==================== design 1
design_1/layers.png
Drawn at 4 px/um. Two of the layers only.
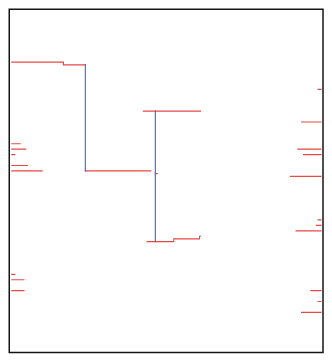

==> config.mk <==
export PLATFORM = sky130hd
export DESIGN_NAME = ascii_hex_parser
export DESIGN_NICKNAME = d
export VERILOG_FILES = /design/src/rtl/ascii_hex_parser_pkg.sv /design/src/rtl/ascii_char_decode.sv /design/src/rtl/ascii_hex_parser.sv
export SDC_FILE = /design/constraint.sdc
export NUM_CORES = 1
export LEC_CHECK = 0
export CELL_PAD_IN_SITES_DETAIL_PLACEMENT = 1
export CELL_PAD_IN_SITES_GLOBAL_PLACEMENT = 2
export CORE_ASPECT_RATIO = 1.1
export CORE_MARGIN = 2
export CORE_UTILIZATION = 37
export CTS_BUF_LIST = sky130_fd_sc_hd__clkbuf_4
export CTS_CLUSTER_DIAMETER = 60
export DETAILED_ROUTE_END_ITERATION = 8
export GPL_TIMING_DRIVEN = 0
export HOLD_SLACK_MARGIN = 0.12
export PLACE_DENSITY_LB_ADDON = 0.1
export SYNTH_ARGS = -nofsm -noshare
export SYNTH_HDL_FRONTEND = slang
export SYNTH_SLANG_ARGS = --single-unit
==> constraint.sdc <==
create_clock -name CLK -period 2.5 [get_ports CLK]
set_input_delay 0.5 -clock CLK [delete_from_list [all_inputs] [get_ports CLK]]
set_output_delay 0.5 -clock CLK [all_outputs]
set_load 0.05 [all_outputs]
==> src/rtl/ascii_hex_parser_pkg.sv <==
// Shared definitions for the ASCII hex token parser: character constants,
// default result width and the parser state encoding.
// Pure declarations, no logic.
package ascii_hex_parser_pkg;

  // Default result width; four bits per hex digit.
  localparam int DATA_WIDTH_DEF = 16;

  // Delimiters that terminate a token.
  localparam logic [7:0] CH_SPACE = 8'h20;
  localparam logic [7:0] CH_CR    = 8'h0D;
  localparam logic [7:0] CH_LF    = 8'h0A;
  localparam logic [7:0] CH_COMMA = 8'h2C;

  // Hex digit range boundaries.
  localparam logic [7:0] CH_0     = 8'h30;
  localparam logic [7:0] CH_9     = 8'h39;
  localparam logic [7:0] CH_UP_A  = 8'h41;
  localparam logic [7:0] CH_UP_F  = 8'h46;
  localparam logic [7:0] CH_LO_A  = 8'h61;
  localparam logic [7:0] CH_LO_F  = 8'h66;

  // Parser states.
  typedef enum logic [1:0] {
    ST_IDLE  = 2'd0,
    ST_ACCUM = 2'd1,
    ST_OUT   = 2'd2,
    ST_SKIP  = 2'd3
  } state_t;

endpackage

==> src/rtl/ascii_char_decode.sv <==
// Classifies one ASCII character as hex digit / delimiter / other and maps hex to a nibble.
// Latency: purely combinational.
// Backpressure: none; evaluated every cycle regardless of handshake.
module ascii_char_decode
  import ascii_hex_parser_pkg::*;
(
  input  logic [7:0] ch_i,
  output logic       is_hex_o,
  output logic       is_delim_o,
  output logic [3:0] nibble_o
);

  // Range checks; letters map as low nibble + 9 ('A'/'a' low nibble is 1).
  always_comb begin
    is_hex_o   = 1'b0;
    is_delim_o = 1'b0;
    nibble_o   = 4'd0;
    if (ch_i >= CH_0 && ch_i <= CH_9) begin
      is_hex_o = 1'b1;
      nibble_o = ch_i[3:0];
    end else if ((ch_i >= CH_UP_A && ch_i <= CH_UP_F) ||
                 (ch_i >= CH_LO_A && ch_i <= CH_LO_F)) begin
      is_hex_o = 1'b1;
      nibble_o = ch_i[3:0] + 4'd9;
    end else if (ch_i == CH_SPACE || ch_i == CH_CR ||
                 ch_i == CH_LF    || ch_i == CH_COMMA) begin
      is_delim_o = 1'b1;
    end
  end

endmodule

==> src/rtl/ascii_hex_parser.sv <==
// Parses delimiter-separated ASCII hex tokens into right-aligned values with a digit count.
// Latency: result valid the cycle after the terminating delimiter; oERR the cycle after a bad char.
// Backpressure: oRDY drops while a result waits for iREADY; no input accepted until it transfers.
module ascii_hex_parser
  import ascii_hex_parser_pkg::*;
#(
  parameter int DATA_WIDTH = DATA_WIDTH_DEF
)(
  input  logic                  CLK,
  input  logic                  RST_N,
  input  logic [7:0]            iD,
  input  logic                  iVALID,
  output logic                  oRDY,
  output logic [DATA_WIDTH-1:0] oD,
  output logic [2:0]            oDIGITS,
  output logic                  oVALID,
  input  logic                  iREADY,
  output logic                  oERR
);

  localparam logic [2:0] MAX_DIGITS = 3'(DATA_WIDTH / 4);

  state_t                state_q, state_d;
  logic [DATA_WIDTH-1:0] acc_q, acc_d;
  logic [2:0]            cnt_q, cnt_d;
  logic [DATA_WIDTH-1:0] od_q, od_d;
  logic [2:0]            dig_q, dig_d;
  logic                  vld_q, vld_d;
  logic                  err_q, err_d;

  logic       is_hex;
  logic       is_delim;
  logic [3:0] nibble;
  logic       xfer;

  ascii_char_decode u_decode (
    .ch_i       (iD),
    .is_hex_o   (is_hex),
    .is_delim_o (is_delim),
    .nibble_o   (nibble)
  );

  // Input is only taken outside OUT, so a pending result blocks the stream.
  assign oRDY = (state_q != ST_OUT);
  assign xfer = iVALID & oRDY;

  // Next-state and datapath update for one accepted character or output handshake.
  always_comb begin
    state_d = state_q;
    acc_d   = acc_q;
    cnt_d   = cnt_q;
    od_d    = od_q;
    dig_d   = dig_q;
    vld_d   = vld_q;
    err_d   = 1'b0;
    unique case (state_q)
      ST_IDLE: begin
        if (xfer) begin
          if (is_hex) begin
            acc_d   = {{(DATA_WIDTH-4){1'b0}}, nibble};
            cnt_d   = 3'd1;
            state_d = ST_ACCUM;
          end else if (!is_delim) begin
            err_d   = 1'b1;
            state_d = ST_SKIP;
          end
        end
      end
      ST_ACCUM: begin
        if (xfer) begin
          if (is_hex && (cnt_q < MAX_DIGITS)) begin
            acc_d = {acc_q[DATA_WIDTH-5:0], nibble};
            cnt_d = cnt_q + 3'd1;
          end else if (is_delim) begin
            od_d    = acc_q;
            dig_d   = cnt_q;
            vld_d   = 1'b1;
            acc_d   = '0;
            cnt_d   = 3'd0;
            state_d = ST_OUT;
          end else begin
            // Too many digits or a non-hex character: the whole token is bad.
            err_d   = 1'b1;
            acc_d   = '0;
            cnt_d   = 3'd0;
            state_d = ST_SKIP;
          end
        end
      end
      ST_OUT: begin
        if (iREADY) begin
          vld_d   = 1'b0;
          acc_d   = '0;
          cnt_d   = 3'd0;
          state_d = ST_IDLE;
        end
      end
      ST_SKIP: begin
        // Rest of a bad token is swallowed silently up to the next delimiter.
        if (xfer && is_delim) begin
          state_d = ST_IDLE;
        end
      end
      default: begin
        state_d = ST_IDLE;
      end
    endcase
  end

  // State and output registers; reset drops any partial or pending result.
  always_ff @(posedge CLK or negedge RST_N) begin
    if (!RST_N) begin
      state_q <= ST_IDLE;
      acc_q   <= '0;
      cnt_q   <= 3'd0;
      od_q    <= '0;
      dig_q   <= 3'd0;
      vld_q   <= 1'b0;
      err_q   <= 1'b0;
    end else begin
      state_q <= state_d;
      acc_q   <= acc_d;
      cnt_q   <= cnt_d;
      od_q    <= od_d;
      dig_q   <= dig_d;
      vld_q   <= vld_d;
      err_q   <= err_d;
    end
  end

  assign oD      = od_q;
  assign oDIGITS = dig_q;
  assign oVALID  = vld_q;
  assign oERR    = err_q;

endmodule

==================== design 2
## config.mk

```make
export PLATFORM = sky130hd
export DESIGN_NAME = i_mem_fetch_sched
export DESIGN_NICKNAME = d
export VERILOG_FILES = /design/src/rtl/i_mem_fetch_sched.sv
export SDC_FILE = /design/constraint.sdc
export NUM_CORES = 1
export LEC_CHECK = 0
export ABC_CLOCK_PERIOD_IN_PS = 3650
export CAP_MARGIN = 20
export CELL_PAD_IN_SITES_DETAIL_PLACEMENT = 1
export CELL_PAD_IN_SITES_GLOBAL_PLACEMENT = 2
export CORE_MARGIN = 2
export CORE_UTILIZATION = 35
export DETAILED_ROUTE_END_ITERATION = 7
export HOLD_SLACK_MARGIN = 0.1
export PLACE_DENSITY_LB_ADDON = 0.1
export RECOVER_POWER = 50
export SLEW_MARGIN = 30
export SYNTH_ARGS = -nofsm -noshare
export SYNTH_HDL_FRONTEND = slang
export SYNTH_SLANG_ARGS = --single-unit
```

## constraint.sdc

```tcl
create_clock -name QClk -period 3.65 [get_ports QClk]
set_input_delay 0.73 -clock QClk [delete_from_list [all_inputs] [get_ports QClk]]
set_output_delay 0.73 -clock QClk [all_outputs]
set_load 0.01 [all_outputs]
```

## src/rtl/i_mem_fetch_sched.sv

```systemverilog
// Round-robin barrel fetch scheduler for instruction memory port A.
// Keeps one PC per thread and allows at most one fetch in flight per thread.
module i_mem_fetch_sched #(
  parameter int          NUM_THREADS      = 4,
  parameter logic [31:0] RESET_PC_BASE    = 32'h0,
  parameter logic [31:0] THREAD_PC_STRIDE = 32'h400,
  localparam int         TID_W            = $clog2(NUM_THREADS)
) (
  input  logic                   QClk,
  input  logic                   RstQnnnH,
  input  logic [NUM_THREADS-1:0] ThreadEnableQ100H,
  input  logic                   StallQ100H,
  output logic [31:0]            PcQ100H,
  output logic                   RdEnableQ100H,
  output logic [TID_W-1:0]       ThreadIdQ100H,
  output logic                   ValidQ101H,
  output logic [TID_W-1:0]       ThreadIdQ101H,
  input  logic                   NextPcValidQ102H,
  input  logic [TID_W-1:0]       NextPcThreadQ102H,
  input  logic [31:0]            NextPcQ102H
);

  logic [31:0]            pcQ [NUM_THREADS];
  logic [NUM_THREADS-1:0] busyQ;
  logic [TID_W-1:0]       lastTid;

  logic [NUM_THREADS-1:0] eligible;
  logic [TID_W-1:0]       selTid;
  logic [TID_W-1:0]       cand;
  logic                   anyEligible;
  logic                   issue;

  assign eligible = ThreadEnableQ100H & ~busyQ;

  // Search starts one past the last winner; offset NUM_THREADS wraps back to lastTid.
  always_comb begin
    selTid      = '0;
    anyEligible = 1'b0;
    cand        = '0;
    for (int i = 1; i <= NUM_THREADS; i++) begin
      cand = lastTid + TID_W'(i);
      if (!anyEligible && eligible[cand]) begin
        selTid      = cand;
        anyEligible = 1'b1;
      end
    end
  end

  assign issue         = anyEligible & ~StallQ100H & ~RstQnnnH;
  assign RdEnableQ100H = issue;
  assign PcQ100H       = issue ? pcQ[selTid] : 32'h0;
  assign ThreadIdQ100H = issue ? selTid : '0;

  always_ff @(posedge QClk) begin
    if (RstQnnnH) begin
      for (int t = 0; t < NUM_THREADS; t++) begin
        pcQ[t] <= RESET_PC_BASE + THREAD_PC_STRIDE * 32'(t);
      end
      busyQ         <= '0;
      lastTid       <= TID_W'(NUM_THREADS - 1);
      ValidQ101H    <= 1'b0;
      ThreadIdQ101H <= '0;
    end else begin
      // A returning thread is busy, so it can never be the thread issuing this cycle.
      if (NextPcValidQ102H && busyQ[NextPcThreadQ102H]) begin
        pcQ[NextPcThreadQ102H]   <= NextPcQ102H & 32'hFFFF_FFFC;
        busyQ[NextPcThreadQ102H] <= 1'b0;
      end
      if (issue) begin
        busyQ[selTid] <= 1'b1;
        lastTid       <= selTid;
        ThreadIdQ101H <= selTid;
      end
      ValidQ101H <= issue;
    end
  end

endmodule

```

==================== design 3
--- config.mk ---
export PLATFORM = sky130hd
export DESIGN_NAME = excess3_deserializer
export DESIGN_NICKNAME = d
export VERILOG_FILES = /design/src/rtl/excess3_deserializer.sv
export SDC_FILE = /design/constraint.sdc
export NUM_CORES = 1
export LEC_CHECK = 0
export CORE_ASPECT_RATIO = 2
export CORE_UTILIZATION = 46
export DETAILED_ROUTE_END_ITERATION = 8
export GPL_ROUTABILITY_DRIVEN = 0
export PLACE_DENSITY = 0.8
export SLEW_MARGIN = 20
export SYNTH_ARGS = -nofsm -noshare
export SYNTH_HDL_FRONTEND = slang
export SYNTH_SLANG_ARGS = --single-unit
--- constraint.sdc ---
create_clock -name clock -period 1.4 [get_ports clock]
set_input_delay 0.35 -clock clock [delete_from_list [all_inputs] [get_ports clock]]
set_output_delay 0.35 -clock clock [all_outputs]
set_load 0.02 [all_outputs]
--- src/rtl/excess3_deserializer.sv ---
`default_nettype none
// ============================================================================
//  Module   : excess3_deserializer
//  Purpose  : Frames the serial excess-3 stream (LSB first, 4 bits per digit)
//             into parallel digits, flags illegal codes or converter overflow,
//             and packs NDIGITS consecutive digits into one parallel word.
//  Revision : 1.0 - initial release
// ============================================================================
module excess3_deserializer #(
  parameter int NDIGITS = 4
) (
  input  logic                   clock,
  input  logic                   reset,
  input  logic                   s_in,
  input  logic                   v_in,
  output logic [3:0]             digit,
  output logic                   digit_valid,
  output logic                   digit_err,
  output logic [4*NDIGITS-1:0]   word,
  output logic                   word_valid,
  output logic                   word_err
);

  localparam int c_word_w = 4 * NDIGITS;
  localparam int c_cnt_w  = $clog2(NDIGITS);

  // Framing state
  logic [1:0]          phase_q,   phase_d;
  logic [3:0]          shreg_q,   shreg_d;
  logic [3:0]          hold_q,    hold_d;
  logic                pending_q, pending_d;

  // Word assembly state
  logic [c_cnt_w-1:0]  cnt_q,     cnt_d;
  logic [c_word_w-1:0] acc_q,     acc_d;
  logic                err_acc_q, err_acc_d;

  // Registered outputs
  logic [3:0]          digit_q,       digit_d;
  logic                digit_valid_q, digit_valid_d;
  logic                digit_err_q,   digit_err_d;
  logic [c_word_w-1:0] word_q,        word_d;
  logic                word_valid_q,  word_valid_d;
  logic                word_err_q,    word_err_d;

  // A digit is released on the phase-0 edge that follows its bit 3.
  logic                w_event;
  logic                w_new_err;
  logic [c_word_w-1:0] w_acc_shift;

  assign w_event     = pending_q && (phase_q == 2'd0);
  // v_in only carries meaning in the cycle a digit is being released.
  assign w_new_err   = v_in || (hold_q < 4'd3) || (hold_q > 4'd12);
  assign w_acc_shift = {hold_q, acc_q[c_word_w-1:4]};

  // Next-state logic: bit framing, digit release and word packing.
  always_comb begin
    phase_d       = phase_q + 2'd1;
    shreg_d       = {s_in, shreg_q[3:1]};
    hold_d        = hold_q;
    pending_d     = pending_q;
    cnt_d         = cnt_q;
    acc_d         = acc_q;
    err_acc_d     = err_acc_q;
    digit_d       = digit_q;
    digit_valid_d = 1'b0;
    digit_err_d   = digit_err_q;
    word_d        = word_q;
    word_valid_d  = 1'b0;
    word_err_d    = word_err_q;

    // Bit 3 arrives: capture the whole code so the shifter can keep going.
    if (phase_q == 2'd3) begin
      hold_d    = {s_in, shreg_q[3:1]};
      pending_d = 1'b1;
    end

    if (w_event) begin
      pending_d     = 1'b0;
      digit_d       = hold_q;
      digit_valid_d = 1'b1;
      digit_err_d   = w_new_err;
      if (cnt_q == c_cnt_w'(NDIGITS - 1)) begin
        // Last digit of the word: publish and restart the accumulator.
        word_d       = w_acc_shift;
        word_err_d   = err_acc_q || w_new_err;
        word_valid_d = 1'b1;
        cnt_d        = '0;
        acc_d        = '0;
        err_acc_d    = 1'b0;
      end else begin
        acc_d     = w_acc_shift;
        err_acc_d = err_acc_q || w_new_err;
        cnt_d     = cnt_q + c_cnt_w'(1);
      end
    end
  end

  // State register with synchronous reset discarding any partial digit/word.
  always_ff @(posedge clock) begin
    if (reset) begin
      phase_q       <= '0;
      shreg_q       <= '0;
      hold_q        <= '0;
      pending_q     <= 1'b0;
      cnt_q         <= '0;
      acc_q         <= '0;
      err_acc_q     <= 1'b0;
      digit_q       <= '0;
      digit_valid_q <= 1'b0;
      digit_err_q   <= 1'b0;
      word_q        <= '0;
      word_valid_q  <= 1'b0;
      word_err_q    <= 1'b0;
    end else begin
      phase_q       <= phase_d;
      shreg_q       <= shreg_d;
      hold_q        <= hold_d;
      pending_q     <= pending_d;
      cnt_q         <= cnt_d;
      acc_q         <= acc_d;
      err_acc_q     <= err_acc_d;
      digit_q       <= digit_d;
      digit_valid_q <= digit_valid_d;
      digit_err_q   <= digit_err_d;
      word_q        <= word_d;
      word_valid_q  <= word_valid_d;
      word_err_q    <= word_err_d;
    end
  end

  assign digit       = digit_q;
  assign digit_valid = digit_valid_q;
  assign digit_err   = digit_err_q;
  assign word        = word_q;
  assign word_valid  = word_valid_q;
  assign word_err    = word_err_q;

endmodule
`default_nettype wire

design_2/ff_map.png
Drawn at 4 px/um.
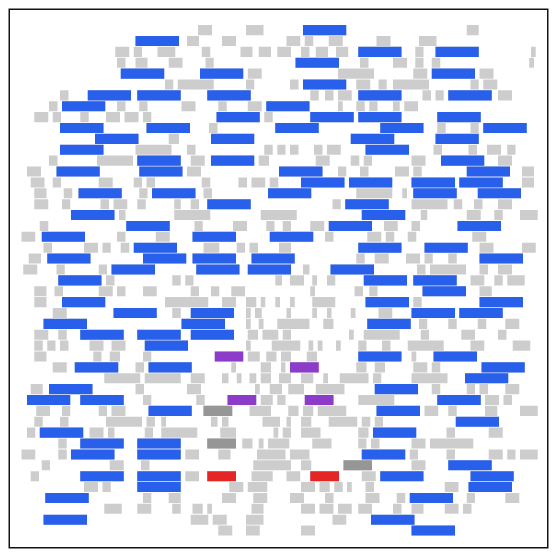
Key: purple = busyQ [flops 4]; red = ThreadIdQ101H [flops 2]; blue = pcQ [flops 120, where widely spread]

==> impl_metrics.tcl, design 2 <==
# collected from the flow reports
set metrics [dict create \
    drc_errors 0 \
    hold_end "ThreadIdQ101H[0]" \
    cp_max_fo 8 \
    rsz0062_at_grt "no" \
    top_area_frac 0.607 \
    post_route_cells_drive_above_1_share 0.135 \
    place.gp.congestion 0.716 \
    ys_types 42 \
    antenna_left 0 \
    simple_gate_share 0.154 \
    cts_tree "done" \
    tool_warnings 29 \
    drt-wirelength-per-cell_um 19.5 \
    clockBufferDepth 2 \
    cp.arrival_ns 2.84 \
    cts_resized 25 \
    netlist_area_um2 5940 \
    outcome "completed" \
    fmax_mhz 280 \
    slew_violations 0 \
    fillers 1683 \
    row_count 47 \
    synth_top_cell_by_area "edfxtp_1" \
    finalClockPeriodUsage 0.979 \
    clock_sinks 129 \
    first_pass_iters 5 \
]
[design 2: worst max-delay path, cell delays in order]
cell and delay (ns):
clkdlybuf4s50_1 0.46, nor2b_4 0.19, nor2_1 0.09, a311o_4 0.35, inv_6 0.08, nand2_4 0.10, buf_6 0.17, buf_4 0.13
inv_2 0.03, clkdlybuf4s50_1 0.52
[design 2: synth_stat cells, types with 2 or more instances]
master / number
nand2_1: 6
or3_1: 3
buf_4: 2
dfxtp_1: 9
nor2_1: 3
o22ai_1: 30
nor2b_1: 3
inv_1: 7
and2_1: 117
nor2_2: 2
o221ai_1: 2
buf_6: 11
o21ai_1: 2
nand2b_1: 3
mux2i_1: 60
inv_2: 2
buf_2: 13
edfxtp_1: 120
nand2b_4: 2
o32ai_1: 2
[design 2: layer usage]
layer | global-route usage | vias to the layer above
met5 | 0 | -
met4 | 0.0526 | 0
met3 | 0.0370 | 7
met2 | 0.319 | 72
met1 | 0.200 | 1854
li1 | - | 1741
[design 2: state kept, by name, indices dropped and copies added, names as in the netlist]
signal / cells
lastTid: 2
ValidQ101H: 1
pcQ: 120
busyQ: 4
ThreadIdQ101H: 2
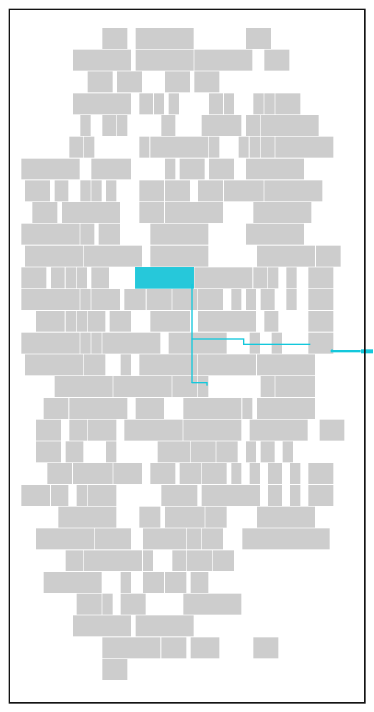
design_3/port_trees.png
Drawn at 8 px/um.
Key: cyan = word_err [bits 1, direction output, end cells 1, buffers 1, wire 33.4 um]

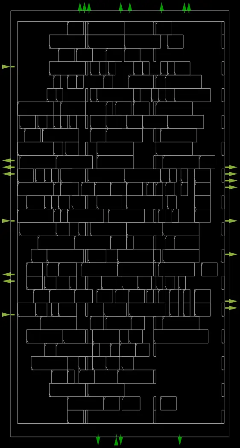
design_3/placed.png
Core ar.: 3420 um^2
num tapcells: 48

==> impl_metrics.tcl, design 3 <==
# collected from the flow reports
set metrics [dict create \
    outcome "completed" \
    dpl_cell_area_um2 1990 \
    tool_warnings 28 \
    nClkBuffers 7 \
    grt_pass1_vias 1166 \
    p_leak_nw 0.915 \
    final_cell_mix "dfxtp_1, nand2_1, dlygate4sd2_1" \
    cp_cell_sequence "dlygate4sd2_1" \
    p_per_area_nw_per_um2 1210 \
    lay_top_count "dfxtp_1" \
    hold_depth 1 \
    fin_crit_ns 1.34 \
    fillers 300 \
    final_cell_area_um2 2080 \
    dieArea_um2 3830 \
    yosys_warnings 0 \
    cp_top_family "flip-flops" \
    crit_buf_inv 1 \
    synthCells 161 \
    root_buffer "clkbuf_8" \
    ys_sh_aoi 0.170 \
]
## design 3: cell usage after synthesis (all sizes together)
library cell and instances:
o31ai 1, ha 3, nand3 1, a21oi 18, nor2 7, mux2 1, and3 1, inv 2
clkbuf 6, buf 5, o211a 1, nand2 34, dfxtp 49, nor2b 5, nor4 1, a22o 17
a211oi 2, and3b 1, o21a 1, mux2i 4, nand2b 1
## design 3: path summary, 6_finish.rpt
check                     to  slack, ns
setup / recovery   digit_err       0.06
hold / removal    phase_q[0]       0.45
hold reg to reg   phase_q[0]       0.45
setup reg to reg    cnt_q[0]       0.06
## design 3: power by group
group / internal (W) / switching [W]
Clock: 0.000582 / 0.000429
Combinational: 0.0000403 / 0.0000493
Sequential: 0.00141 / 0.0000119
## design 3: flip-flops by register name, indices dropped and copies added (netlist names)
register,cells
phase_q,2
shreg_q,3
err_acc_q,1
digit_err,1
cnt_q,2
hold_q,4
word,16
word_err,1
acc_q,12
word_valid,1
pending_q,1
digit_valid,1
digit,4
## design 3: per-layer routing
metal,GRT usage,share of wire,up-vias,routed length (um)
li1,-,-,609,-
met1,0.183,0.40,575,1200
met2,0.298,0.53,27,1590
met3,0.0458,0.035,12,104
met4,0.107,0.032,0,97
met5,0,0,-,0
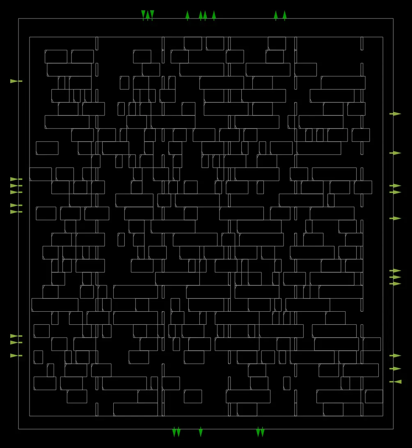
design_1/placed.png
Layout fillers: 624
Core Rows: 29
flop count: 42
num tapcells: 77

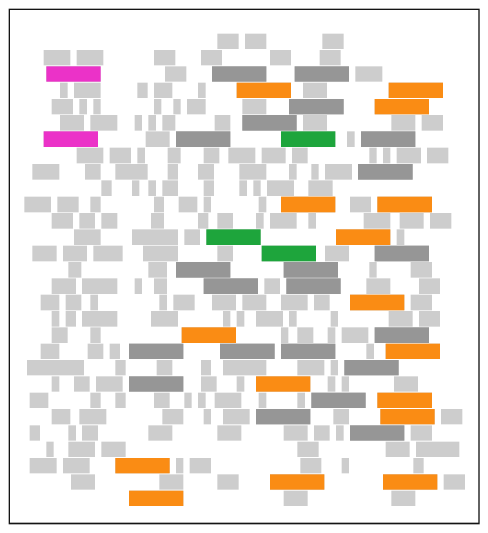
design_1/ff_map.png
Drawn at 6 px/um.
Key: magenta = state_q [flops 2]; green = cnt_q [flops 3]; orange = oD [flops 16]
Another 21 sequential cells are not coloured.

Notes on design_1/layers.png above:
Key: blue = M4 [wire length 59.2 um]; red = M3 [wire length 128 um]

==> impl_metrics.tcl, design 1 <==
# collected from the flow reports
set metrics [dict create \
    fin_crit_ns 2.44 \
    avgSynthCellArea_um2 11.6 \
    pre_cts_ws_ns -0.703 \
    p_leak_nw 1.25 \
    netlist_area_um2 2230 \
    p_clk_w 0.000316 \
    drt-vias-per-instance 5.08 \
    edf_count 0 \
    yosys-stat-area_um2 2230 \
    path_depth 8 \
    rr_worst_depth 7 \
    finalHoldViolations 0 \
    setup_viol 0 \
    final_cell_area_um2 2810 \
    place.gp.congestion 0.788 \
    grt_pass1_vias 1791 \
    outcome "completed" \
    p_comb_w 0.00106 \
    synth_top_cell_by_area "dfrtp_1" \
    cts_resized 8 \
    cp_common_cell "buf_6" \
    slew_headroom 0.657 \
    grt_max_degree 42 \
    ys_types 45 \
]
[design 1: cell families (layout without fill, tap and decap cells)]
logic type | Yosys count | count (layout) | synth area share
XOR/XNOR | 1 | 1 | 0.00392
buffers and inverters | 31 | 76 | 0.0661
flip-flops | 42 | 42 | 0.471
multiplexers | 24 | 24 | 0.120
AND-OR/OR-AND | 42 | 42 | 0.186
adder cells (fa/ha/maj) | 10 | 10 | 0.0561
AND/OR/NAND/NOR | 43 | 43 | 0.0970
[design 1: flip-flops by register name, indices dropped and copies added (netlist names)]
register  count
oERR          1
state_q       2
oD           16
oVALID        1
oDIGITS       3
cnt_q         3
acc_q        16
[design 1: cell type report]
| class | instances | area (um^2) |
|---|---|---|
| plain buffers | 9 | 72.6 |
| multi-input cells | 120 | 1060 |
| clock inverters | 2 | 10.0 |
| inverters | 22 | 82.6 |
| flip-flops and latches | 42 | 1050 |
| fillers | 624 | 3000 |
| well taps | 77 | 96.3 |
| repair buffers | 38 | 390 |
| clock buffers | 5 | 37.5 |
[design 1: layer usage]
metal  GRT usage  wire length [um]  vias up
li1            -                 -      765
met1       0.198              2070      804
met3      0.0330               128        5
met2       0.294              2690       25
met4      0.0463                59        0
met5           0                 0        -

==================== design 4
`config.mk`:
```
export PLATFORM = sky130hd
export DESIGN_NAME = lockin_display_decimator
export DESIGN_NICKNAME = d
export VERILOG_FILES = /design/src/rtl/lockin_pkg.sv /design/src/rtl/lockin_boxcar_acc.sv /design/src/rtl/lockin_display_decimator.sv
export SDC_FILE = /design/constraint.sdc
export NUM_CORES = 1
export LEC_CHECK = 0
export CAP_MARGIN = 20
export CORE_UTILIZATION = 55
export CTS_BUF_LIST = sky130_fd_sc_hd__clkbuf_16
export DETAILED_ROUTE_END_ITERATION = 7
export PLACE_DENSITY = 0.81
export RECOVER_POWER = 50
export SYNTH_ARGS = -nofsm -noshare
export SYNTH_HDL_FRONTEND = slang
export SYNTH_SLANG_ARGS = --single-unit
```
`constraint.sdc`:
```
create_clock -name clk -period 4.3 [get_ports clk]
set_input_delay 0.86 -clock clk [delete_from_list [all_inputs] [get_ports clk]]
set_output_delay 0.86 -clock clk [all_outputs]
set_load 0.005 [all_outputs]
```
`src/rtl/lockin_pkg.sv`:
```
// Shared constants and state encoding for the lock-in display decimator.
// Both the top level and the boxcar lanes import this package.
package lockin_pkg;

    localparam int CORDIC_WIDTH_DEF = 42;
    localparam int LOG2_N_DEF       = 10;

    typedef enum logic {
        ST_ACCUM = 1'b0,
        ST_EMIT  = 1'b1
    } lockin_state_e;

endpackage

```
`src/rtl/lockin_boxcar_acc.sv`:
```
// One accumulate-and-dump lane: sums N samples and registers the floored
// block mean on the edge that accepts the last sample of the block.
module lockin_boxcar_acc
    import lockin_pkg::*;
#(
    parameter int CORDIC_WIDTH = CORDIC_WIDTH_DEF,
    parameter int LOG2_N       = LOG2_N_DEF,
    parameter bit SIGNED       = 1'b0
) (
    input  logic                    clk,
    input  logic                    rst,
    input  logic                    clear_i,
    input  logic                    accept_i,
    input  logic                    dump_i,
    input  logic [CORDIC_WIDTH-1:0] sample_i,
    output logic [CORDIC_WIDTH-1:0] mean_o
);

    localparam int AW = CORDIC_WIDTH + LOG2_N;

    logic [AW-1:0]           acc_q;
    logic [AW-1:0]           acc_d;
    logic [CORDIC_WIDTH-1:0] mean_q;
    logic [CORDIC_WIDTH-1:0] mean_d;
    logic [AW-1:0]           sample_ext_s;
    logic [AW-1:0]           sum_s;
    logic [AW-1:0]           shifted_s;

    // Extend the sample, form the running sum and its shifted mean.
    always_comb begin
        sample_ext_s = '0;
        shifted_s    = '0;
        if (SIGNED) begin
            sample_ext_s = {{LOG2_N{sample_i[CORDIC_WIDTH-1]}}, sample_i};
        end else begin
            sample_ext_s = {{LOG2_N{1'b0}}, sample_i};
        end
        sum_s = acc_q + sample_ext_s;
        // Arithmetic shift floors toward -inf for the signed lane.
        if (SIGNED) begin
            shifted_s = AW'($signed(sum_s) >>> LOG2_N);
        end else begin
            shifted_s = sum_s >> LOG2_N;
        end
    end

    // Next-state for accumulator and held mean.
    always_comb begin
        acc_d  = acc_q;
        mean_d = mean_q;
        if (clear_i) begin
            acc_d = '0;
        end else if (accept_i && dump_i) begin
            acc_d  = '0;
            mean_d = shifted_s[CORDIC_WIDTH-1:0];
        end else if (accept_i) begin
            acc_d = sum_s;
        end else begin
            acc_d = acc_q;
        end
    end

    // Lane registers.
    always_ff @(posedge clk) begin
        if (rst) begin
            acc_q  <= '0;
            mean_q <= '0;
        end else begin
            acc_q  <= acc_d;
            mean_q <= mean_d;
        end
    end

    assign mean_o = mean_q;

endmodule

```
`src/rtl/lockin_display_decimator.sv`:
```
// Block-averaging decimator for CORDIC magnitude/phase: emits one mean pair
// per 2^LOG2_N accepted samples, with freeze and clear controls.
module lockin_display_decimator
    import lockin_pkg::*;
#(
    parameter int CORDIC_WIDTH = CORDIC_WIDTH_DEF,
    parameter int LOG2_N       = LOG2_N_DEF
) (
    input  logic                    clk,
    input  logic                    rst,
    input  logic                    i_valid,
    input  logic [CORDIC_WIDTH-1:0] i_magnitude,
    input  logic [CORDIC_WIDTH-1:0] i_phase,
    input  logic                    i_freeze,
    input  logic                    i_clear,
    output logic                    o_valid,
    output logic [CORDIC_WIDTH-1:0] o_magnitude,
    output logic [CORDIC_WIDTH-1:0] o_phase,
    output logic [LOG2_N-1:0]       o_fill
);

    lockin_state_e     state_q;
    lockin_state_e     state_d;
    logic [LOG2_N-1:0] fill_q;
    logic [LOG2_N-1:0] fill_d;
    logic              accept_s;
    logic              last_s;

    // Clear dominates both valid and freeze.
    assign accept_s = i_valid & ~i_freeze & ~i_clear;
    assign last_s   = accept_s & (fill_q == {LOG2_N{1'b1}});

    // Fill counter wraps to zero naturally on the Nth sample.
    always_comb begin
        fill_d = fill_q;
        if (i_clear) begin
            fill_d = '0;
        end else if (accept_s) begin
            fill_d = fill_q + LOG2_N'(1);
        end else begin
            fill_d = fill_q;
        end
    end

    // FSM next state; EMIT lasts one cycle and needs no accept gating.
    always_comb begin
        state_d = state_q;
        case (state_q)
            ST_ACCUM: begin
                if (last_s) begin
                    state_d = ST_EMIT;
                end else begin
                    state_d = ST_ACCUM;
                end
            end
            ST_EMIT:  state_d = ST_ACCUM;
            default:  state_d = ST_ACCUM;
        endcase
    end

    // Control registers.
    always_ff @(posedge clk) begin
        if (rst) begin
            state_q <= ST_ACCUM;
            fill_q  <= '0;
        end else begin
            state_q <= state_d;
            fill_q  <= fill_d;
        end
    end

    lockin_boxcar_acc #(
        .CORDIC_WIDTH (CORDIC_WIDTH),
        .LOG2_N       (LOG2_N),
        .SIGNED       (1'b0)
    ) u_mag_lane (
        .clk      (clk),
        .rst      (rst),
        .clear_i  (i_clear),
        .accept_i (accept_s),
        .dump_i   (last_s),
        .sample_i (i_magnitude),
        .mean_o   (o_magnitude)
    );

    lockin_boxcar_acc #(
        .CORDIC_WIDTH (CORDIC_WIDTH),
        .LOG2_N       (LOG2_N),
        .SIGNED       (1'b1)
    ) u_phs_lane (
        .clk      (clk),
        .rst      (rst),
        .clear_i  (i_clear),
        .accept_i (accept_s),
        .dump_i   (last_s),
        .sample_i (i_phase),
        .mean_o   (o_phase)
    );

    assign o_valid = (state_q == ST_EMIT);
    assign o_fill  = fill_q;

endmodule

```
==================== design 5
<file path="src/rtl/matvec_pkg.sv">
// Shared constants and types for the sequential 3x4 matrix-vector MAC controller.
// The MATVEC_ROW_OUT_EN macro selects per-row result words instead of one total.
package matvec_pkg;

   localparam int DEF_ROWS = 3;
   localparam int DEF_COLS = 4;
   localparam int DEF_DW   = 32;

   // Counter width helper that never returns zero, so one-entry ranges still get a bit.
   function automatic int cw(input int n);
      return (n <= 1) ? 1 : $clog2(n);
   endfunction

   localparam int NWORDS = DEF_ROWS * DEF_COLS + DEF_COLS;
   localparam int WCNT_W = cw(NWORDS + 1);
   localparam int MCNT_W = cw(DEF_ROWS * DEF_COLS);

   typedef enum logic [1:0] {
      IDLE,
      COMPUTE,
      OUT
   } state_t;

endpackage

</file>
<file path="src/rtl/matvec_mac.sv">
// Registered multiply-accumulate with wrapping arithmetic. Clear together with enable
// restarts the sum at the current product instead of zero.
module matvec_mac
   import matvec_pkg::*;
#(
   parameter int DW = DEF_DW
) (
   input  logic          clk,
   input  logic          rst_n,
   input  logic          clr_i,
   input  logic          en_i,
   input  logic [DW-1:0] a_i,
   input  logic [DW-1:0] b_i,
   output logic [DW-1:0] acc_o
);

   logic [DW-1:0] acc_q;
   logic [DW-1:0] acc_d;
   logic [DW-1:0] prod;

   // Only the low DW bits of the product matter; the sum wraps modulo 2^DW.
   assign prod = a_i * b_i;

   always_comb begin
      acc_d = acc_q;
      if (clr_i) begin
         acc_d = en_i ? prod : '0;
      end else if (en_i) begin
         acc_d = acc_q + prod;
      end
   end

   always_ff @(posedge clk or negedge rst_n) begin
      if (!rst_n) begin
         acc_q <= '0;
      end else begin
         acc_q <= acc_d;
      end
   end

   assign acc_o = acc_q;

endmodule

</file>
<file path="src/rtl/matvec_seq_ctrl.sv">
// Loads a ROWSxCOLS matrix and COLS vector over a stream, then sums all products on one MAC.
// Defining MATVEC_ROW_OUT_EN returns one word per row sum instead of a single total.
module matvec_seq_ctrl
   import matvec_pkg::*;
#(
   parameter int ROWS = DEF_ROWS,
   parameter int COLS = DEF_COLS,
   parameter int DW   = DEF_DW
) (
   input  logic          clk,
   input  logic          rst_n,
   input  logic          in_valid,
   output logic          in_ready,
   input  logic [DW-1:0] in_data,
   output logic          out_valid,
   input  logic          out_ready,
   output logic [DW-1:0] out_data,
   output logic          out_last,
   output logic          busy
);

   localparam int NM  = ROWS * COLS;
   localparam int NW  = NM + COLS;
   localparam int WCW = cw(NW + 1);
   localparam int KW  = cw(NM);
   localparam int JW  = cw(COLS);
   localparam int IW  = cw(ROWS);

   state_t         state_q, state_d;
   logic           rdy_q;
   logic [WCW-1:0] wcnt_q;
   logic [KW-1:0]  k_q;
   logic [JW-1:0]  j_q;
   logic [IW-1:0]  i_q;
   logic [DW-1:0]  m_q [NM];
   logic [DW-1:0]  v_q [COLS];
   logic [NM-1:0]  m_we;
   logic [COLS-1:0] v_we;

   logic           xfer, last_word, last_mac, out_hs, job_done;
   logic           mac_clr, mac_en;
   logic [DW-1:0]  mac_acc;

   // in_ready stays low until the first clock after reset release.
   assign in_ready  = (state_q == IDLE) && rdy_q;
   assign xfer      = in_valid && in_ready;
   assign last_word = xfer && (wcnt_q == WCW'(NW - 1));
   assign last_mac  = (state_q == COMPUTE) && (k_q == KW'(NM - 1));
   assign out_hs    = (state_q == OUT) && out_ready;
   assign out_valid = (state_q == OUT);
   assign busy      = (state_q != IDLE);

   generate
      for (genvar gi = 0; gi < NM; gi++) begin : g_m_we
         assign m_we[gi] = xfer && (wcnt_q == WCW'(gi));
      end
      for (genvar gi = 0; gi < COLS; gi++) begin : g_v_we
         assign v_we[gi] = xfer && (wcnt_q == WCW'(NM + gi));
      end
   endgenerate

   always_ff @(posedge clk or negedge rst_n) begin
      if (!rst_n) begin
         for (int n = 0; n < NM; n++) m_q[n] <= '0;
         for (int n = 0; n < COLS; n++) v_q[n] <= '0;
      end else begin
         for (int n = 0; n < NM; n++) if (m_we[n]) m_q[n] <= in_data;
         for (int n = 0; n < COLS; n++) if (v_we[n]) v_q[n] <= in_data;
      end
   end

   always_ff @(posedge clk or negedge rst_n) begin
      if (!rst_n) begin
         state_q <= IDLE;
         rdy_q   <= 1'b0;
         wcnt_q  <= '0;
      end else begin
         state_q <= state_d;
         rdy_q   <= 1'b1;
         if (job_done) begin
            wcnt_q <= '0;
         end else if (xfer) begin
            wcnt_q <= wcnt_q + WCW'(1);
         end
      end
   end

   // k walks the matrix row-major; j/i track the vector index and row alongside it.
   always_ff @(posedge clk or negedge rst_n) begin
      if (!rst_n) begin
         k_q <= '0;
         j_q <= '0;
         i_q <= '0;
      end else if (state_q == COMPUTE) begin
         if (last_mac) begin
            k_q <= '0;
            j_q <= '0;
            i_q <= '0;
         end else begin
            k_q <= k_q + KW'(1);
            if (j_q == JW'(COLS - 1)) begin
               j_q <= '0;
               i_q <= i_q + IW'(1);
            end else begin
               j_q <= j_q + JW'(1);
            end
         end
      end
   end

   always_comb begin
      state_d = state_q;
      mac_clr = 1'b0;
      mac_en  = 1'b0;
      case (state_q)
         IDLE: begin
            if (last_word) begin
               state_d = COMPUTE;
               mac_clr = 1'b1;
            end
         end
         COMPUTE: begin
            mac_en = 1'b1;
`ifdef MATVEC_ROW_OUT_EN
            mac_clr = (j_q == '0);
`endif
            if (last_mac) state_d = OUT;
         end
         OUT: begin
            if (job_done) state_d = IDLE;
         end
         default: state_d = IDLE;
      endcase
   end

   matvec_mac #(.DW(DW)) u_mac (
      .clk   (clk),
      .rst_n (rst_n),
      .clr_i (mac_clr),
      .en_i  (mac_en),
      .a_i   (m_q[k_q]),
      .b_i   (v_q[j_q]),
      .acc_o (mac_acc)
   );

`ifdef MATVEC_ROW_OUT_EN
   logic [IW-1:0] oidx_q;
   logic [DW-1:0] row_sum_q [ROWS];
   logic [ROWS-1:0] rs_cap;
   logic [DW-1:0] row_word;

   // The MAC restarts at each row, so at the first column of row i it holds row i-1's sum.
   // The final row is read straight from the accumulator, which is idle during OUT.
   generate
      for (genvar gi = 0; gi < ROWS; gi++) begin : g_rs_cap
         assign rs_cap[gi] = (state_q == COMPUTE) && (j_q == '0) && (int'(i_q) == gi + 1);
      end
   endgenerate

   always_ff @(posedge clk or negedge rst_n) begin
      if (!rst_n) begin
         for (int n = 0; n < ROWS; n++) row_sum_q[n] <= '0;
         oidx_q <= '0;
      end else begin
         for (int n = 0; n < ROWS; n++) if (rs_cap[n]) row_sum_q[n] <= mac_acc;
         if (job_done) begin
            oidx_q <= '0;
         end else if (out_hs) begin
            oidx_q <= oidx_q + IW'(1);
         end
      end
   end

   assign job_done = out_hs && (oidx_q == IW'(ROWS - 1));
   assign row_word = (oidx_q == IW'(ROWS - 1)) ? mac_acc : row_sum_q[oidx_q];
   assign out_data = (state_q == OUT) ? row_word : '0;
   assign out_last = (state_q == OUT) && (oidx_q == IW'(ROWS - 1));
`else
   assign job_done = out_hs;
   assign out_data = (state_q == OUT) ? mac_acc : '0;
   assign out_last = (state_q == OUT);
`endif

endmodule

</file>
<file path="config.mk">
export PLATFORM = sky130hd
export DESIGN_NAME = matvec_seq_ctrl
export DESIGN_NICKNAME = d
export VERILOG_FILES = /design/src/rtl/matvec_pkg.sv /design/src/rtl/matvec_mac.sv /design/src/rtl/matvec_seq_ctrl.sv
export SDC_FILE = /design/constraint.sdc
export NUM_CORES = 2
export LEC_CHECK = 0
export CAP_MARGIN = 20
export CORE_MARGIN = 3
export CORE_UTILIZATION = 59
export CTS_CLUSTER_DIAMETER = 100
export CTS_CLUSTER_SIZE = 30
export DETAILED_ROUTE_END_ITERATION = 6
export PLACE_DENSITY = 0.79
export SYNTH_ARGS = -nofsm -noshare
export SYNTH_HDL_FRONTEND = slang
export SYNTH_SLANG_ARGS = --single-unit
</file>
<file path="constraint.sdc">
create_clock -name clk -period 13.1 [get_ports clk]
set_input_delay 1.31 -clock clk [delete_from_list [all_inputs] [get_ports clk]]
set_output_delay 1.31 -clock clk [all_outputs]
set_load 0.1 [all_outputs]
</file>
==================== design 6
$ cat config.mk
export PLATFORM = sky130hd
export DESIGN_NAME = multi_channel_ring_buffer_flat
export DESIGN_NICKNAME = d
export VERILOG_FILES = /design/src/rtl/multi_channel_ring_buffer_if.sv /design/src/rtl/multi_channel_ring_buffer.sv /design/src/flat_wrapper.sv
export SDC_FILE = /design/constraint.sdc
export NUM_CORES = 2
export LEC_CHECK = 0
export ABC_AREA = 1
export CAP_MARGIN = 20
export CORE_MARGIN = 2
export CORE_UTILIZATION = 35
export DETAILED_ROUTE_END_ITERATION = 8
export HOLD_SLACK_MARGIN = 0.08
export SETUP_SLACK_MARGIN = 0.02
export SLEW_MARGIN = 20
export SYNTH_ARGS = -nofsm -noshare
export SYNTH_HDL_FRONTEND = slang
export SYNTH_SLANG_ARGS = --single-unit
$ cat constraint.sdc
create_clock -name clk -period 5.3 [get_ports clk]
set_input_delay 0.53 -clock clk [delete_from_list [all_inputs] [get_ports clk]]
set_output_delay 0.53 -clock clk [all_outputs]
set_load 0.02 [all_outputs]
$ cat src/rtl/multi_channel_ring_buffer_if.sv
// Handshake/status bundle for multi_channel_ring_buffer.
// Build option: define MCRB_FLUSH_EN to add the per-channel flush input.
//   wr_valid/wr_ready/wr_ch/wr_data   : write beat from PHY/backend side
//   rd_req/rd_req_ready/rd_ch         : pop request into the output stage
//   rd_valid/rd_ready/rd_data/rd_ch_out: registered output stage to the frontend
//   empty/full/count                   : per-channel status, count of channel i at [i*CntW +: CntW]
//   flush (MCRB_FLUSH_EN only)          : per-channel clear
// The master modport drives the requests; the slave modport is the buffer.
interface multi_channel_ring_buffer_if #(
    parameter int unsigned NumChannels = 4,
    parameter int unsigned Depth       = 8,
    parameter int unsigned DataWidth   = 64
);
    localparam int unsigned ChW  = (NumChannels > 1) ? $clog2(NumChannels) : 1;
    localparam int unsigned CntW = $clog2(Depth + 1);

    logic                        wr_valid;
    logic                        wr_ready;
    logic [ChW-1:0]              wr_ch;
    logic [DataWidth-1:0]        wr_data;
    logic                        rd_req;
    logic                        rd_req_ready;
    logic [ChW-1:0]              rd_ch;
    logic                        rd_valid;
    logic                        rd_ready;
    logic [DataWidth-1:0]        rd_data;
    logic [ChW-1:0]              rd_ch_out;
    logic [NumChannels-1:0]      empty;
    logic [NumChannels-1:0]      full;
    logic [NumChannels*CntW-1:0] count;
`ifdef MCRB_FLUSH_EN
    logic [NumChannels-1:0]      flush;
`endif

    modport master (
        output wr_valid, wr_ch, wr_data, rd_req, rd_ch, rd_ready,
`ifdef MCRB_FLUSH_EN
        output flush,
`endif
        input  wr_ready, rd_req_ready, rd_valid, rd_data, rd_ch_out, empty, full, count
    );

    modport slave (
        input  wr_valid, wr_ch, wr_data, rd_req, rd_ch, rd_ready,
`ifdef MCRB_FLUSH_EN
        input  flush,
`endif
        output wr_ready, rd_req_ready, rd_valid, rd_data, rd_ch_out, empty, full, count
    );
endinterface

$ cat src/rtl/multi_channel_ring_buffer.sv
// NumChannels independent circular FIFOs sharing one storage array, with a
// registered valid/ready output stage on the read side.
// Build option: define MCRB_FLUSH_EN to enable the per-channel flush input.
// Ports:
//   clk  : clock
//   rst  : asynchronous reset, active-low
//   bus  : multi_channel_ring_buffer_if.slave (write, pop, output stage, status)
module multi_channel_ring_buffer #(
    parameter int unsigned NumChannels = 4,
    parameter int unsigned Depth       = 8,
    parameter int unsigned DataWidth   = 64
) (
    input logic                        clk,
    input logic                        rst,
    multi_channel_ring_buffer_if.slave bus
);
    localparam int unsigned ChW   = (NumChannels > 1) ? $clog2(NumChannels) : 1;
    localparam int unsigned CntW  = $clog2(Depth + 1);
    localparam int unsigned PtrW  = $clog2(Depth);
    localparam int unsigned Slots = NumChannels * Depth;
    localparam int unsigned AddrW = (Slots > 1) ? $clog2(Slots) : 1;

    localparam logic [ChW:0]    ChLimit = (ChW + 1)'(NumChannels);
    localparam logic [CntW-1:0] CntFull = CntW'(Depth);
    localparam logic [PtrW-1:0] PtrLast = PtrW'(Depth - 1);

    // Channel c owns slots [c*Depth, c*Depth+Depth).
    logic [DataWidth-1:0] mem [Slots];

    logic [PtrW-1:0] wptr_q [NumChannels];
    logic [PtrW-1:0] wptr_d [NumChannels];
    logic [PtrW-1:0] rptr_q [NumChannels];
    logic [PtrW-1:0] rptr_d [NumChannels];
    logic [CntW-1:0] cnt_q  [NumChannels];
    logic [CntW-1:0] cnt_d  [NumChannels];

    logic                 rd_valid_q;
    logic [DataWidth-1:0] rd_data_q;
    logic [ChW-1:0]       rd_ch_out_q;

    logic [NumChannels-1:0] empty_vec, full_vec, wr_hit, rd_hit;
    logic                   wr_in_range, rd_in_range, wr_full_sel, rd_empty_sel;
    logic [PtrW-1:0]        wptr_sel, rptr_sel;
    logic                   wr_ready, wr_fire, rd_accept;
    logic [AddrW-1:0]       wr_addr, rd_addr;

    // Status flags and per-channel selection by the requested channel ids.
    always_comb begin
        wr_full_sel  = 1'b0;
        rd_empty_sel = 1'b1;
        wptr_sel     = '0;
        rptr_sel     = '0;
        empty_vec    = '0;
        full_vec     = '0;
        for (int i = 0; i < NumChannels; i++) begin
            empty_vec[i] = (cnt_q[i] == '0);
            full_vec[i]  = (cnt_q[i] == CntFull);
            if (bus.wr_ch == ChW'(i)) begin
                wr_full_sel = full_vec[i];
                wptr_sel    = wptr_q[i];
            end
            if (bus.rd_ch == ChW'(i)) begin
                rd_empty_sel = empty_vec[i];
                rptr_sel     = rptr_q[i];
            end
        end
    end

    assign wr_in_range = ({1'b0, bus.wr_ch} < ChLimit);
    assign rd_in_range = ({1'b0, bus.rd_ch} < ChLimit);

    // Status comes from registered counts only, so a same-cycle pop never
    // frees room for a write and a same-cycle write never feeds a pop.
    assign wr_ready  = wr_in_range && !wr_full_sel;
    assign wr_fire   = bus.wr_valid && wr_ready;
    assign rd_accept = bus.rd_req && rd_in_range && !rd_empty_sel &&
                       (!rd_valid_q || bus.rd_ready);

    assign wr_addr = AddrW'(bus.wr_ch) * AddrW'(Depth) + AddrW'(wptr_sel);
    assign rd_addr = AddrW'(bus.rd_ch) * AddrW'(Depth) + AddrW'(rptr_sel);

    always_comb begin
        wr_hit = '0;
        rd_hit = '0;
        for (int i = 0; i < NumChannels; i++) begin
            wr_hit[i] = wr_fire && (bus.wr_ch == ChW'(i));
            rd_hit[i] = rd_accept && (bus.rd_ch == ChW'(i));
            wptr_d[i] = wptr_q[i];
            rptr_d[i] = rptr_q[i];
            cnt_d[i]  = cnt_q[i];
            if (wr_hit[i]) wptr_d[i] = (wptr_q[i] == PtrLast) ? '0 : wptr_q[i] + PtrW'(1);
            if (rd_hit[i]) rptr_d[i] = (rptr_q[i] == PtrLast) ? '0 : rptr_q[i] + PtrW'(1);
            case ({wr_hit[i], rd_hit[i]})
                2'b10:   cnt_d[i] = cnt_q[i] + CntW'(1);
                2'b01:   cnt_d[i] = cnt_q[i] - CntW'(1);
                default: cnt_d[i] = cnt_q[i];
            endcase
`ifdef MCRB_FLUSH_EN
            // Flush wins; a same-cycle write/pop still handshakes but its
            // pointer/count effect is dropped.
            if (bus.flush[i]) begin
                wptr_d[i] = '0;
                rptr_d[i] = '0;
                cnt_d[i]  = '0;
            end
`endif
        end
    end

    always_ff @(posedge clk or negedge rst) begin
        if (!rst) begin
            for (int i = 0; i < NumChannels; i++) begin
                wptr_q[i] <= '0;
                rptr_q[i] <= '0;
                cnt_q[i]  <= '0;
            end
            rd_valid_q  <= 1'b0;
            rd_data_q   <= '0;
            rd_ch_out_q <= '0;
        end else begin
            for (int i = 0; i < NumChannels; i++) begin
                wptr_q[i] <= wptr_d[i];
                rptr_q[i] <= rptr_d[i];
                cnt_q[i]  <= cnt_d[i];
            end
            if (rd_accept) begin
                rd_valid_q  <= 1'b1;
                rd_data_q   <= mem[rd_addr];
                rd_ch_out_q <= bus.rd_ch;
            end else if (bus.rd_ready) begin
                rd_valid_q <= 1'b0;
            end
        end
    end

    // Storage is not reset; contents are only observed after being written.
    always_ff @(posedge clk) begin
        if (wr_fire) mem[wr_addr] <= bus.wr_data;
    end

    assign bus.wr_ready     = wr_ready;
    assign bus.rd_req_ready = rd_accept;
    assign bus.rd_valid     = rd_valid_q;
    assign bus.rd_data      = rd_data_q;
    assign bus.rd_ch_out    = rd_ch_out_q;
    assign bus.empty        = empty_vec;
    assign bus.full         = full_vec;

    always_comb begin
        bus.count = '0;
        for (int i = 0; i < NumChannels; i++) begin
            bus.count[i*CntW +: CntW] = cnt_q[i];
        end
    end
endmodule

$ cat src/flat_wrapper.sv
// flat-port wrapper written by rule: the top's interface ports become plain ports
module multi_channel_ring_buffer_flat 
#(
    parameter int unsigned NumChannels = 4,
    parameter int unsigned Depth       = 8,
    parameter int unsigned DataWidth   = 64
)
  (clk, rst, bus_wr_valid, bus_wr_ch, bus_wr_data, bus_rd_req, bus_rd_ch, bus_rd_ready, bus_wr_ready, bus_rd_req_ready, bus_rd_valid, bus_rd_data, bus_rd_ch_out, bus_empty, bus_full, bus_count);
  multi_channel_ring_buffer_if #(.NumChannels(NumChannels), .Depth(Depth), .DataWidth(DataWidth)) bus_i ();
  input logic clk;
  input logic rst;
  input wire logic [$bits(bus_i.wr_valid)-1:0] bus_wr_valid;
  input wire logic [$bits(bus_i.wr_ch)-1:0] bus_wr_ch;
  input wire logic [$bits(bus_i.wr_data)-1:0] bus_wr_data;
  input wire logic [$bits(bus_i.rd_req)-1:0] bus_rd_req;
  input wire logic [$bits(bus_i.rd_ch)-1:0] bus_rd_ch;
  input wire logic [$bits(bus_i.rd_ready)-1:0] bus_rd_ready;
  output wire logic [$bits(bus_i.wr_ready)-1:0] bus_wr_ready;
  output wire logic [$bits(bus_i.rd_req_ready)-1:0] bus_rd_req_ready;
  output wire logic [$bits(bus_i.rd_valid)-1:0] bus_rd_valid;
  output wire logic [$bits(bus_i.rd_data)-1:0] bus_rd_data;
  output wire logic [$bits(bus_i.rd_ch_out)-1:0] bus_rd_ch_out;
  output wire logic [$bits(bus_i.empty)-1:0] bus_empty;
  output wire logic [$bits(bus_i.full)-1:0] bus_full;
  output wire logic [$bits(bus_i.count)-1:0] bus_count;
  assign bus_i.wr_valid = bus_wr_valid;
  assign bus_i.wr_ch = bus_wr_ch;
  assign bus_i.wr_data = bus_wr_data;
  assign bus_i.rd_req = bus_rd_req;
  assign bus_i.rd_ch = bus_rd_ch;
  assign bus_i.rd_ready = bus_rd_ready;
  assign bus_wr_ready = bus_i.wr_ready;
  assign bus_rd_req_ready = bus_i.rd_req_ready;
  assign bus_rd_valid = bus_i.rd_valid;
  assign bus_rd_data = bus_i.rd_data;
  assign bus_rd_ch_out = bus_i.rd_ch_out;
  assign bus_empty = bus_i.empty;
  assign bus_full = bus_i.full;
  assign bus_count = bus_i.count;
  multi_channel_ring_buffer #(.NumChannels(NumChannels), .Depth(Depth), .DataWidth(DataWidth)) u_core (.clk(clk), .rst(rst), .bus(bus_i));
endmodule
design_4/placed.png
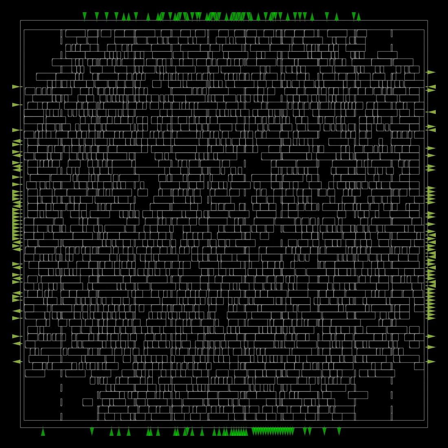
Layout fillers: 1,877
Finished Core Util: 0.690
flop count: 199

==> impl_metrics.tcl, design 4 <==
# collected from the flow reports
set metrics [dict create \
    synth-cells-yosys 1649 \
    n_antenna_cell 2 \
    cts_resized 0 \
    drt-vias-per-instance 6.02 \
    yosys-stat-area_um2 12600 \
    grt_pass1_vias 11691 \
    dieArea_um2 23400 \
    yosys_warnings 0 \
    ioPinCount 184 \
    buffers_excl_clock 214 \
    maxCapViolCount 1 \
    outcome "finished, violations left" \
    fp_util 0.569 \
    rr_startpoint "u_phs_lane.acc_q[0]" \
    finalSetupTns_ns 0 \
    violations "max-capacitance violations, max-slew violations" \
    slew_violations 41 \
]
-- design 4: cell usage after synthesis (5+ instances only) --
master      n  area, um^2
o211ai_1   10        75.1
a31oi_1    14        87.6
o21bai_1   12        90.1
and4_1      5        43.8
o21ai_0    30         150
a211oi_1   43         323
ha_1       94        1180
and3_1     23         144
nand3_1    37         185
nor2_1    109         409
a211o_1     9        78.8
nor2b_1    14        87.6
inv_1      15        56.3
nand4_1    27         169
o21a_1      7        52.6
a21boi_1    5        37.5
nand3b_1    5        37.5
a21oi_1   229        1150
nand2b_1   13        81.3
o21ai_1    35         175
nor3b_1     8        60.1
xor2_1     34         298
nor3_1     30         150
or3_1       8        50.1
a21o_1     48         360
dfxtp_1   199        3980
clkbuf_1   98         368
and2_1      6        37.5
a41oi_1     7        61.3
nand2_1   325        1220
mux2i_1     6        60.1
xnor2_1    70         613
-- design 4: kinds of logic after synthesis --
family,Yosys count,synth area share
AND/OR/NAND/NOR,635,0.232
AND-OR/OR-AND,489,0.241
flip-flops,199,0.317
buffers and inverters,120,0.0364
XOR/XNOR,104,0.0725
adder cells (fa/ha/maj),96,0.0968
multiplexers,6,0.00478
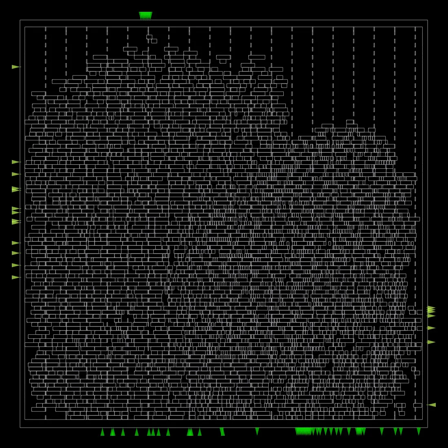
design_5/placed.png
Seq/total area: 0.313
Finished Core Util: 0.634

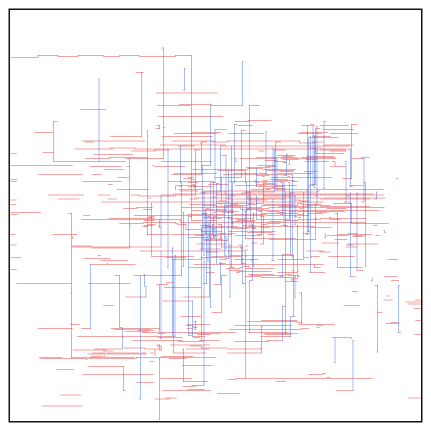
design_5/layers.png
Drawn at 1.5 px/um. Two of the layers only.
Key: red = M3 [wire length 8,500 um]; blue = M4 [wire length 4,750 um]

==> impl_metrics.tcl, design 5 <==
# collected from the flow reports
set metrics [dict create \
    slew_violations 0 \
    synthXorXnorAreaFrac 0.0240 \
    cts_buffers 24 \
    hold_buffers 0 \
    hold_depth 1 \
    first_pass_iters 7 \
    outcome "completed" \
    instances_no_fill 4581 \
    maxCapViolCount 0 \
    synthCells 3673 \
    crit_path_max_incr_delay_ns 0.93 \
    cp-start-kind "flop" \
    critPathSlowestCell "dfrtp_4" \
    end_kind "flop" \
    area_delta_synth_final_pct 5.50 \
    top_area_frac 0.330 \
    path_depth 42 \
    grt_pass1_vias 29137 \
    place.gp.congestion 0.935 \
    synth_top_cell_by_area "dfrtp_1" \
    pre_cts_ws_ns 1.98 \
    dp_cells 4544 \
    synthAdderAreaFrac 0.241 \
    fp_util 0.601 \
    final_nets 4242 \
    final_cell_mix "dfrtp_1, mux2_2, inv_1" \
    ioPinCount 72 \
    ys_types 69 \
    row_count 97 \
]
## design 5: registers in the layout, summed over array words and instances, names as in the netlist
signal,flops
j_q,2
k_q,4
m_q,384
rdy_q,1
state_q,2
u_mac.acc_o,32
v_q,128
wcnt_q,5
## design 5: layout make-up
cell class	count	area, um^2
Clock inverter	7	120
Clock buffer	26	608
Tap cell	940	1180
Timing Repair Buffer	146	1340
Sequential cell	558	14000
Fill cell	5348	25800
Multi-Input combinational cell	2441	25700
Inverter	463	1740
## design 5: metal layers
layer | track usage | share of wire
met2 | 0.471 | 0.48
met3 | 0.0589 | 0.081
met4 | 0.108 | 0.045
met5 | 0 | 0
met1 | 0.375 | 0.39
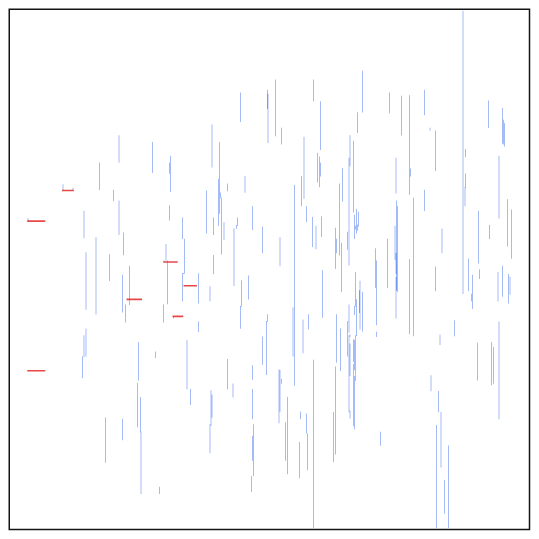
design_6/layers.png
Drawn at 1 px/um. Two of the layers only.
Key: red = M5 [wire length 91.1 um]; blue = M4 [wire length 7,150 um]

==> impl_metrics.tcl, design 6 <==
# collected from the flow reports
set metrics [dict create \
    crit_start "u_core.bus.count[12]" \
    fp_util 0.351 \
    hold_start "bus_wr_data[33]" \
    root_buffer "clkbuf_16" \
    synth.logic.top_family "simple AND/OR/NAND/NOR gates" \
    cp-start-kind "flop" \
    synth_top_cell_by_area "edfxtp_1" \
    hold_end "u_core.mem[25][33]" \
    cts_tree "done" \
    fillers 25094 \
    finalSetupTns_ns 0 \
    outcome "completed" \
    end_kind "output pin" \
    cp_common_cell "nand2_1" \
    cts_buffers 220 \
    worst_slew_pin_slew_ns 1.10 \
    dp_cells 12106 \
    synthXorXnorAreaFrac 0.00113 \
    synth_flop_count 2155 \
    cts_max_level 4 \
]
==> design 6: area by class of cell <==
| class | count | area [um^2] | share of cell area |
|---|---|---|---|
| diodes | 5 | 12.5 | 0.000118 |
| clock buffers | 313 | 6020 | 0.0569 |
| clock inverters | 96 | 947 | 0.00894 |
| inverters | 1642 | 6180 | 0.0583 |
| multi-input cells | 4440 | 20500 | 0.194 |
| flip-flops and latches | 2155 | 64200 | 0.606 |
| well taps | 3533 | 4420 | 0.0417 |
| repair buffers | 338 | 3690 | 0.0348 |
==> design 6: synthesized netlist by cell type (all sizes together), types with 3 or more instances <==
library cell / instances
inv: 1642
dfrtp: 107
xnor2: 5
o211ai: 64
clkbuf: 86
ha: 28
nor3: 5
nor2: 320
o21ai: 157
xor2: 7
nand2: 2025
edfxtp: 2048
or2: 70
a211oi: 4
o21bai: 128
nand3: 1616
a21oi: 3
fa: 4
buf: 366
==> design 6: per-layer routing <==
layer	global-route usage	up-vias	routed length, um
li1	-	28660	-
met5	0	-	91
met2	0.322	2679	127000
met3	0.0314	450	22000
met1	0.273	30495	115000
met4	0.0552	14	7150

==> layout pictures side by side <==
Register map, names as in the netlist.
panel A
Drawn at 1 px/um.
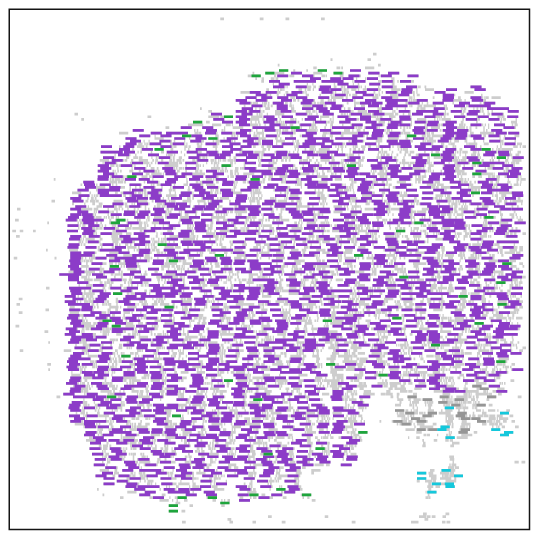
panel B
Drawn at 2 px/um.
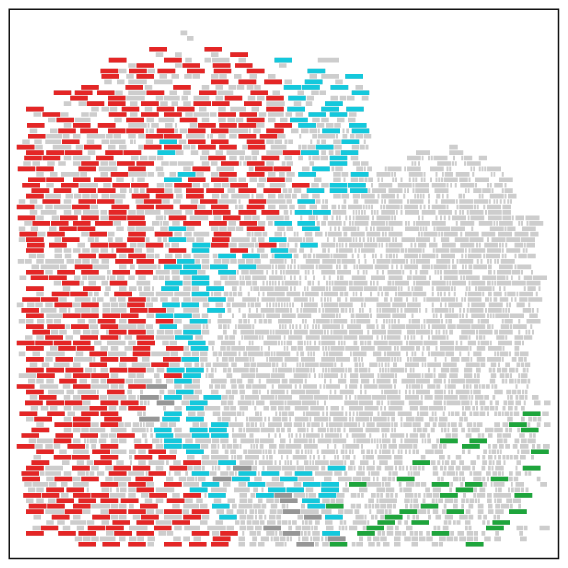
panel C
Drawn at 4 px/um.
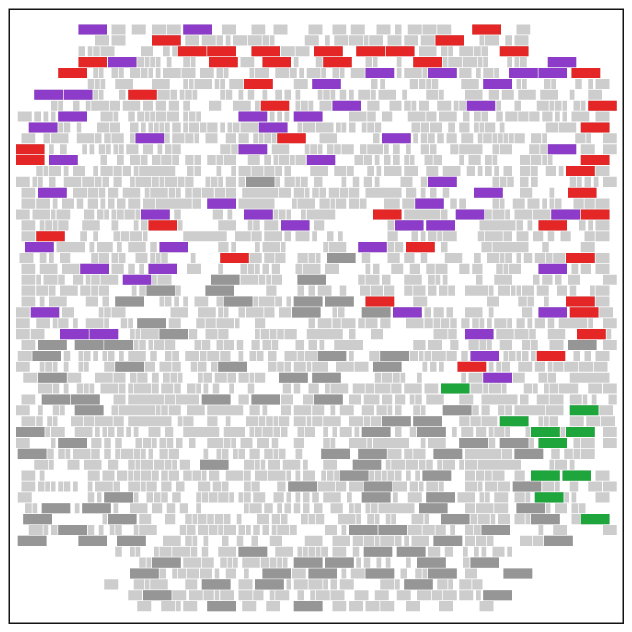
| from | picture |
|---|---|
| design 4 | panel C |
| design 5 | panel B |
| design 6 | panel A |


==================== design 7
File: src/rtl/conv_maxpool_if.sv
// Stream interface between the convolutor output and the 2x2 max-pooling stage.
// The master drives samples and frame control; the slave returns pooled results.
interface conv_maxpool_if #(
  parameter int DATA_WIDTH = 16
);
  logic                         clear_i;
  logic signed [DATA_WIDTH-1:0] data_i;
  logic                         valid_i;
  logic signed [DATA_WIDTH-1:0] data_o;
  logic                         valid_o;
  logic                         done_o;
  logic                         busy_o;

  modport master (
    output clear_i, data_i, valid_i,
    input  data_o, valid_o, done_o, busy_o
  );

  modport slave (
    input  clear_i, data_i, valid_i,
    output data_o, valid_o, done_o, busy_o
  );
endinterface

File: src/rtl/conv_maxpool.sv
// Streaming 2x2 stride-2 signed max-pool over a row-major IN_W x IN_H frame.
// One line of partial maxima (OUT_W registers) plus a single hold register.
// Optional build macro MAXPOOL_RELU_EN clamps negative pooled results to 0.
module conv_maxpool #(
  parameter int DATA_WIDTH = 16,
  parameter int Q          = 5,
  parameter int IN_W       = 2,
  parameter int IN_H       = 2
) (
  input logic           clk,
  input logic           rst,
  conv_maxpool_if.slave bus
);

  localparam int OUT_W  = IN_W / 2;
  localparam int COL_W  = $clog2(IN_W);
  localparam int ROW_W  = $clog2(IN_H);
  localparam int LIDX_W = (OUT_W > 1) ? $clog2(OUT_W) : 1;
  localparam bit ODD_W  = (IN_W % 2) == 1;
  localparam bit ODD_H  = (IN_H % 2) == 1;

  // Q only documents the fixed-point format; max is format-independent.
  if (IN_W < 2 || IN_H < 2 || Q >= DATA_WIDTH) begin : g_bad_params
    $error("conv_maxpool: IN_W and IN_H must be >= 2 and Q < DATA_WIDTH");
  end

  typedef logic signed [DATA_WIDTH-1:0] sample_t;

  function automatic sample_t smax(input sample_t a, input sample_t b);
    return (a > b) ? a : b;
  endfunction

  function automatic sample_t out_fn(input sample_t v);
`ifdef MAXPOOL_RELU_EN
    return v[DATA_WIDTH-1] ? '0 : v;
`else
    return v;
`endif
  endfunction

  logic [COL_W-1:0] col_q, col_d;
  logic [ROW_W-1:0] row_q, row_d;
  sample_t          hold_q, hold_d;
  sample_t          data_q, data_d;
  logic             valid_q, valid_d;
  logic             done_q, done_d;
  logic             busy_q, busy_d;

  sample_t          line_q [OUT_W];
  logic             line_we;
  sample_t          line_wd;
  logic [LIDX_W-1:0] lidx;
  sample_t          line_rd;

  logic accept;
  logic col_last, row_last;
  logic in_pool;

  assign accept   = bus.valid_i && !bus.clear_i;
  assign col_last = (col_q == COL_W'(IN_W - 1));
  assign row_last = (row_q == ROW_W'(IN_H - 1));
  // Trailing odd column/row are counted but never contribute to a window.
  assign in_pool  = !(ODD_W && col_last) && !(ODD_H && row_last);
  assign lidx     = LIDX_W'(col_q >> 1);
  assign line_rd  = line_q[lidx];

  // Next-state: frame position, partial maxima and registered outputs.
  always_comb begin
    col_d   = col_q;
    row_d   = row_q;
    hold_d  = hold_q;
    data_d  = data_q;
    valid_d = 1'b0;
    done_d  = 1'b0;
    busy_d  = busy_q;
    line_we = 1'b0;
    line_wd = hold_q;

    if (bus.clear_i) begin
      col_d  = '0;
      row_d  = '0;
      busy_d = 1'b0;
    end else if (accept) begin
      busy_d = 1'b1;
      if (col_last) begin
        col_d = '0;
        row_d = row_last ? '0 : row_q + ROW_W'(1);
      end else begin
        col_d = col_q + COL_W'(1);
      end
      // Frame ends on the last input sample, pooled or not.
      done_d = col_last && row_last;

      if (in_pool) begin
        unique case ({row_q[0], col_q[0]})
          2'b00: hold_d = bus.data_i;
          2'b01: begin
            line_we = 1'b1;
            line_wd = smax(hold_q, bus.data_i);
          end
          2'b10: hold_d = smax(line_rd, bus.data_i);
          2'b11: begin
            data_d  = out_fn(smax(hold_q, bus.data_i));
            valid_d = 1'b1;
          end
          default: ;
        endcase
      end
    end else if (done_q) begin
      busy_d = 1'b0;
    end
  end

  // Control and output registers with asynchronous active-low reset.
  always_ff @(posedge clk or negedge rst) begin
    if (!rst) begin
      col_q   <= '0;
      row_q   <= '0;
      hold_q  <= '0;
      data_q  <= '0;
      valid_q <= 1'b0;
      done_q  <= 1'b0;
      busy_q  <= 1'b0;
    end else begin
      col_q   <= col_d;
      row_q   <= row_d;
      hold_q  <= hold_d;
      data_q  <= data_d;
      valid_q <= valid_d;
      done_q  <= done_d;
      busy_q  <= busy_d;
    end
  end

  // Line of partial column-pair maxima; contents are don't-care after reset.
  always_ff @(posedge clk) begin
    if (line_we) begin
      line_q[lidx] <= line_wd;
    end
  end

  assign bus.data_o  = data_q;
  assign bus.valid_o = valid_q;
  assign bus.done_o  = done_q;
  assign bus.busy_o  = busy_q;

endmodule

File: src/flat_wrapper.sv
// flat-port wrapper written by rule: the top's interface ports become plain ports
module conv_maxpool_flat 
#(
  parameter int DATA_WIDTH = 16,
  parameter int Q          = 5,
  parameter int IN_W       = 2,
  parameter int IN_H       = 2
)
  (clk, rst, bus_clear_i, bus_data_i, bus_valid_i, bus_data_o, bus_valid_o, bus_done_o, bus_busy_o);
  conv_maxpool_if #(.DATA_WIDTH(DATA_WIDTH)) bus_i ();
  input logic clk;
  input logic rst;
  input wire logic [$bits(bus_i.clear_i)-1:0] bus_clear_i;
  input wire logic [$bits(bus_i.data_i)-1:0] bus_data_i;
  input wire logic [$bits(bus_i.valid_i)-1:0] bus_valid_i;
  output wire logic [$bits(bus_i.data_o)-1:0] bus_data_o;
  output wire logic [$bits(bus_i.valid_o)-1:0] bus_valid_o;
  output wire logic [$bits(bus_i.done_o)-1:0] bus_done_o;
  output wire logic [$bits(bus_i.busy_o)-1:0] bus_busy_o;
  assign bus_i.clear_i = bus_clear_i;
  assign bus_i.data_i = bus_data_i;
  assign bus_i.valid_i = bus_valid_i;
  assign bus_data_o = bus_i.data_o;
  assign bus_valid_o = bus_i.valid_o;
  assign bus_done_o = bus_i.done_o;
  assign bus_busy_o = bus_i.busy_o;
  conv_maxpool #(.DATA_WIDTH(DATA_WIDTH), .Q(Q), .IN_W(IN_W), .IN_H(IN_H)) u_core (.clk(clk), .rst(rst), .bus(bus_i));
endmodule
File: config.mk
export PLATFORM = sky130hd
export DESIGN_NAME = conv_maxpool_flat
export DESIGN_NICKNAME = d
export VERILOG_FILES = /design/src/rtl/conv_maxpool_if.sv /design/src/rtl/conv_maxpool.sv /design/src/flat_wrapper.sv
export SDC_FILE = /design/constraint.sdc
export NUM_CORES = 1
export LEC_CHECK = 0
export CORE_MARGIN = 3
export CORE_UTILIZATION = 30
export CTS_BUF_LIST = sky130_fd_sc_hd__clkbuf_4 sky130_fd_sc_hd__clkbuf_8
export DETAILED_ROUTE_END_ITERATION = 16
export GPL_TIMING_DRIVEN = 0
export PLACE_DENSITY_LB_ADDON = 0.05
export SLEW_MARGIN = 25
export SYNTH_ARGS = -nofsm -noshare
export SYNTH_HDL_FRONTEND = slang
export SYNTH_SLANG_ARGS = --single-unit
File: constraint.sdc
create_clock -name clk -period 6.8 [get_ports clk]
set_input_delay 1.36 -clock clk [delete_from_list [all_inputs] [get_ports clk]]
set_output_delay 1.36 -clock clk [all_outputs]
set_load 0.1 [all_outputs]
==================== design 8
**src/rtl/instr_decoder_pkg.sv**
```systemverilog
// Shared types and link constants for the instruction decoder.
// Frame delimiters default here unless INSTR_HEAD/INSTR_TAIL are predefined.
`ifndef INSTR_HEAD
`define INSTR_HEAD 32'hA5A5_5A5A
`endif
`ifndef INSTR_TAIL
`define INSTR_TAIL 32'h5A5A_A5A5
`endif

package instr_decoder_pkg;

  localparam logic [31:0] HEAD_WORD = `INSTR_HEAD;
  localparam logic [31:0] TAIL_WORD = `INSTR_TAIL;

  typedef enum logic [1:0] {
    ST_IDLE  = 2'd0,
    ST_INSTR = 2'd1,
    ST_TAIL  = 2'd2,
    ST_CHECK = 2'd3
  } state_t;

endpackage

```
**src/rtl/instr_gap_timer.sv**
```systemverilog
// Intra-frame idle gap timer for the instruction decoder.
// expire is combinational: high on the TIMEOUT-th idle cycle.
module instr_gap_timer #(
  parameter int TIMEOUT = 16
) (
  input  logic clk,
  input  logic rst_n,
  input  logic run,
  input  logic kick,
  output logic expire
);

  if (TIMEOUT == 0) begin : g_off
    assign expire = 1'b0;
  end else begin : g_on
    localparam int GW = $clog2(TIMEOUT + 1);
    localparam logic [GW-1:0] LAST = GW'(TIMEOUT - 1);

    logic [GW-1:0] gap;

    assign expire = run && !kick && (gap == LAST);

    // count idle cycles while a frame is open
    always_ff @(posedge clk or negedge rst_n) begin
      if (!rst_n) begin
        gap <= '0;
      end else if (!run || kick || expire) begin
        gap <= '0;
      end else begin
        gap <= gap + 1'b1;
      end
    end
  end

endmodule

```
**src/rtl/instr_decoder.sv**
```systemverilog
// Frame hunter/validator delivering INSTR words over valid/ready.
// Optional stats counters: define INSTR_DECODER_STAT_EN.
import instr_decoder_pkg::*;

module instr_decoder #(
  parameter int DATA_WIDTH = 32,
  parameter int TIMEOUT    = 16
) (
  input  logic                  sys_clk,
  input  logic                  sys_rstn,
  input  logic                  pre_en,
  input  logic [DATA_WIDTH-1:0] pre_data,
  input  logic                  post_ready,
  output logic                  post_en,
  output logic [DATA_WIDTH-1:0] post_data,
  output logic                  err_tail,
  output logic                  err_sum,
  output logic                  err_timeout,
  output logic                  err_ovf
`ifdef INSTR_DECODER_STAT_EN
  ,
  output logic [15:0]           frame_cnt,
  output logic [15:0]           err_cnt
`endif
);

  localparam logic [DATA_WIDTH-1:0] HEAD =
    DATA_WIDTH'(HEAD_WORD);
  localparam logic [DATA_WIDTH-1:0] TAIL =
    DATA_WIDTH'(TAIL_WORD);

  state_t                  state, state_n;
  logic [DATA_WIDTH-1:0]   sum, sum_n;
  logic [DATA_WIDTH-1:0]   instr_r, instr_n;
  logic                    tail_n, chk_n, good;
  logic                    expire, load, ovf_n;

  instr_gap_timer #(
    .TIMEOUT (TIMEOUT)
  ) u_gap (
    .clk    (sys_clk),
    .rst_n  (sys_rstn),
    .run    (state != ST_IDLE),
    .kick   (pre_en),
    .expire (expire)
  );

  assign load  = good && (!post_en || post_ready);
  assign ovf_n = good && post_en && !post_ready;

  // state register
  always_ff @(posedge sys_clk or negedge sys_rstn) begin
    if (!sys_rstn) begin
      state <= ST_IDLE;
    end else begin
      state <= state_n;
    end
  end

  // frame parsing: next state, checksum and error detection
  always_comb begin
    state_n = state;
    sum_n   = sum;
    instr_n = instr_r;
    tail_n  = 1'b0;
    chk_n   = 1'b0;
    good    = 1'b0;
    if (expire) begin
      state_n = ST_IDLE;
    end else begin
      unique case (state)
        ST_IDLE: begin
          if (pre_en && pre_data == HEAD) begin
            state_n = ST_INSTR;
            sum_n   = HEAD;
          end
        end
        ST_INSTR: begin
          if (pre_en) begin
            instr_n = pre_data;
            sum_n   = sum + pre_data;
            state_n = ST_TAIL;
          end
        end
        ST_TAIL: begin
          if (pre_en) begin
            if (pre_data == TAIL) begin
              sum_n   = sum + TAIL;
              state_n = ST_CHECK;
            end else begin
              tail_n = 1'b1;
              if (pre_data == HEAD) begin
                sum_n   = HEAD;
                state_n = ST_INSTR;
              end else begin
                state_n = ST_IDLE;
              end
            end
          end
        end
        ST_CHECK: begin
          if (pre_en) begin
            state_n = ST_IDLE;
            if (pre_data == ~sum) begin
              good = 1'b1;
            end else begin
              chk_n = 1'b1;
            end
          end
        end
        default: state_n = ST_IDLE;
      endcase
    end
  end

  // checksum accumulator and captured instruction
  always_ff @(posedge sys_clk or negedge sys_rstn) begin
    if (!sys_rstn) begin
      sum     <= '0;
      instr_r <= '0;
    end else begin
      sum     <= sum_n;
      instr_r <= instr_n;
    end
  end

  // holding register toward the dispatcher
  always_ff @(posedge sys_clk or negedge sys_rstn) begin
    if (!sys_rstn) begin
      post_en   <= 1'b0;
      post_data <= '0;
    end else if (load) begin
      post_en   <= 1'b1;
      post_data <= instr_r;
    end else if (post_ready) begin
      post_en   <= 1'b0;
    end
  end

  // one-cycle error pulses
  always_ff @(posedge sys_clk or negedge sys_rstn) begin
    if (!sys_rstn) begin
      err_tail    <= 1'b0;
      err_sum     <= 1'b0;
      err_timeout <= 1'b0;
      err_ovf     <= 1'b0;
    end else begin
      err_tail    <= tail_n;
      err_sum     <= chk_n;
      err_timeout <= expire;
      err_ovf     <= ovf_n;
    end
  end

`ifdef INSTR_DECODER_STAT_EN
  logic [2:0]  err_inc;
  logic [16:0] err_add;

  assign err_inc = {2'b0, tail_n} + {2'b0, chk_n}
                 + {2'b0, expire} + {2'b0, ovf_n};
  assign err_add = {1'b0, err_cnt} + 17'(err_inc);

  // saturating frame and error statistics
  always_ff @(posedge sys_clk or negedge sys_rstn) begin
    if (!sys_rstn) begin
      frame_cnt <= '0;
      err_cnt   <= '0;
    end else begin
      if (load && frame_cnt != 16'hFFFF) begin
        frame_cnt <= frame_cnt + 16'd1;
      end
      err_cnt <= err_add[16] ? 16'hFFFF : err_add[15:0];
    end
  end
`endif

endmodule

```
**config.mk**
```make
export PLATFORM = sky130hd
export DESIGN_NAME = instr_decoder
export DESIGN_NICKNAME = d
export VERILOG_FILES = /design/src/rtl/instr_decoder_pkg.sv /design/src/rtl/instr_gap_timer.sv /design/src/rtl/instr_decoder.sv
export SDC_FILE = /design/constraint.sdc
export NUM_CORES = 1
export LEC_CHECK = 0
export ABC_AREA = 1
export CELL_PAD_IN_SITES_DETAIL_PLACEMENT = 1
export CELL_PAD_IN_SITES_GLOBAL_PLACEMENT = 2
export CORE_ASPECT_RATIO = 1.25
export CORE_MARGIN = 5
export CORE_UTILIZATION = 32
export DETAILED_ROUTE_END_ITERATION = 8
export PLACE_DENSITY = 0.83
export SETUP_SLACK_MARGIN = 0.3
export SYNTH_ARGS = -nofsm -noshare
export SYNTH_HDL_FRONTEND = slang
export SYNTH_SLANG_ARGS = --single-unit
```
**constraint.sdc**
```tcl
create_clock -name sys_clk -period 2.9 [get_ports sys_clk]
set_input_delay 0.58 -clock sys_clk [delete_from_list [all_inputs] [get_ports sys_clk]]
set_output_delay 0.58 -clock sys_clk [all_outputs]
set_load 0.01 [all_outputs]
```
==================== design 9
[src/rtl/m3_phasegatedriver.sv]
`timescale 1ns/1ps
// m3 phase gate driver: 12-step commutation index plus edge-aligned PWM to six half-bridge gates,
// with one dead-time FSM per leg so a leg's high and low switches never conduct together.
module m3_phasegatedriver #(
  parameter int PWM_BITS  = 8,
  parameter int DEAD_CLKS = 2
) (
  input  logic                clkI,
  input  logic                nRstI,
  input  logic [3:0]          m3stepI,
  input  logic [PWM_BITS-1:0] m3powerI,
  input  logic                m3invRotateI,
  input  logic                m3forceStopI,
  output logic                m3uHo,
  output logic                m3uLo,
  output logic                m3vHo,
  output logic                m3vLo,
  output logic                m3wHo,
  output logic                m3wLo,
  output logic                m3activeO
);

  typedef enum logic [1:0] {
    LEG_OFF  = 2'd0,
    LEG_HI   = 2'd1,
    LEG_LO   = 2'd2,
    LEG_DEAD = 2'd3
  } leg_state_t;

  localparam logic [3:0] DEAD_INIT = 4'(DEAD_CLKS - 1);

  // Leg index 0=U, 1=V, 2=W; reverse rotation swaps the V and W roles.
  function automatic logic [2:0] phase_mask(input logic [1:0] leg, input logic inv);
    case (leg)
      2'd0:    phase_mask = 3'b001;
      2'd1:    phase_mask = inv ? 3'b100 : 3'b010;
      default: phase_mask = inv ? 3'b010 : 3'b100;
    endcase
  endfunction

  logic [PWM_BITS-1:0] r_cnt;
  logic [PWM_BITS-1:0] r_duty;
  logic                w_wrap;
  logic                w_pwmOn;

  assign w_wrap  = (r_cnt == {PWM_BITS{1'b1}});
  assign w_pwmOn = (r_cnt < r_duty);

  // Duty only reloads as the carrier wraps, so a period never sees a mid-cycle duty edit.
  always_ff @(posedge clkI or negedge nRstI) begin
    if (!nRstI) begin
      r_cnt  <= '0;
      r_duty <= '0;
    end else begin
      r_cnt <= r_cnt + 1'b1;
      if (w_wrap) r_duty <= m3powerI;
    end
  end

  logic       w_idle;
  logic [1:0] w_posLeg;
  logic [1:0] w_negLeg;
  logic [2:0] w_reqHi;
  logic [2:0] w_reqLo;

  always_comb begin
    w_posLeg = 2'd0;
    w_negLeg = 2'd1;
    case (m3stepI[3:1])
      3'd0: begin w_posLeg = 2'd0; w_negLeg = 2'd1; end
      3'd1: begin w_posLeg = 2'd0; w_negLeg = 2'd2; end
      3'd2: begin w_posLeg = 2'd1; w_negLeg = 2'd2; end
      3'd3: begin w_posLeg = 2'd1; w_negLeg = 2'd0; end
      3'd4: begin w_posLeg = 2'd2; w_negLeg = 2'd0; end
      3'd5: begin w_posLeg = 2'd2; w_negLeg = 2'd1; end
      default: ;
    endcase
    w_idle  = (m3stepI > 4'd11) || m3forceStopI;
    w_reqHi = (w_idle || !w_pwmOn) ? 3'b000 : phase_mask(w_posLeg, m3invRotateI);
    w_reqLo = w_idle ? 3'b000 : phase_mask(w_negLeg, m3invRotateI);
  end

  leg_state_t r_state [3];
  logic [3:0] r_dead  [3];
  logic [2:0] r_ho;
  logic [2:0] r_lo;
  logic       r_active;
  logic [2:0] w_legOnNext;

  // Look-ahead of each leg's gate so the activity flag lands on the same edge as the gates.
  always_comb begin
    w_legOnNext = '0;
    for (int i = 0; i < 3; i++) begin
      w_legOnNext[i] = ((r_state[i] == LEG_OFF) && (w_reqHi[i] || w_reqLo[i])) ||
                       ((r_state[i] == LEG_HI)  && w_reqHi[i]) ||
                       ((r_state[i] == LEG_LO)  && w_reqLo[i]);
    end
  end

  always_ff @(posedge clkI or negedge nRstI) begin
    if (!nRstI) begin
      for (int i = 0; i < 3; i++) begin
        r_state[i] <= LEG_OFF;
        r_dead[i]  <= 4'd0;
      end
      r_ho     <= '0;
      r_lo     <= '0;
      r_active <= 1'b0;
    end else begin
      for (int i = 0; i < 3; i++) begin
        case (r_state[i])
          LEG_OFF: begin
            if (w_reqHi[i]) begin
              r_state[i] <= LEG_HI;
              r_ho[i]    <= 1'b1;
            end else if (w_reqLo[i]) begin
              r_state[i] <= LEG_LO;
              r_lo[i]    <= 1'b1;
            end
          end
          LEG_HI: begin
            if (!w_reqHi[i]) begin
              r_state[i] <= LEG_DEAD;
              r_dead[i]  <= DEAD_INIT;
              r_ho[i]    <= 1'b0;
            end
          end
          LEG_LO: begin
            if (!w_reqLo[i]) begin
              r_state[i] <= LEG_DEAD;
              r_dead[i]  <= DEAD_INIT;
              r_lo[i]    <= 1'b0;
            end
          end
          default: begin
            r_ho[i] <= 1'b0;
            r_lo[i] <= 1'b0;
            if (r_dead[i] == 4'd0) r_state[i] <= LEG_OFF;
            else                   r_dead[i]  <= r_dead[i] - 1'b1;
          end
        endcase
      end
      r_active <= |w_legOnNext;
    end
  end

  assign m3uHo     = r_ho[0];
  assign m3uLo     = r_lo[0];
  assign m3vHo     = r_ho[1];
  assign m3vLo     = r_lo[1];
  assign m3wHo     = r_ho[2];
  assign m3wLo     = r_lo[2];
  assign m3activeO = r_active;

endmodule

[config.mk]
export PLATFORM = sky130hd
export DESIGN_NAME = m3_phasegatedriver
export DESIGN_NICKNAME = d
export VERILOG_FILES = /design/src/rtl/m3_phasegatedriver.sv
export SDC_FILE = /design/constraint.sdc
export NUM_CORES = 1
export LEC_CHECK = 0
export ABC_AREA = 0
export CAP_MARGIN = 0
export CELL_PAD_IN_SITES_DETAIL_PLACEMENT = 0
export CELL_PAD_IN_SITES_GLOBAL_PLACEMENT = 1
export CORE_ASPECT_RATIO = 0.7
export CORE_MARGIN = 5
export CORE_UTILIZATION = 40
export CTS_CLUSTER_SIZE = 40
export DETAILED_ROUTE_END_ITERATION = 8
export PLACE_DENSITY = 0.74
export SYNTH_ARGS = -nofsm -noshare
export SYNTH_HDL_FRONTEND = slang
export SYNTH_SLANG_ARGS = --single-unit
[constraint.sdc]
create_clock -name clkI -period 3.1 [get_ports clkI]
set_clock_uncertainty 0.05 [all_clocks]
set_input_delay 0.62 -clock clkI [delete_from_list [all_inputs] [get_ports clkI]]
set_output_delay 0.62 -clock clkI [all_outputs]
set_load 0.1 [all_outputs]
==================== design 10
File: src/rtl/vga_timing_out.sv
// VGA 640x480@60 timing generator and DAC output stage; sync/blank are delayed to line up with the mux RGB.
// Optional TEST_PATTERN_EN replaces the mux RGB with 8 vertical colour bars indexed by delayed pixelX[9:7].
`timescale 1ns/1ps
module vga_timing_out #(
  parameter int H_ACTIVE   = 640,
  parameter int H_FP       = 16,
  parameter int H_SYNC     = 96,
  parameter int H_BP       = 48,
  parameter int V_ACTIVE   = 480,
  parameter int V_FP       = 10,
  parameter int V_SYNC     = 2,
  parameter int V_BP       = 33,
  parameter int PIPE_DELAY = 1
) (
  input  logic        clk,
  input  logic        resetN,
  input  logic [7:0]  redIn,
  input  logic [7:0]  greenIn,
  input  logic [7:0]  blueIn,
  output logic [10:0] pixelX,
  output logic [10:0] pixelY,
  output logic        startOfFrame,
  output logic [7:0]  vgaR,
  output logic [7:0]  vgaG,
  output logic [7:0]  vgaB,
  output logic        vgaHS,
  output logic        vgaVS,
  output logic        vgaBlankN
);

  localparam int H_TOTAL = H_ACTIVE + H_FP + H_SYNC + H_BP;
  localparam int V_TOTAL = V_ACTIVE + V_FP + V_SYNC + V_BP;
  localparam logic [10:0] H_LAST   = 11'(H_TOTAL - 1);
  localparam logic [10:0] V_LAST   = 11'(V_TOTAL - 1);
  localparam logic [10:0] H_VIS    = 11'(H_ACTIVE);
  localparam logic [10:0] V_VIS    = 11'(V_ACTIVE);
  localparam logic [10:0] HS_START = 11'(H_ACTIVE + H_FP);
  localparam logic [10:0] HS_END   = 11'(H_ACTIVE + H_FP + H_SYNC);
  localparam logic [10:0] VS_START = 11'(V_ACTIVE + V_FP);
  localparam logic [10:0] VS_END   = 11'(V_ACTIVE + V_FP + V_SYNC);
  // Inactive timing word {hs, vs, vis}
  localparam logic [2:0]  TIM_IDLE = 3'b110;

  logic [10:0] r_hcnt;
  logic [10:0] r_vcnt;
  logic        w_hs_raw;
  logic        w_vs_raw;
  logic        w_vis_raw;
  logic [PIPE_DELAY:0][2:0] w_tap;
  logic [2:0]  w_tim_dly;
  logic [7:0]  w_r_src;
  logic [7:0]  w_g_src;
  logic [7:0]  w_b_src;
  logic        r_hs;
  logic        r_vs;
  logic        r_blank_n;
  logic [7:0]  r_red;
  logic [7:0]  r_grn;
  logic [7:0]  r_blu;
  logic        r_sof;

  // Horizontal/vertical raster counters; the line counter advances on the pixel wrap.
  always_ff @(posedge clk or negedge resetN) begin
    if (!resetN) begin
      r_hcnt <= 11'd0;
      r_vcnt <= 11'd0;
    end else if (r_hcnt == H_LAST) begin
      r_hcnt <= 11'd0;
      r_vcnt <= (r_vcnt == V_LAST) ? 11'd0 : r_vcnt + 11'd1;
    end else begin
      r_hcnt <= r_hcnt + 11'd1;
      r_vcnt <= r_vcnt;
    end
  end

  assign w_hs_raw  = !((r_hcnt >= HS_START) && (r_hcnt < HS_END));
  assign w_vs_raw  = !((r_vcnt >= VS_START) && (r_vcnt < VS_END));
  assign w_vis_raw = (r_hcnt < H_VIS) && (r_vcnt < V_VIS);

  assign w_tap[0]  = {w_hs_raw, w_vs_raw, w_vis_raw};

  for (genvar i = 0; i < PIPE_DELAY; i++) begin : g_pipe
    logic [2:0] r_stage;
    // Timing delay stage matching the upstream mux latency; flushed to idle on reset.
    always_ff @(posedge clk or negedge resetN) begin
      if (!resetN) begin
        r_stage <= TIM_IDLE;
      end else begin
        r_stage <= w_tap[i];
      end
    end
    assign w_tap[i+1] = r_stage;
  end

  assign w_tim_dly = w_tap[PIPE_DELAY];

`ifdef TEST_PATTERN_EN
  logic [PIPE_DELAY:0][10:0] w_xtap;
  logic [10:0] w_x_dly;
  logic [2:0]  w_bar_idx;

  assign w_xtap[0] = r_hcnt;
  for (genvar j = 0; j < PIPE_DELAY; j++) begin : g_xpipe
    logic [10:0] r_xstage;
    // Delayed pixel column so the bars stay aligned with the delayed sync.
    always_ff @(posedge clk or negedge resetN) begin
      if (!resetN) begin
        r_xstage <= 11'd0;
      end else begin
        r_xstage <= w_xtap[j];
      end
    end
    assign w_xtap[j+1] = r_xstage;
  end

  assign w_x_dly   = w_xtap[PIPE_DELAY];
  assign w_bar_idx = w_x_dly[9:7];
  assign w_r_src   = {8{w_bar_idx[2]}};
  assign w_g_src   = {8{w_bar_idx[1]}};
  assign w_b_src   = {8{w_bar_idx[0]}};
`else
  assign w_r_src = redIn;
  assign w_g_src = greenIn;
  assign w_b_src = blueIn;
`endif

  // DAC output register; colour is forced to black outside the visible area.
  always_ff @(posedge clk or negedge resetN) begin
    if (!resetN) begin
      r_hs      <= 1'b1;
      r_vs      <= 1'b1;
      r_blank_n <= 1'b0;
      r_red     <= 8'h00;
      r_grn     <= 8'h00;
      r_blu     <= 8'h00;
      r_sof     <= 1'b0;
    end else begin
      r_hs      <= w_tim_dly[2];
      r_vs      <= w_tim_dly[1];
      r_blank_n <= w_tim_dly[0];
      r_red     <= w_tim_dly[0] ? w_r_src : 8'h00;
      r_grn     <= w_tim_dly[0] ? w_g_src : 8'h00;
      r_blu     <= w_tim_dly[0] ? w_b_src : 8'h00;
      // Frame pulse tracks the live counters, not the delayed pipeline.
      r_sof     <= (r_hcnt == 11'd0) && (r_vcnt == V_VIS);
    end
  end

  assign pixelX       = r_hcnt;
  assign pixelY       = r_vcnt;
  assign startOfFrame = r_sof;
  assign vgaR         = r_red;
  assign vgaG         = r_grn;
  assign vgaB         = r_blu;
  assign vgaHS        = r_hs;
  assign vgaVS        = r_vs;
  assign vgaBlankN    = r_blank_n;

endmodule

File: config.mk
export PLATFORM = sky130hd
export DESIGN_NAME = vga_timing_out
export DESIGN_NICKNAME = d
export VERILOG_FILES = /design/src/rtl/vga_timing_out.sv
export SDC_FILE = /design/constraint.sdc
export NUM_CORES = 1
export LEC_CHECK = 0
export ABC_CLOCK_PERIOD_IN_PS = 1950
export CAP_MARGIN = 20
export CORE_MARGIN = 4
export CORE_UTILIZATION = 40
export CTS_CLUSTER_SIZE = 24
export DETAILED_ROUTE_END_ITERATION = 16
export GPL_TIMING_DRIVEN = 1
export PLACE_DENSITY = 0.77
export SLEW_MARGIN = 25
export SYNTH_ARGS = -nofsm -noshare
export SYNTH_HDL_FRONTEND = slang
export SYNTH_SLANG_ARGS = --single-unit
File: constraint.sdc
create_clock -name clk -period 1.95 [get_ports clk]
set_input_delay 0.195 -clock clk [delete_from_list [all_inputs] [get_ports clk]]
set_output_delay 0.195 -clock clk [all_outputs]
set_load 0.05 [all_outputs]
design_10/ff_map.png
Drawn at 6 px/um.
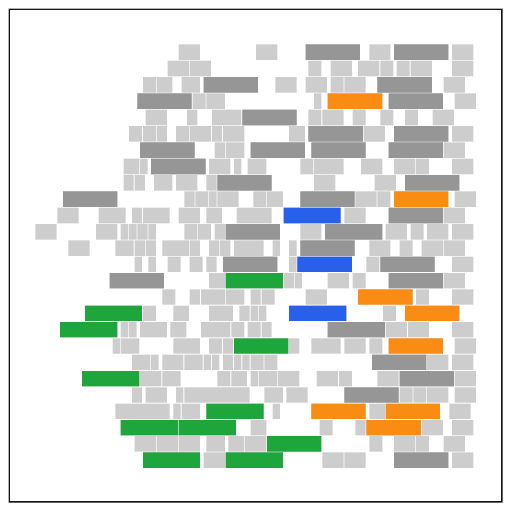
Key: blue = g_pipe.r_stage [flops 3]; orange = vgaG [flops 8]; green = pixelX [flops 11]

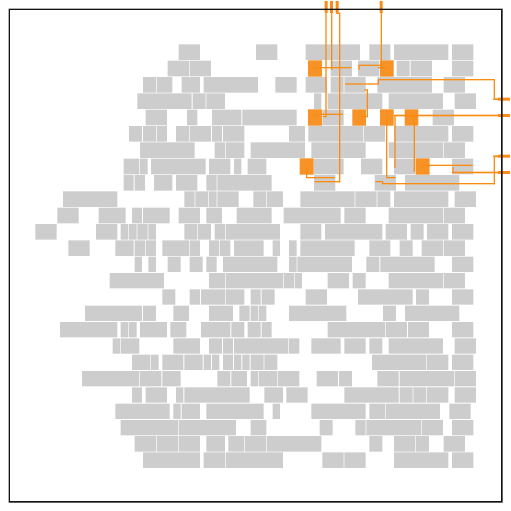
design_10/port_trees.png
Drawn at 6 px/um.
Key: orange = redIn [bits 8, direction input, end cells 8, buffers 8, wire 219 um]

==> impl_metrics.tcl, design 10 <==
# collected from the flow reports
set metrics [dict create \
    fmax_mhz 537 \
    instances_no_fill 345 \
    dpl_cell_area_um2 3080 \
    cts_resized 0 \
    outcome "completed" \
    synth_flop_count 53 \
    crit_path_max_incr_delay_ns 0.86 \
    fp.dieW_um 81.8 \
    final_nets 305 \
    p_sw_w 0.000494 \
    cts.clk_slew.worst_paths_ns 0.09 \
    pre_cts_ws_ns 0.120 \
    cp_cell_sequence "clkdlybuf4s50_1" \
    synthTopCellsByArea "dfrtp_1, and2_1, dfstp_2, xor2_1, ha_1" \
    core-area_um2 5200 \
    rr_startpoint "pixelX[5]" \
    synth.logic.top_family "simple AND/OR/NAND/NOR gates" \
]
design 10: layout make-up:
cell class	count	area, um^2	area share
clock buffers	6	72.6	0.0226
clock inverters	2	38.8	0.0121
inverters	6	22.5	0.00702
multi-input cells	124	832	0.259
flip-flops and latches	53	1340	0.418
well taps	70	87.6	0.0273
repair buffers	84	813	0.253
design 10: logic make-up after synthesis:
group / count (synthesis)
mux: 3
xor+xnor: 11
simple gates: 89
fa+ha+maj: 5
compound gates: 16
buf+inv: 12
flops: 53
design 10: metal layers:
metal	share of wire	wire [um]	track usage
met1	0.43	2170	0.204
met2	0.46	2330	0.271
met3	0.10	513	0.0515
met4	0.0093	47	0.0498
met5	0	0	0
design 10: power groups by stage:
stage / logic, W / registers [W] / clock network [W]
floorplan: 0.0000167 / 0.00124 / 0
global placement: 0.000232 / 0.00115 / 0
detailed placement: 0.000235 / 0.00115 / 0
CTS: 0.000237 / 0.00113 / 0.000759
global route: 0.000250 / 0.00113 / 0.000810
finish: 0.000234 / 0.00113 / 0.000740
design 10: stage by stage:
step,power [W],hold WS [ns]
after global placement,0.00138,0.219
after global routing,0.00219,0.359
after CTS,0.00213,0.357
after floorplan,0.00126,-0.101
after detailed placement,0.00139,0.231
final,0.00210,0.360
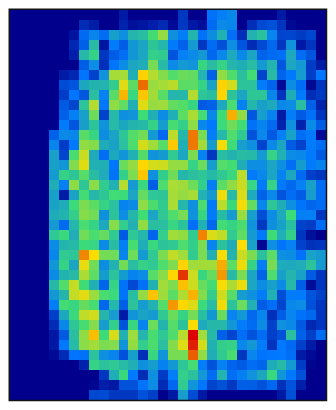
design_8/route_heat.png
Drawn at 2 px/um. The die is cut into 32 by 39 equal tiles; dark blue is low, red is high, scaled to the fullest tile. Values are wire area over tile area, all layers added.
The fullest tile reaches 0.51. The emptiest ninth of the die: north-west. 20% of the tiles are over half the peak. 20% of the tiles are nearly empty.

==> impl_metrics.tcl, design 8 <==
# collected from the flow reports
set metrics [dict create \
    top_layer "met4" \
    p_clk_w 0.00120 \
    core-area_um2 26900 \
    cp.arrival_ns 2.79 \
    clock_sinks 108 \
    fp.dieW_um 158 \
    dpl_cell_area_um2 10500 \
    share_comb_of_total_power 0.654 \
    pre_cts_ws_ns -0.176 \
    path_depth 14 \
    finalHoldViolations 0 \
    rr_worst_depth 10 \
    n_antenna_cell 0 \
    synth_flop_count 108 \
    antenna_found_initial 0 \
    worst_slew_pin_slew_ns 0.584 \
    hold_path.class "input pin to asynchronous set/reset pin" \
    drc_errors 0 \
    yosys_warnings 0 \
    grt_max_degree 65 \
    outcome "completed" \
]
==> design 8: sequential cells by signal, summed over array words and instances (netlist names) <==
| name | cells |
|---|---|
| err_tail | 1 |
| u_gap.g_on.gap | 5 |
| post_data | 32 |
| instr_r | 32 |
| err_ovf | 1 |
| err_timeout | 1 |
| post_en | 1 |
| state | 2 |
| sum | 32 |
| err_sum | 1 |
==> design 8: kinds of logic (layout without fill, tap and decap cells) <==
| group | count (synthesis) | count (layout) | synth area share |
|---|---|---|---|
| AOI/OAI and AO/OA | 185 | 185 | 0.124 |
| xor gates and xnor gates | 10 | 10 | 0.0100 |
| adders and majority gates | 41 | 41 | 0.0595 |
| buffers and inverters | 243 | 402 | 0.112 |
| DFF | 108 | 108 | 0.309 |
| and+or+nand+nor | 785 | 785 | 0.385 |
==> design 8: final cells by class <==
type,instances,area share
clock inverters,5,0.00340
multi-input cells,1021,0.475
inverters,215,0.0733
repair buffers,171,0.143
clock buffers,11,0.0211
well taps,345,0.0391
flip-flops and latches,108,0.245
==> design 8: what timing repair did <==
item / in CTS / in global routing
resized: 6 / 36
gates cloned: 0 / 1
pin swaps: 0 / 3
setup buffers: 0 / 2
setup endpoints to repair: 16 / 62
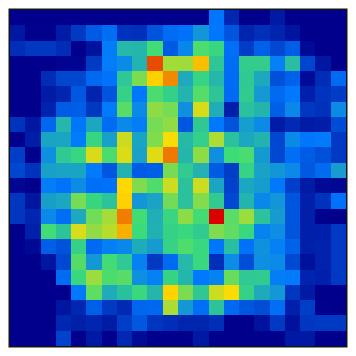
design_7/route_heat.png
Drawn at 3 px/um. The die is cut into 22 by 22 equal tiles; dark blue is low, red is high, scaled to the fullest tile. Values are wire area over tile area, all layers added.
The emptiest ninth of the die: north-west. The fullest tile reaches 0.49. 18% of the tiles are nearly empty.

==> impl_metrics.tcl, design 7 <==
# collected from the flow reports
set metrics [dict create \
    root_buffer "clkbuf_8" \
    synth.most_common_cell "nor2_1" \
    ioPinCount 39 \
    fmax_mhz 228 \
    instances_no_fill 530 \
    area_delta_synth_final_pct 20.2 \
    drt_iter0_drc 118 \
    grt_pass1_vias 2824 \
    hold_path.class "flop to flop" \
    met3_length_um 493 \
    switching_share 0.479 \
    rsz0062_at_grt "no" \
    hold_buffers 0 \
    critPathSlowestCell "clkdlybuf4s50_1" \
    finalHoldViolations 0 \
    post-cts-setup-buffers 0 \
    m1WireLength_um 5040 \
    skew_ns 0.00777 \
    finalWorstSetupSlack_ns 2.41 \
    grt_pass1_wl_um 16100 \
    antenna_left 0 \
    p_leak_nw 1.57 \
    cp-start-kind "input pin" \
    cts_max_level 2 \
    met2_usage 0.255 \
    top_power_group "combinational cells" \
    endpoint "u_core.line_q[0][9]" \
    outcome "completed" \
    clock.latency.late_pin_ns 0.31 \
]
==> design 7: per-stage QoR <==
step / total power, W / instance area [um^2]
final: 0.00121 / 4050
after CTS: 0.00122 / 4050
after global routing: 0.00128 / 4050
after floorplan: 0.000872 / 3370
after global placement: 0.00103 / 3920
after detailed placement: 0.00104 / 3970
==> design 7: flip-flops by register name, summed over array words and instances, names as in the netlist <==
signal	flops
u_core.hold_q	16
u_core.bus.done_o	1
u_core.bus.busy_o	1
u_core.row_last	1
u_core.line_q	16
u_core.col_last	1
u_core.bus.data_o	16
==> design 7: logic make-up (layout without fill, tap and decap cells) <==
group / after synthesis / after routing / share of synthesized area
xor+xnor: 2 / 2 / 0.00520
flops: 52 / 52 / 0.410
buf+inv: 44 / 92 / 0.0538
mux: 16 / 16 / 0.0535
fa+ha+maj: 32 / 32 / 0.119
compound gates: 128 / 128 / 0.261
simple gates: 68 / 68 / 0.0980
==> design 7: layout make-up <==
cell class                 count  area (um^2)
multi-input combinational    246         1820
inverter                      23         86.3
fill                        1133         6840
timing repair buffer          40          412
buffer                        21         95.1
clock inverter                 3         13.8
clock buffer                   5         68.8
tap                          140          175
sequential                    52         1380
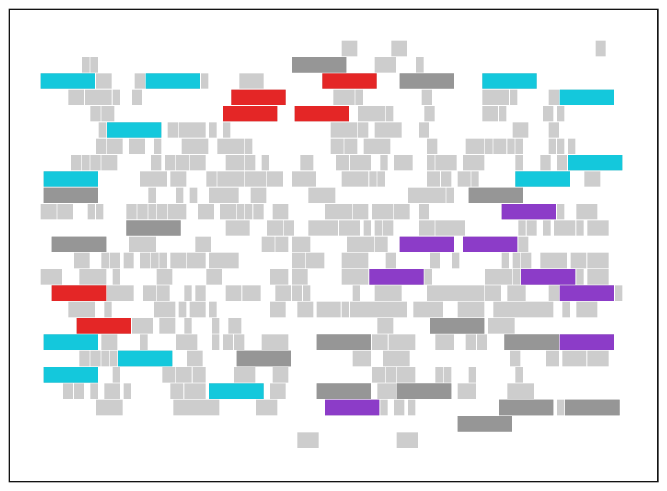
design_9/ff_map.png
Drawn at 6 px/um.
Key: red = r_state [flops 6]; cyan = r_dead [flops 12, where widely spread]; purple = r_duty [flops 8, where east]
Another 15 sequential cells are not coloured.

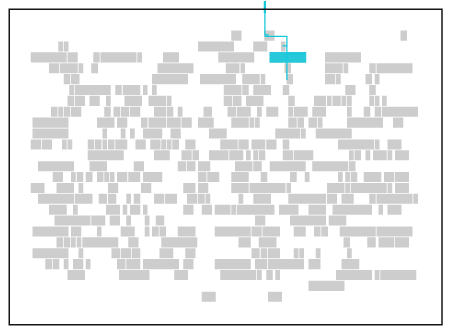
design_9/port_trees.png
Drawn at 4 px/um.
Key: cyan = m3vHo [bits 1, direction output, end cells 1, buffers 1, wire 29.0 um]

==> impl_metrics.tcl, design 9 <==
# collected from the flow reports
set metrics [dict create \
    worstSetupPathType "input pin to flop" \
    cp.arrival_ns 2.94 \
    synth.most_common_cell "dfrtp_1" \
    met3_length_um 204 \
    vias 2037 \
    p_clk_frac 0.133 \
    yosys-stat-area_um2 2680 \
    cp_top_family "simple AND/OR/NAND/NOR gates" \
    cp-start-kind "input pin" \
    outcome "completed" \
    finalWorstSetupSlack_ns 0.288 \
    finalSetupTns_ns 0 \
    grtUsageTotal 0.138 \
    cts.clk_slew.worst_paths_ns 0.09 \
    p_per_area_nw_per_um2 830 \
    fp.dieW_um 108 \
    p_leak_nw 1.53 \
    ys_types 55 \
    hold_path.class "input pin to asynchronous set/reset pin" \
]
## design 9: worst register-to-register path: cells and delay by family, from the launching register on
kind	cells	cell delay, ns
and+or+nand+nor	2	0.75
AOI/OAI and AO/OA	4	0.68
DFF	1	0.42
adders and majority gates	1	0.34
buffers and inverters	1	0.18
## design 9: per-layer routing
metal	up-vias	track usage
li1	1077	-
met1	928	0.205
met2	28	0.203
met3	4	0.0353
met4	0	0.0265
met5	-	0
## design 9: registers in the layout, summed over array words and instances, names as in the netlist
register	flops
m3activeO	1
r_cnt	8
r_dead	12
r_duty	8
r_ho	3
r_lo	3
r_state	6
## design 9: path summary, 6_finish.rpt
path,to,slack [ns],startpoint,depth (start not counted)
worst max-delay path,r_state[0],0.29,m3stepI[2],9
worst min-delay path,r_duty[1],0.41,nRstI,1
worst max register to register,m3activeO,0.54,r_cnt[7],8
worst min register to register,r_dead[1],0.44,r_dead[1],2
max in group asynchronous,r_dead[9],2.01,nRstI,1
min in group clkI,r_dead[1],0.44,r_dead[1],2
## design 9: cell type report
type                    count  area share
flip-flops and latches     41       0.323
clock inverters             3     0.00552
multi-input cells         200       0.472
repair buffers             37      0.0970
well taps                  94      0.0371
inverters                  37      0.0438
clock buffers               5      0.0217


==> notes/layouts.md <==
Pictures saved along the way, in no particular order.

I/O nets highlighted.
Plate I
Drawn at 2 px/um.
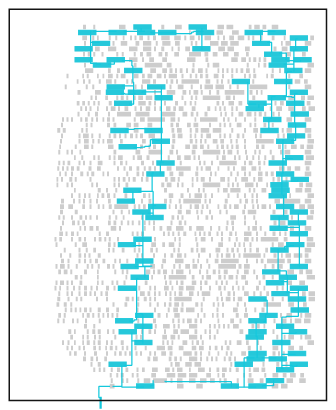
Plate II
Drawn at 4 px/um.
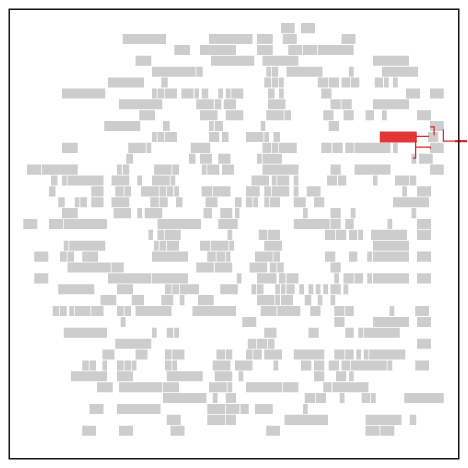
Plate III
Drawn at 4 px/um.
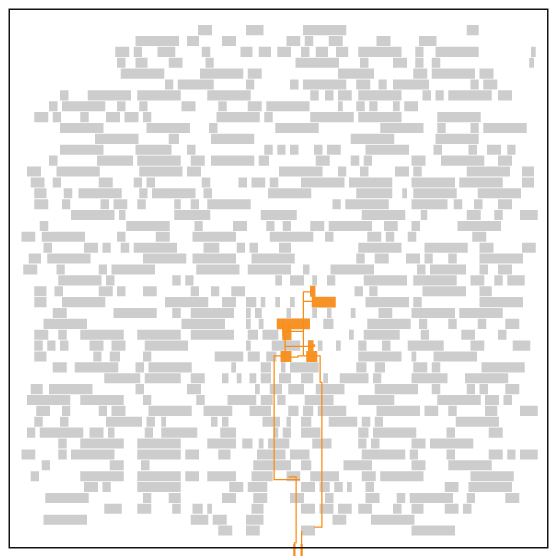
Plate IV
Drawn at 3 px/um.
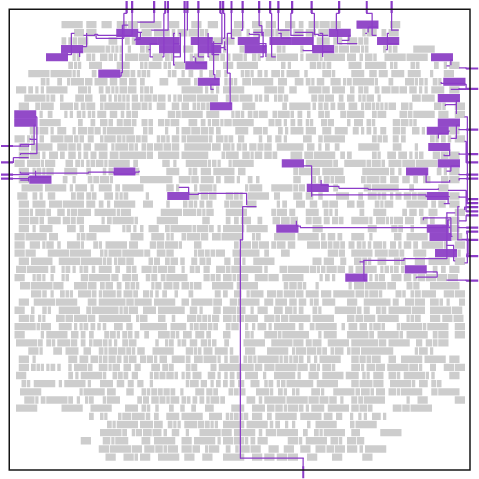
Plate V
Drawn at 6 px/um.
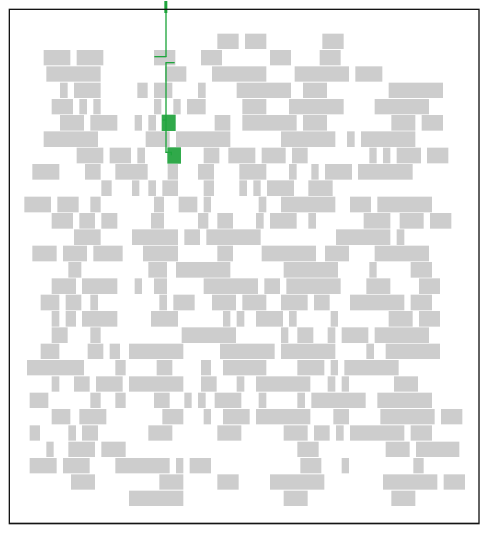
Plate VI
Drawn at 1.5 px/um.
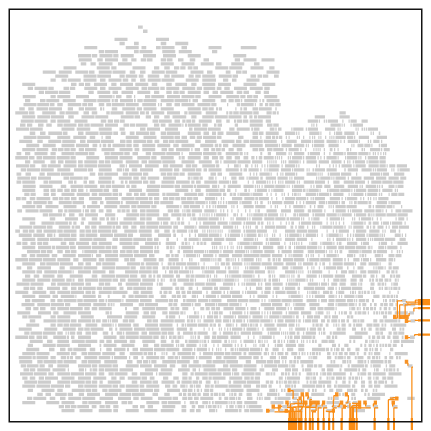
Plate I: design 8
Plate III: design 2
Plate VI: design 5
Plate II: design 7
Plate V: design 1
Plate IV: design 4

Key to Plate II:
Key: red = bus_valid_o [bits 1, direction output, end cells 1, buffers 2, wire 21.9 um]


## Gallery

Wiring heat map.
picture 1
Drawn at 3 px/um. The die is cut into 27 by 27 equal tiles; dark blue is low, red is high, scaled to the fullest tile. Values are wire area over tile area, all layers added.
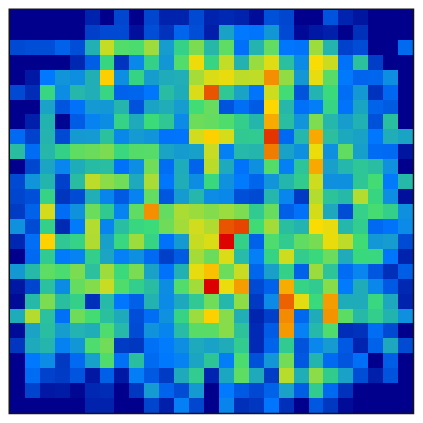
picture 2
Drawn at 4 px/um. The die is cut into 16 by 17 equal tiles; dark blue is low, red is high, scaled to the fullest tile. Values are wire area over tile area, all layers added.
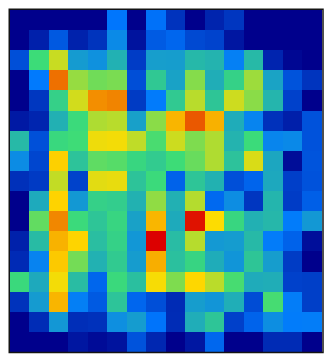
picture 3
The die is cut into 26 by 26 equal tiles; dark blue is low, red is high, scaled to the fullest tile. Values are wire area over tile area, all layers added.
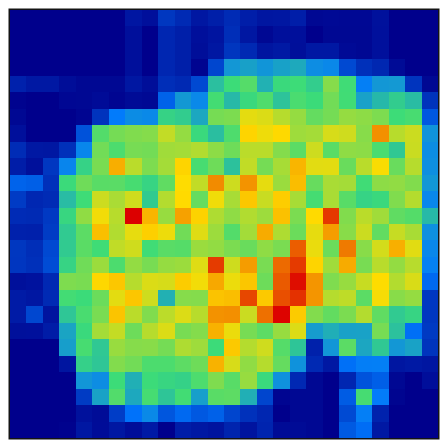
picture 4
Drawn at 6 px/um. The die is cut into 9 by 17 equal tiles; dark blue is low, red is high, scaled to the fullest tile. Values are wire area over tile area, all layers added.
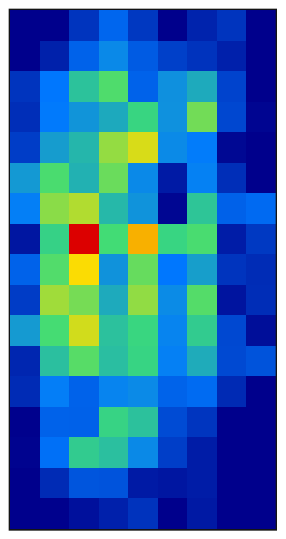
picture 5
Drawn at 4 px/um. The die is cut into 16 by 16 equal tiles; dark blue is low, red is high, scaled to the fullest tile. Values are wire area over tile area, all layers added.
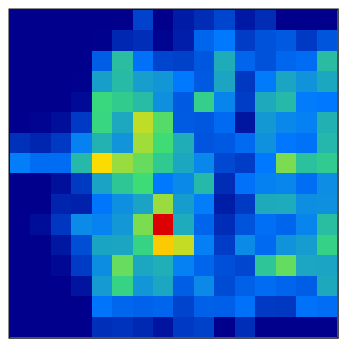
picture 6
Drawn at 3 px/um. The die is cut into 22 by 16 equal tiles; dark blue is low, red is high, scaled to the fullest tile. Values are wire area over tile area, all layers added.
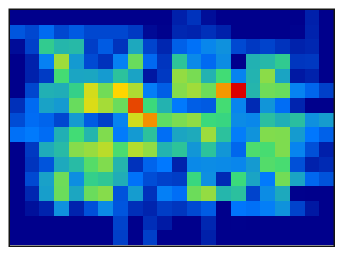
design 2 -> picture 1
design 10 -> picture 5
design 9 -> picture 6
design 6 -> picture 3
design 1 -> picture 2
design 3 -> picture 4
Of these, smallest die: picture 4
Of these, largest die: picture 3

Key to picture 5:
22% of the tiles are nearly empty. The fullest tile reaches 0.58. The mean over all tiles is 0.13. The densest ninth of the die: centre. 6.2% of the tiles are over half the peak.

Power is estimated from default activity; no workload was simulated.
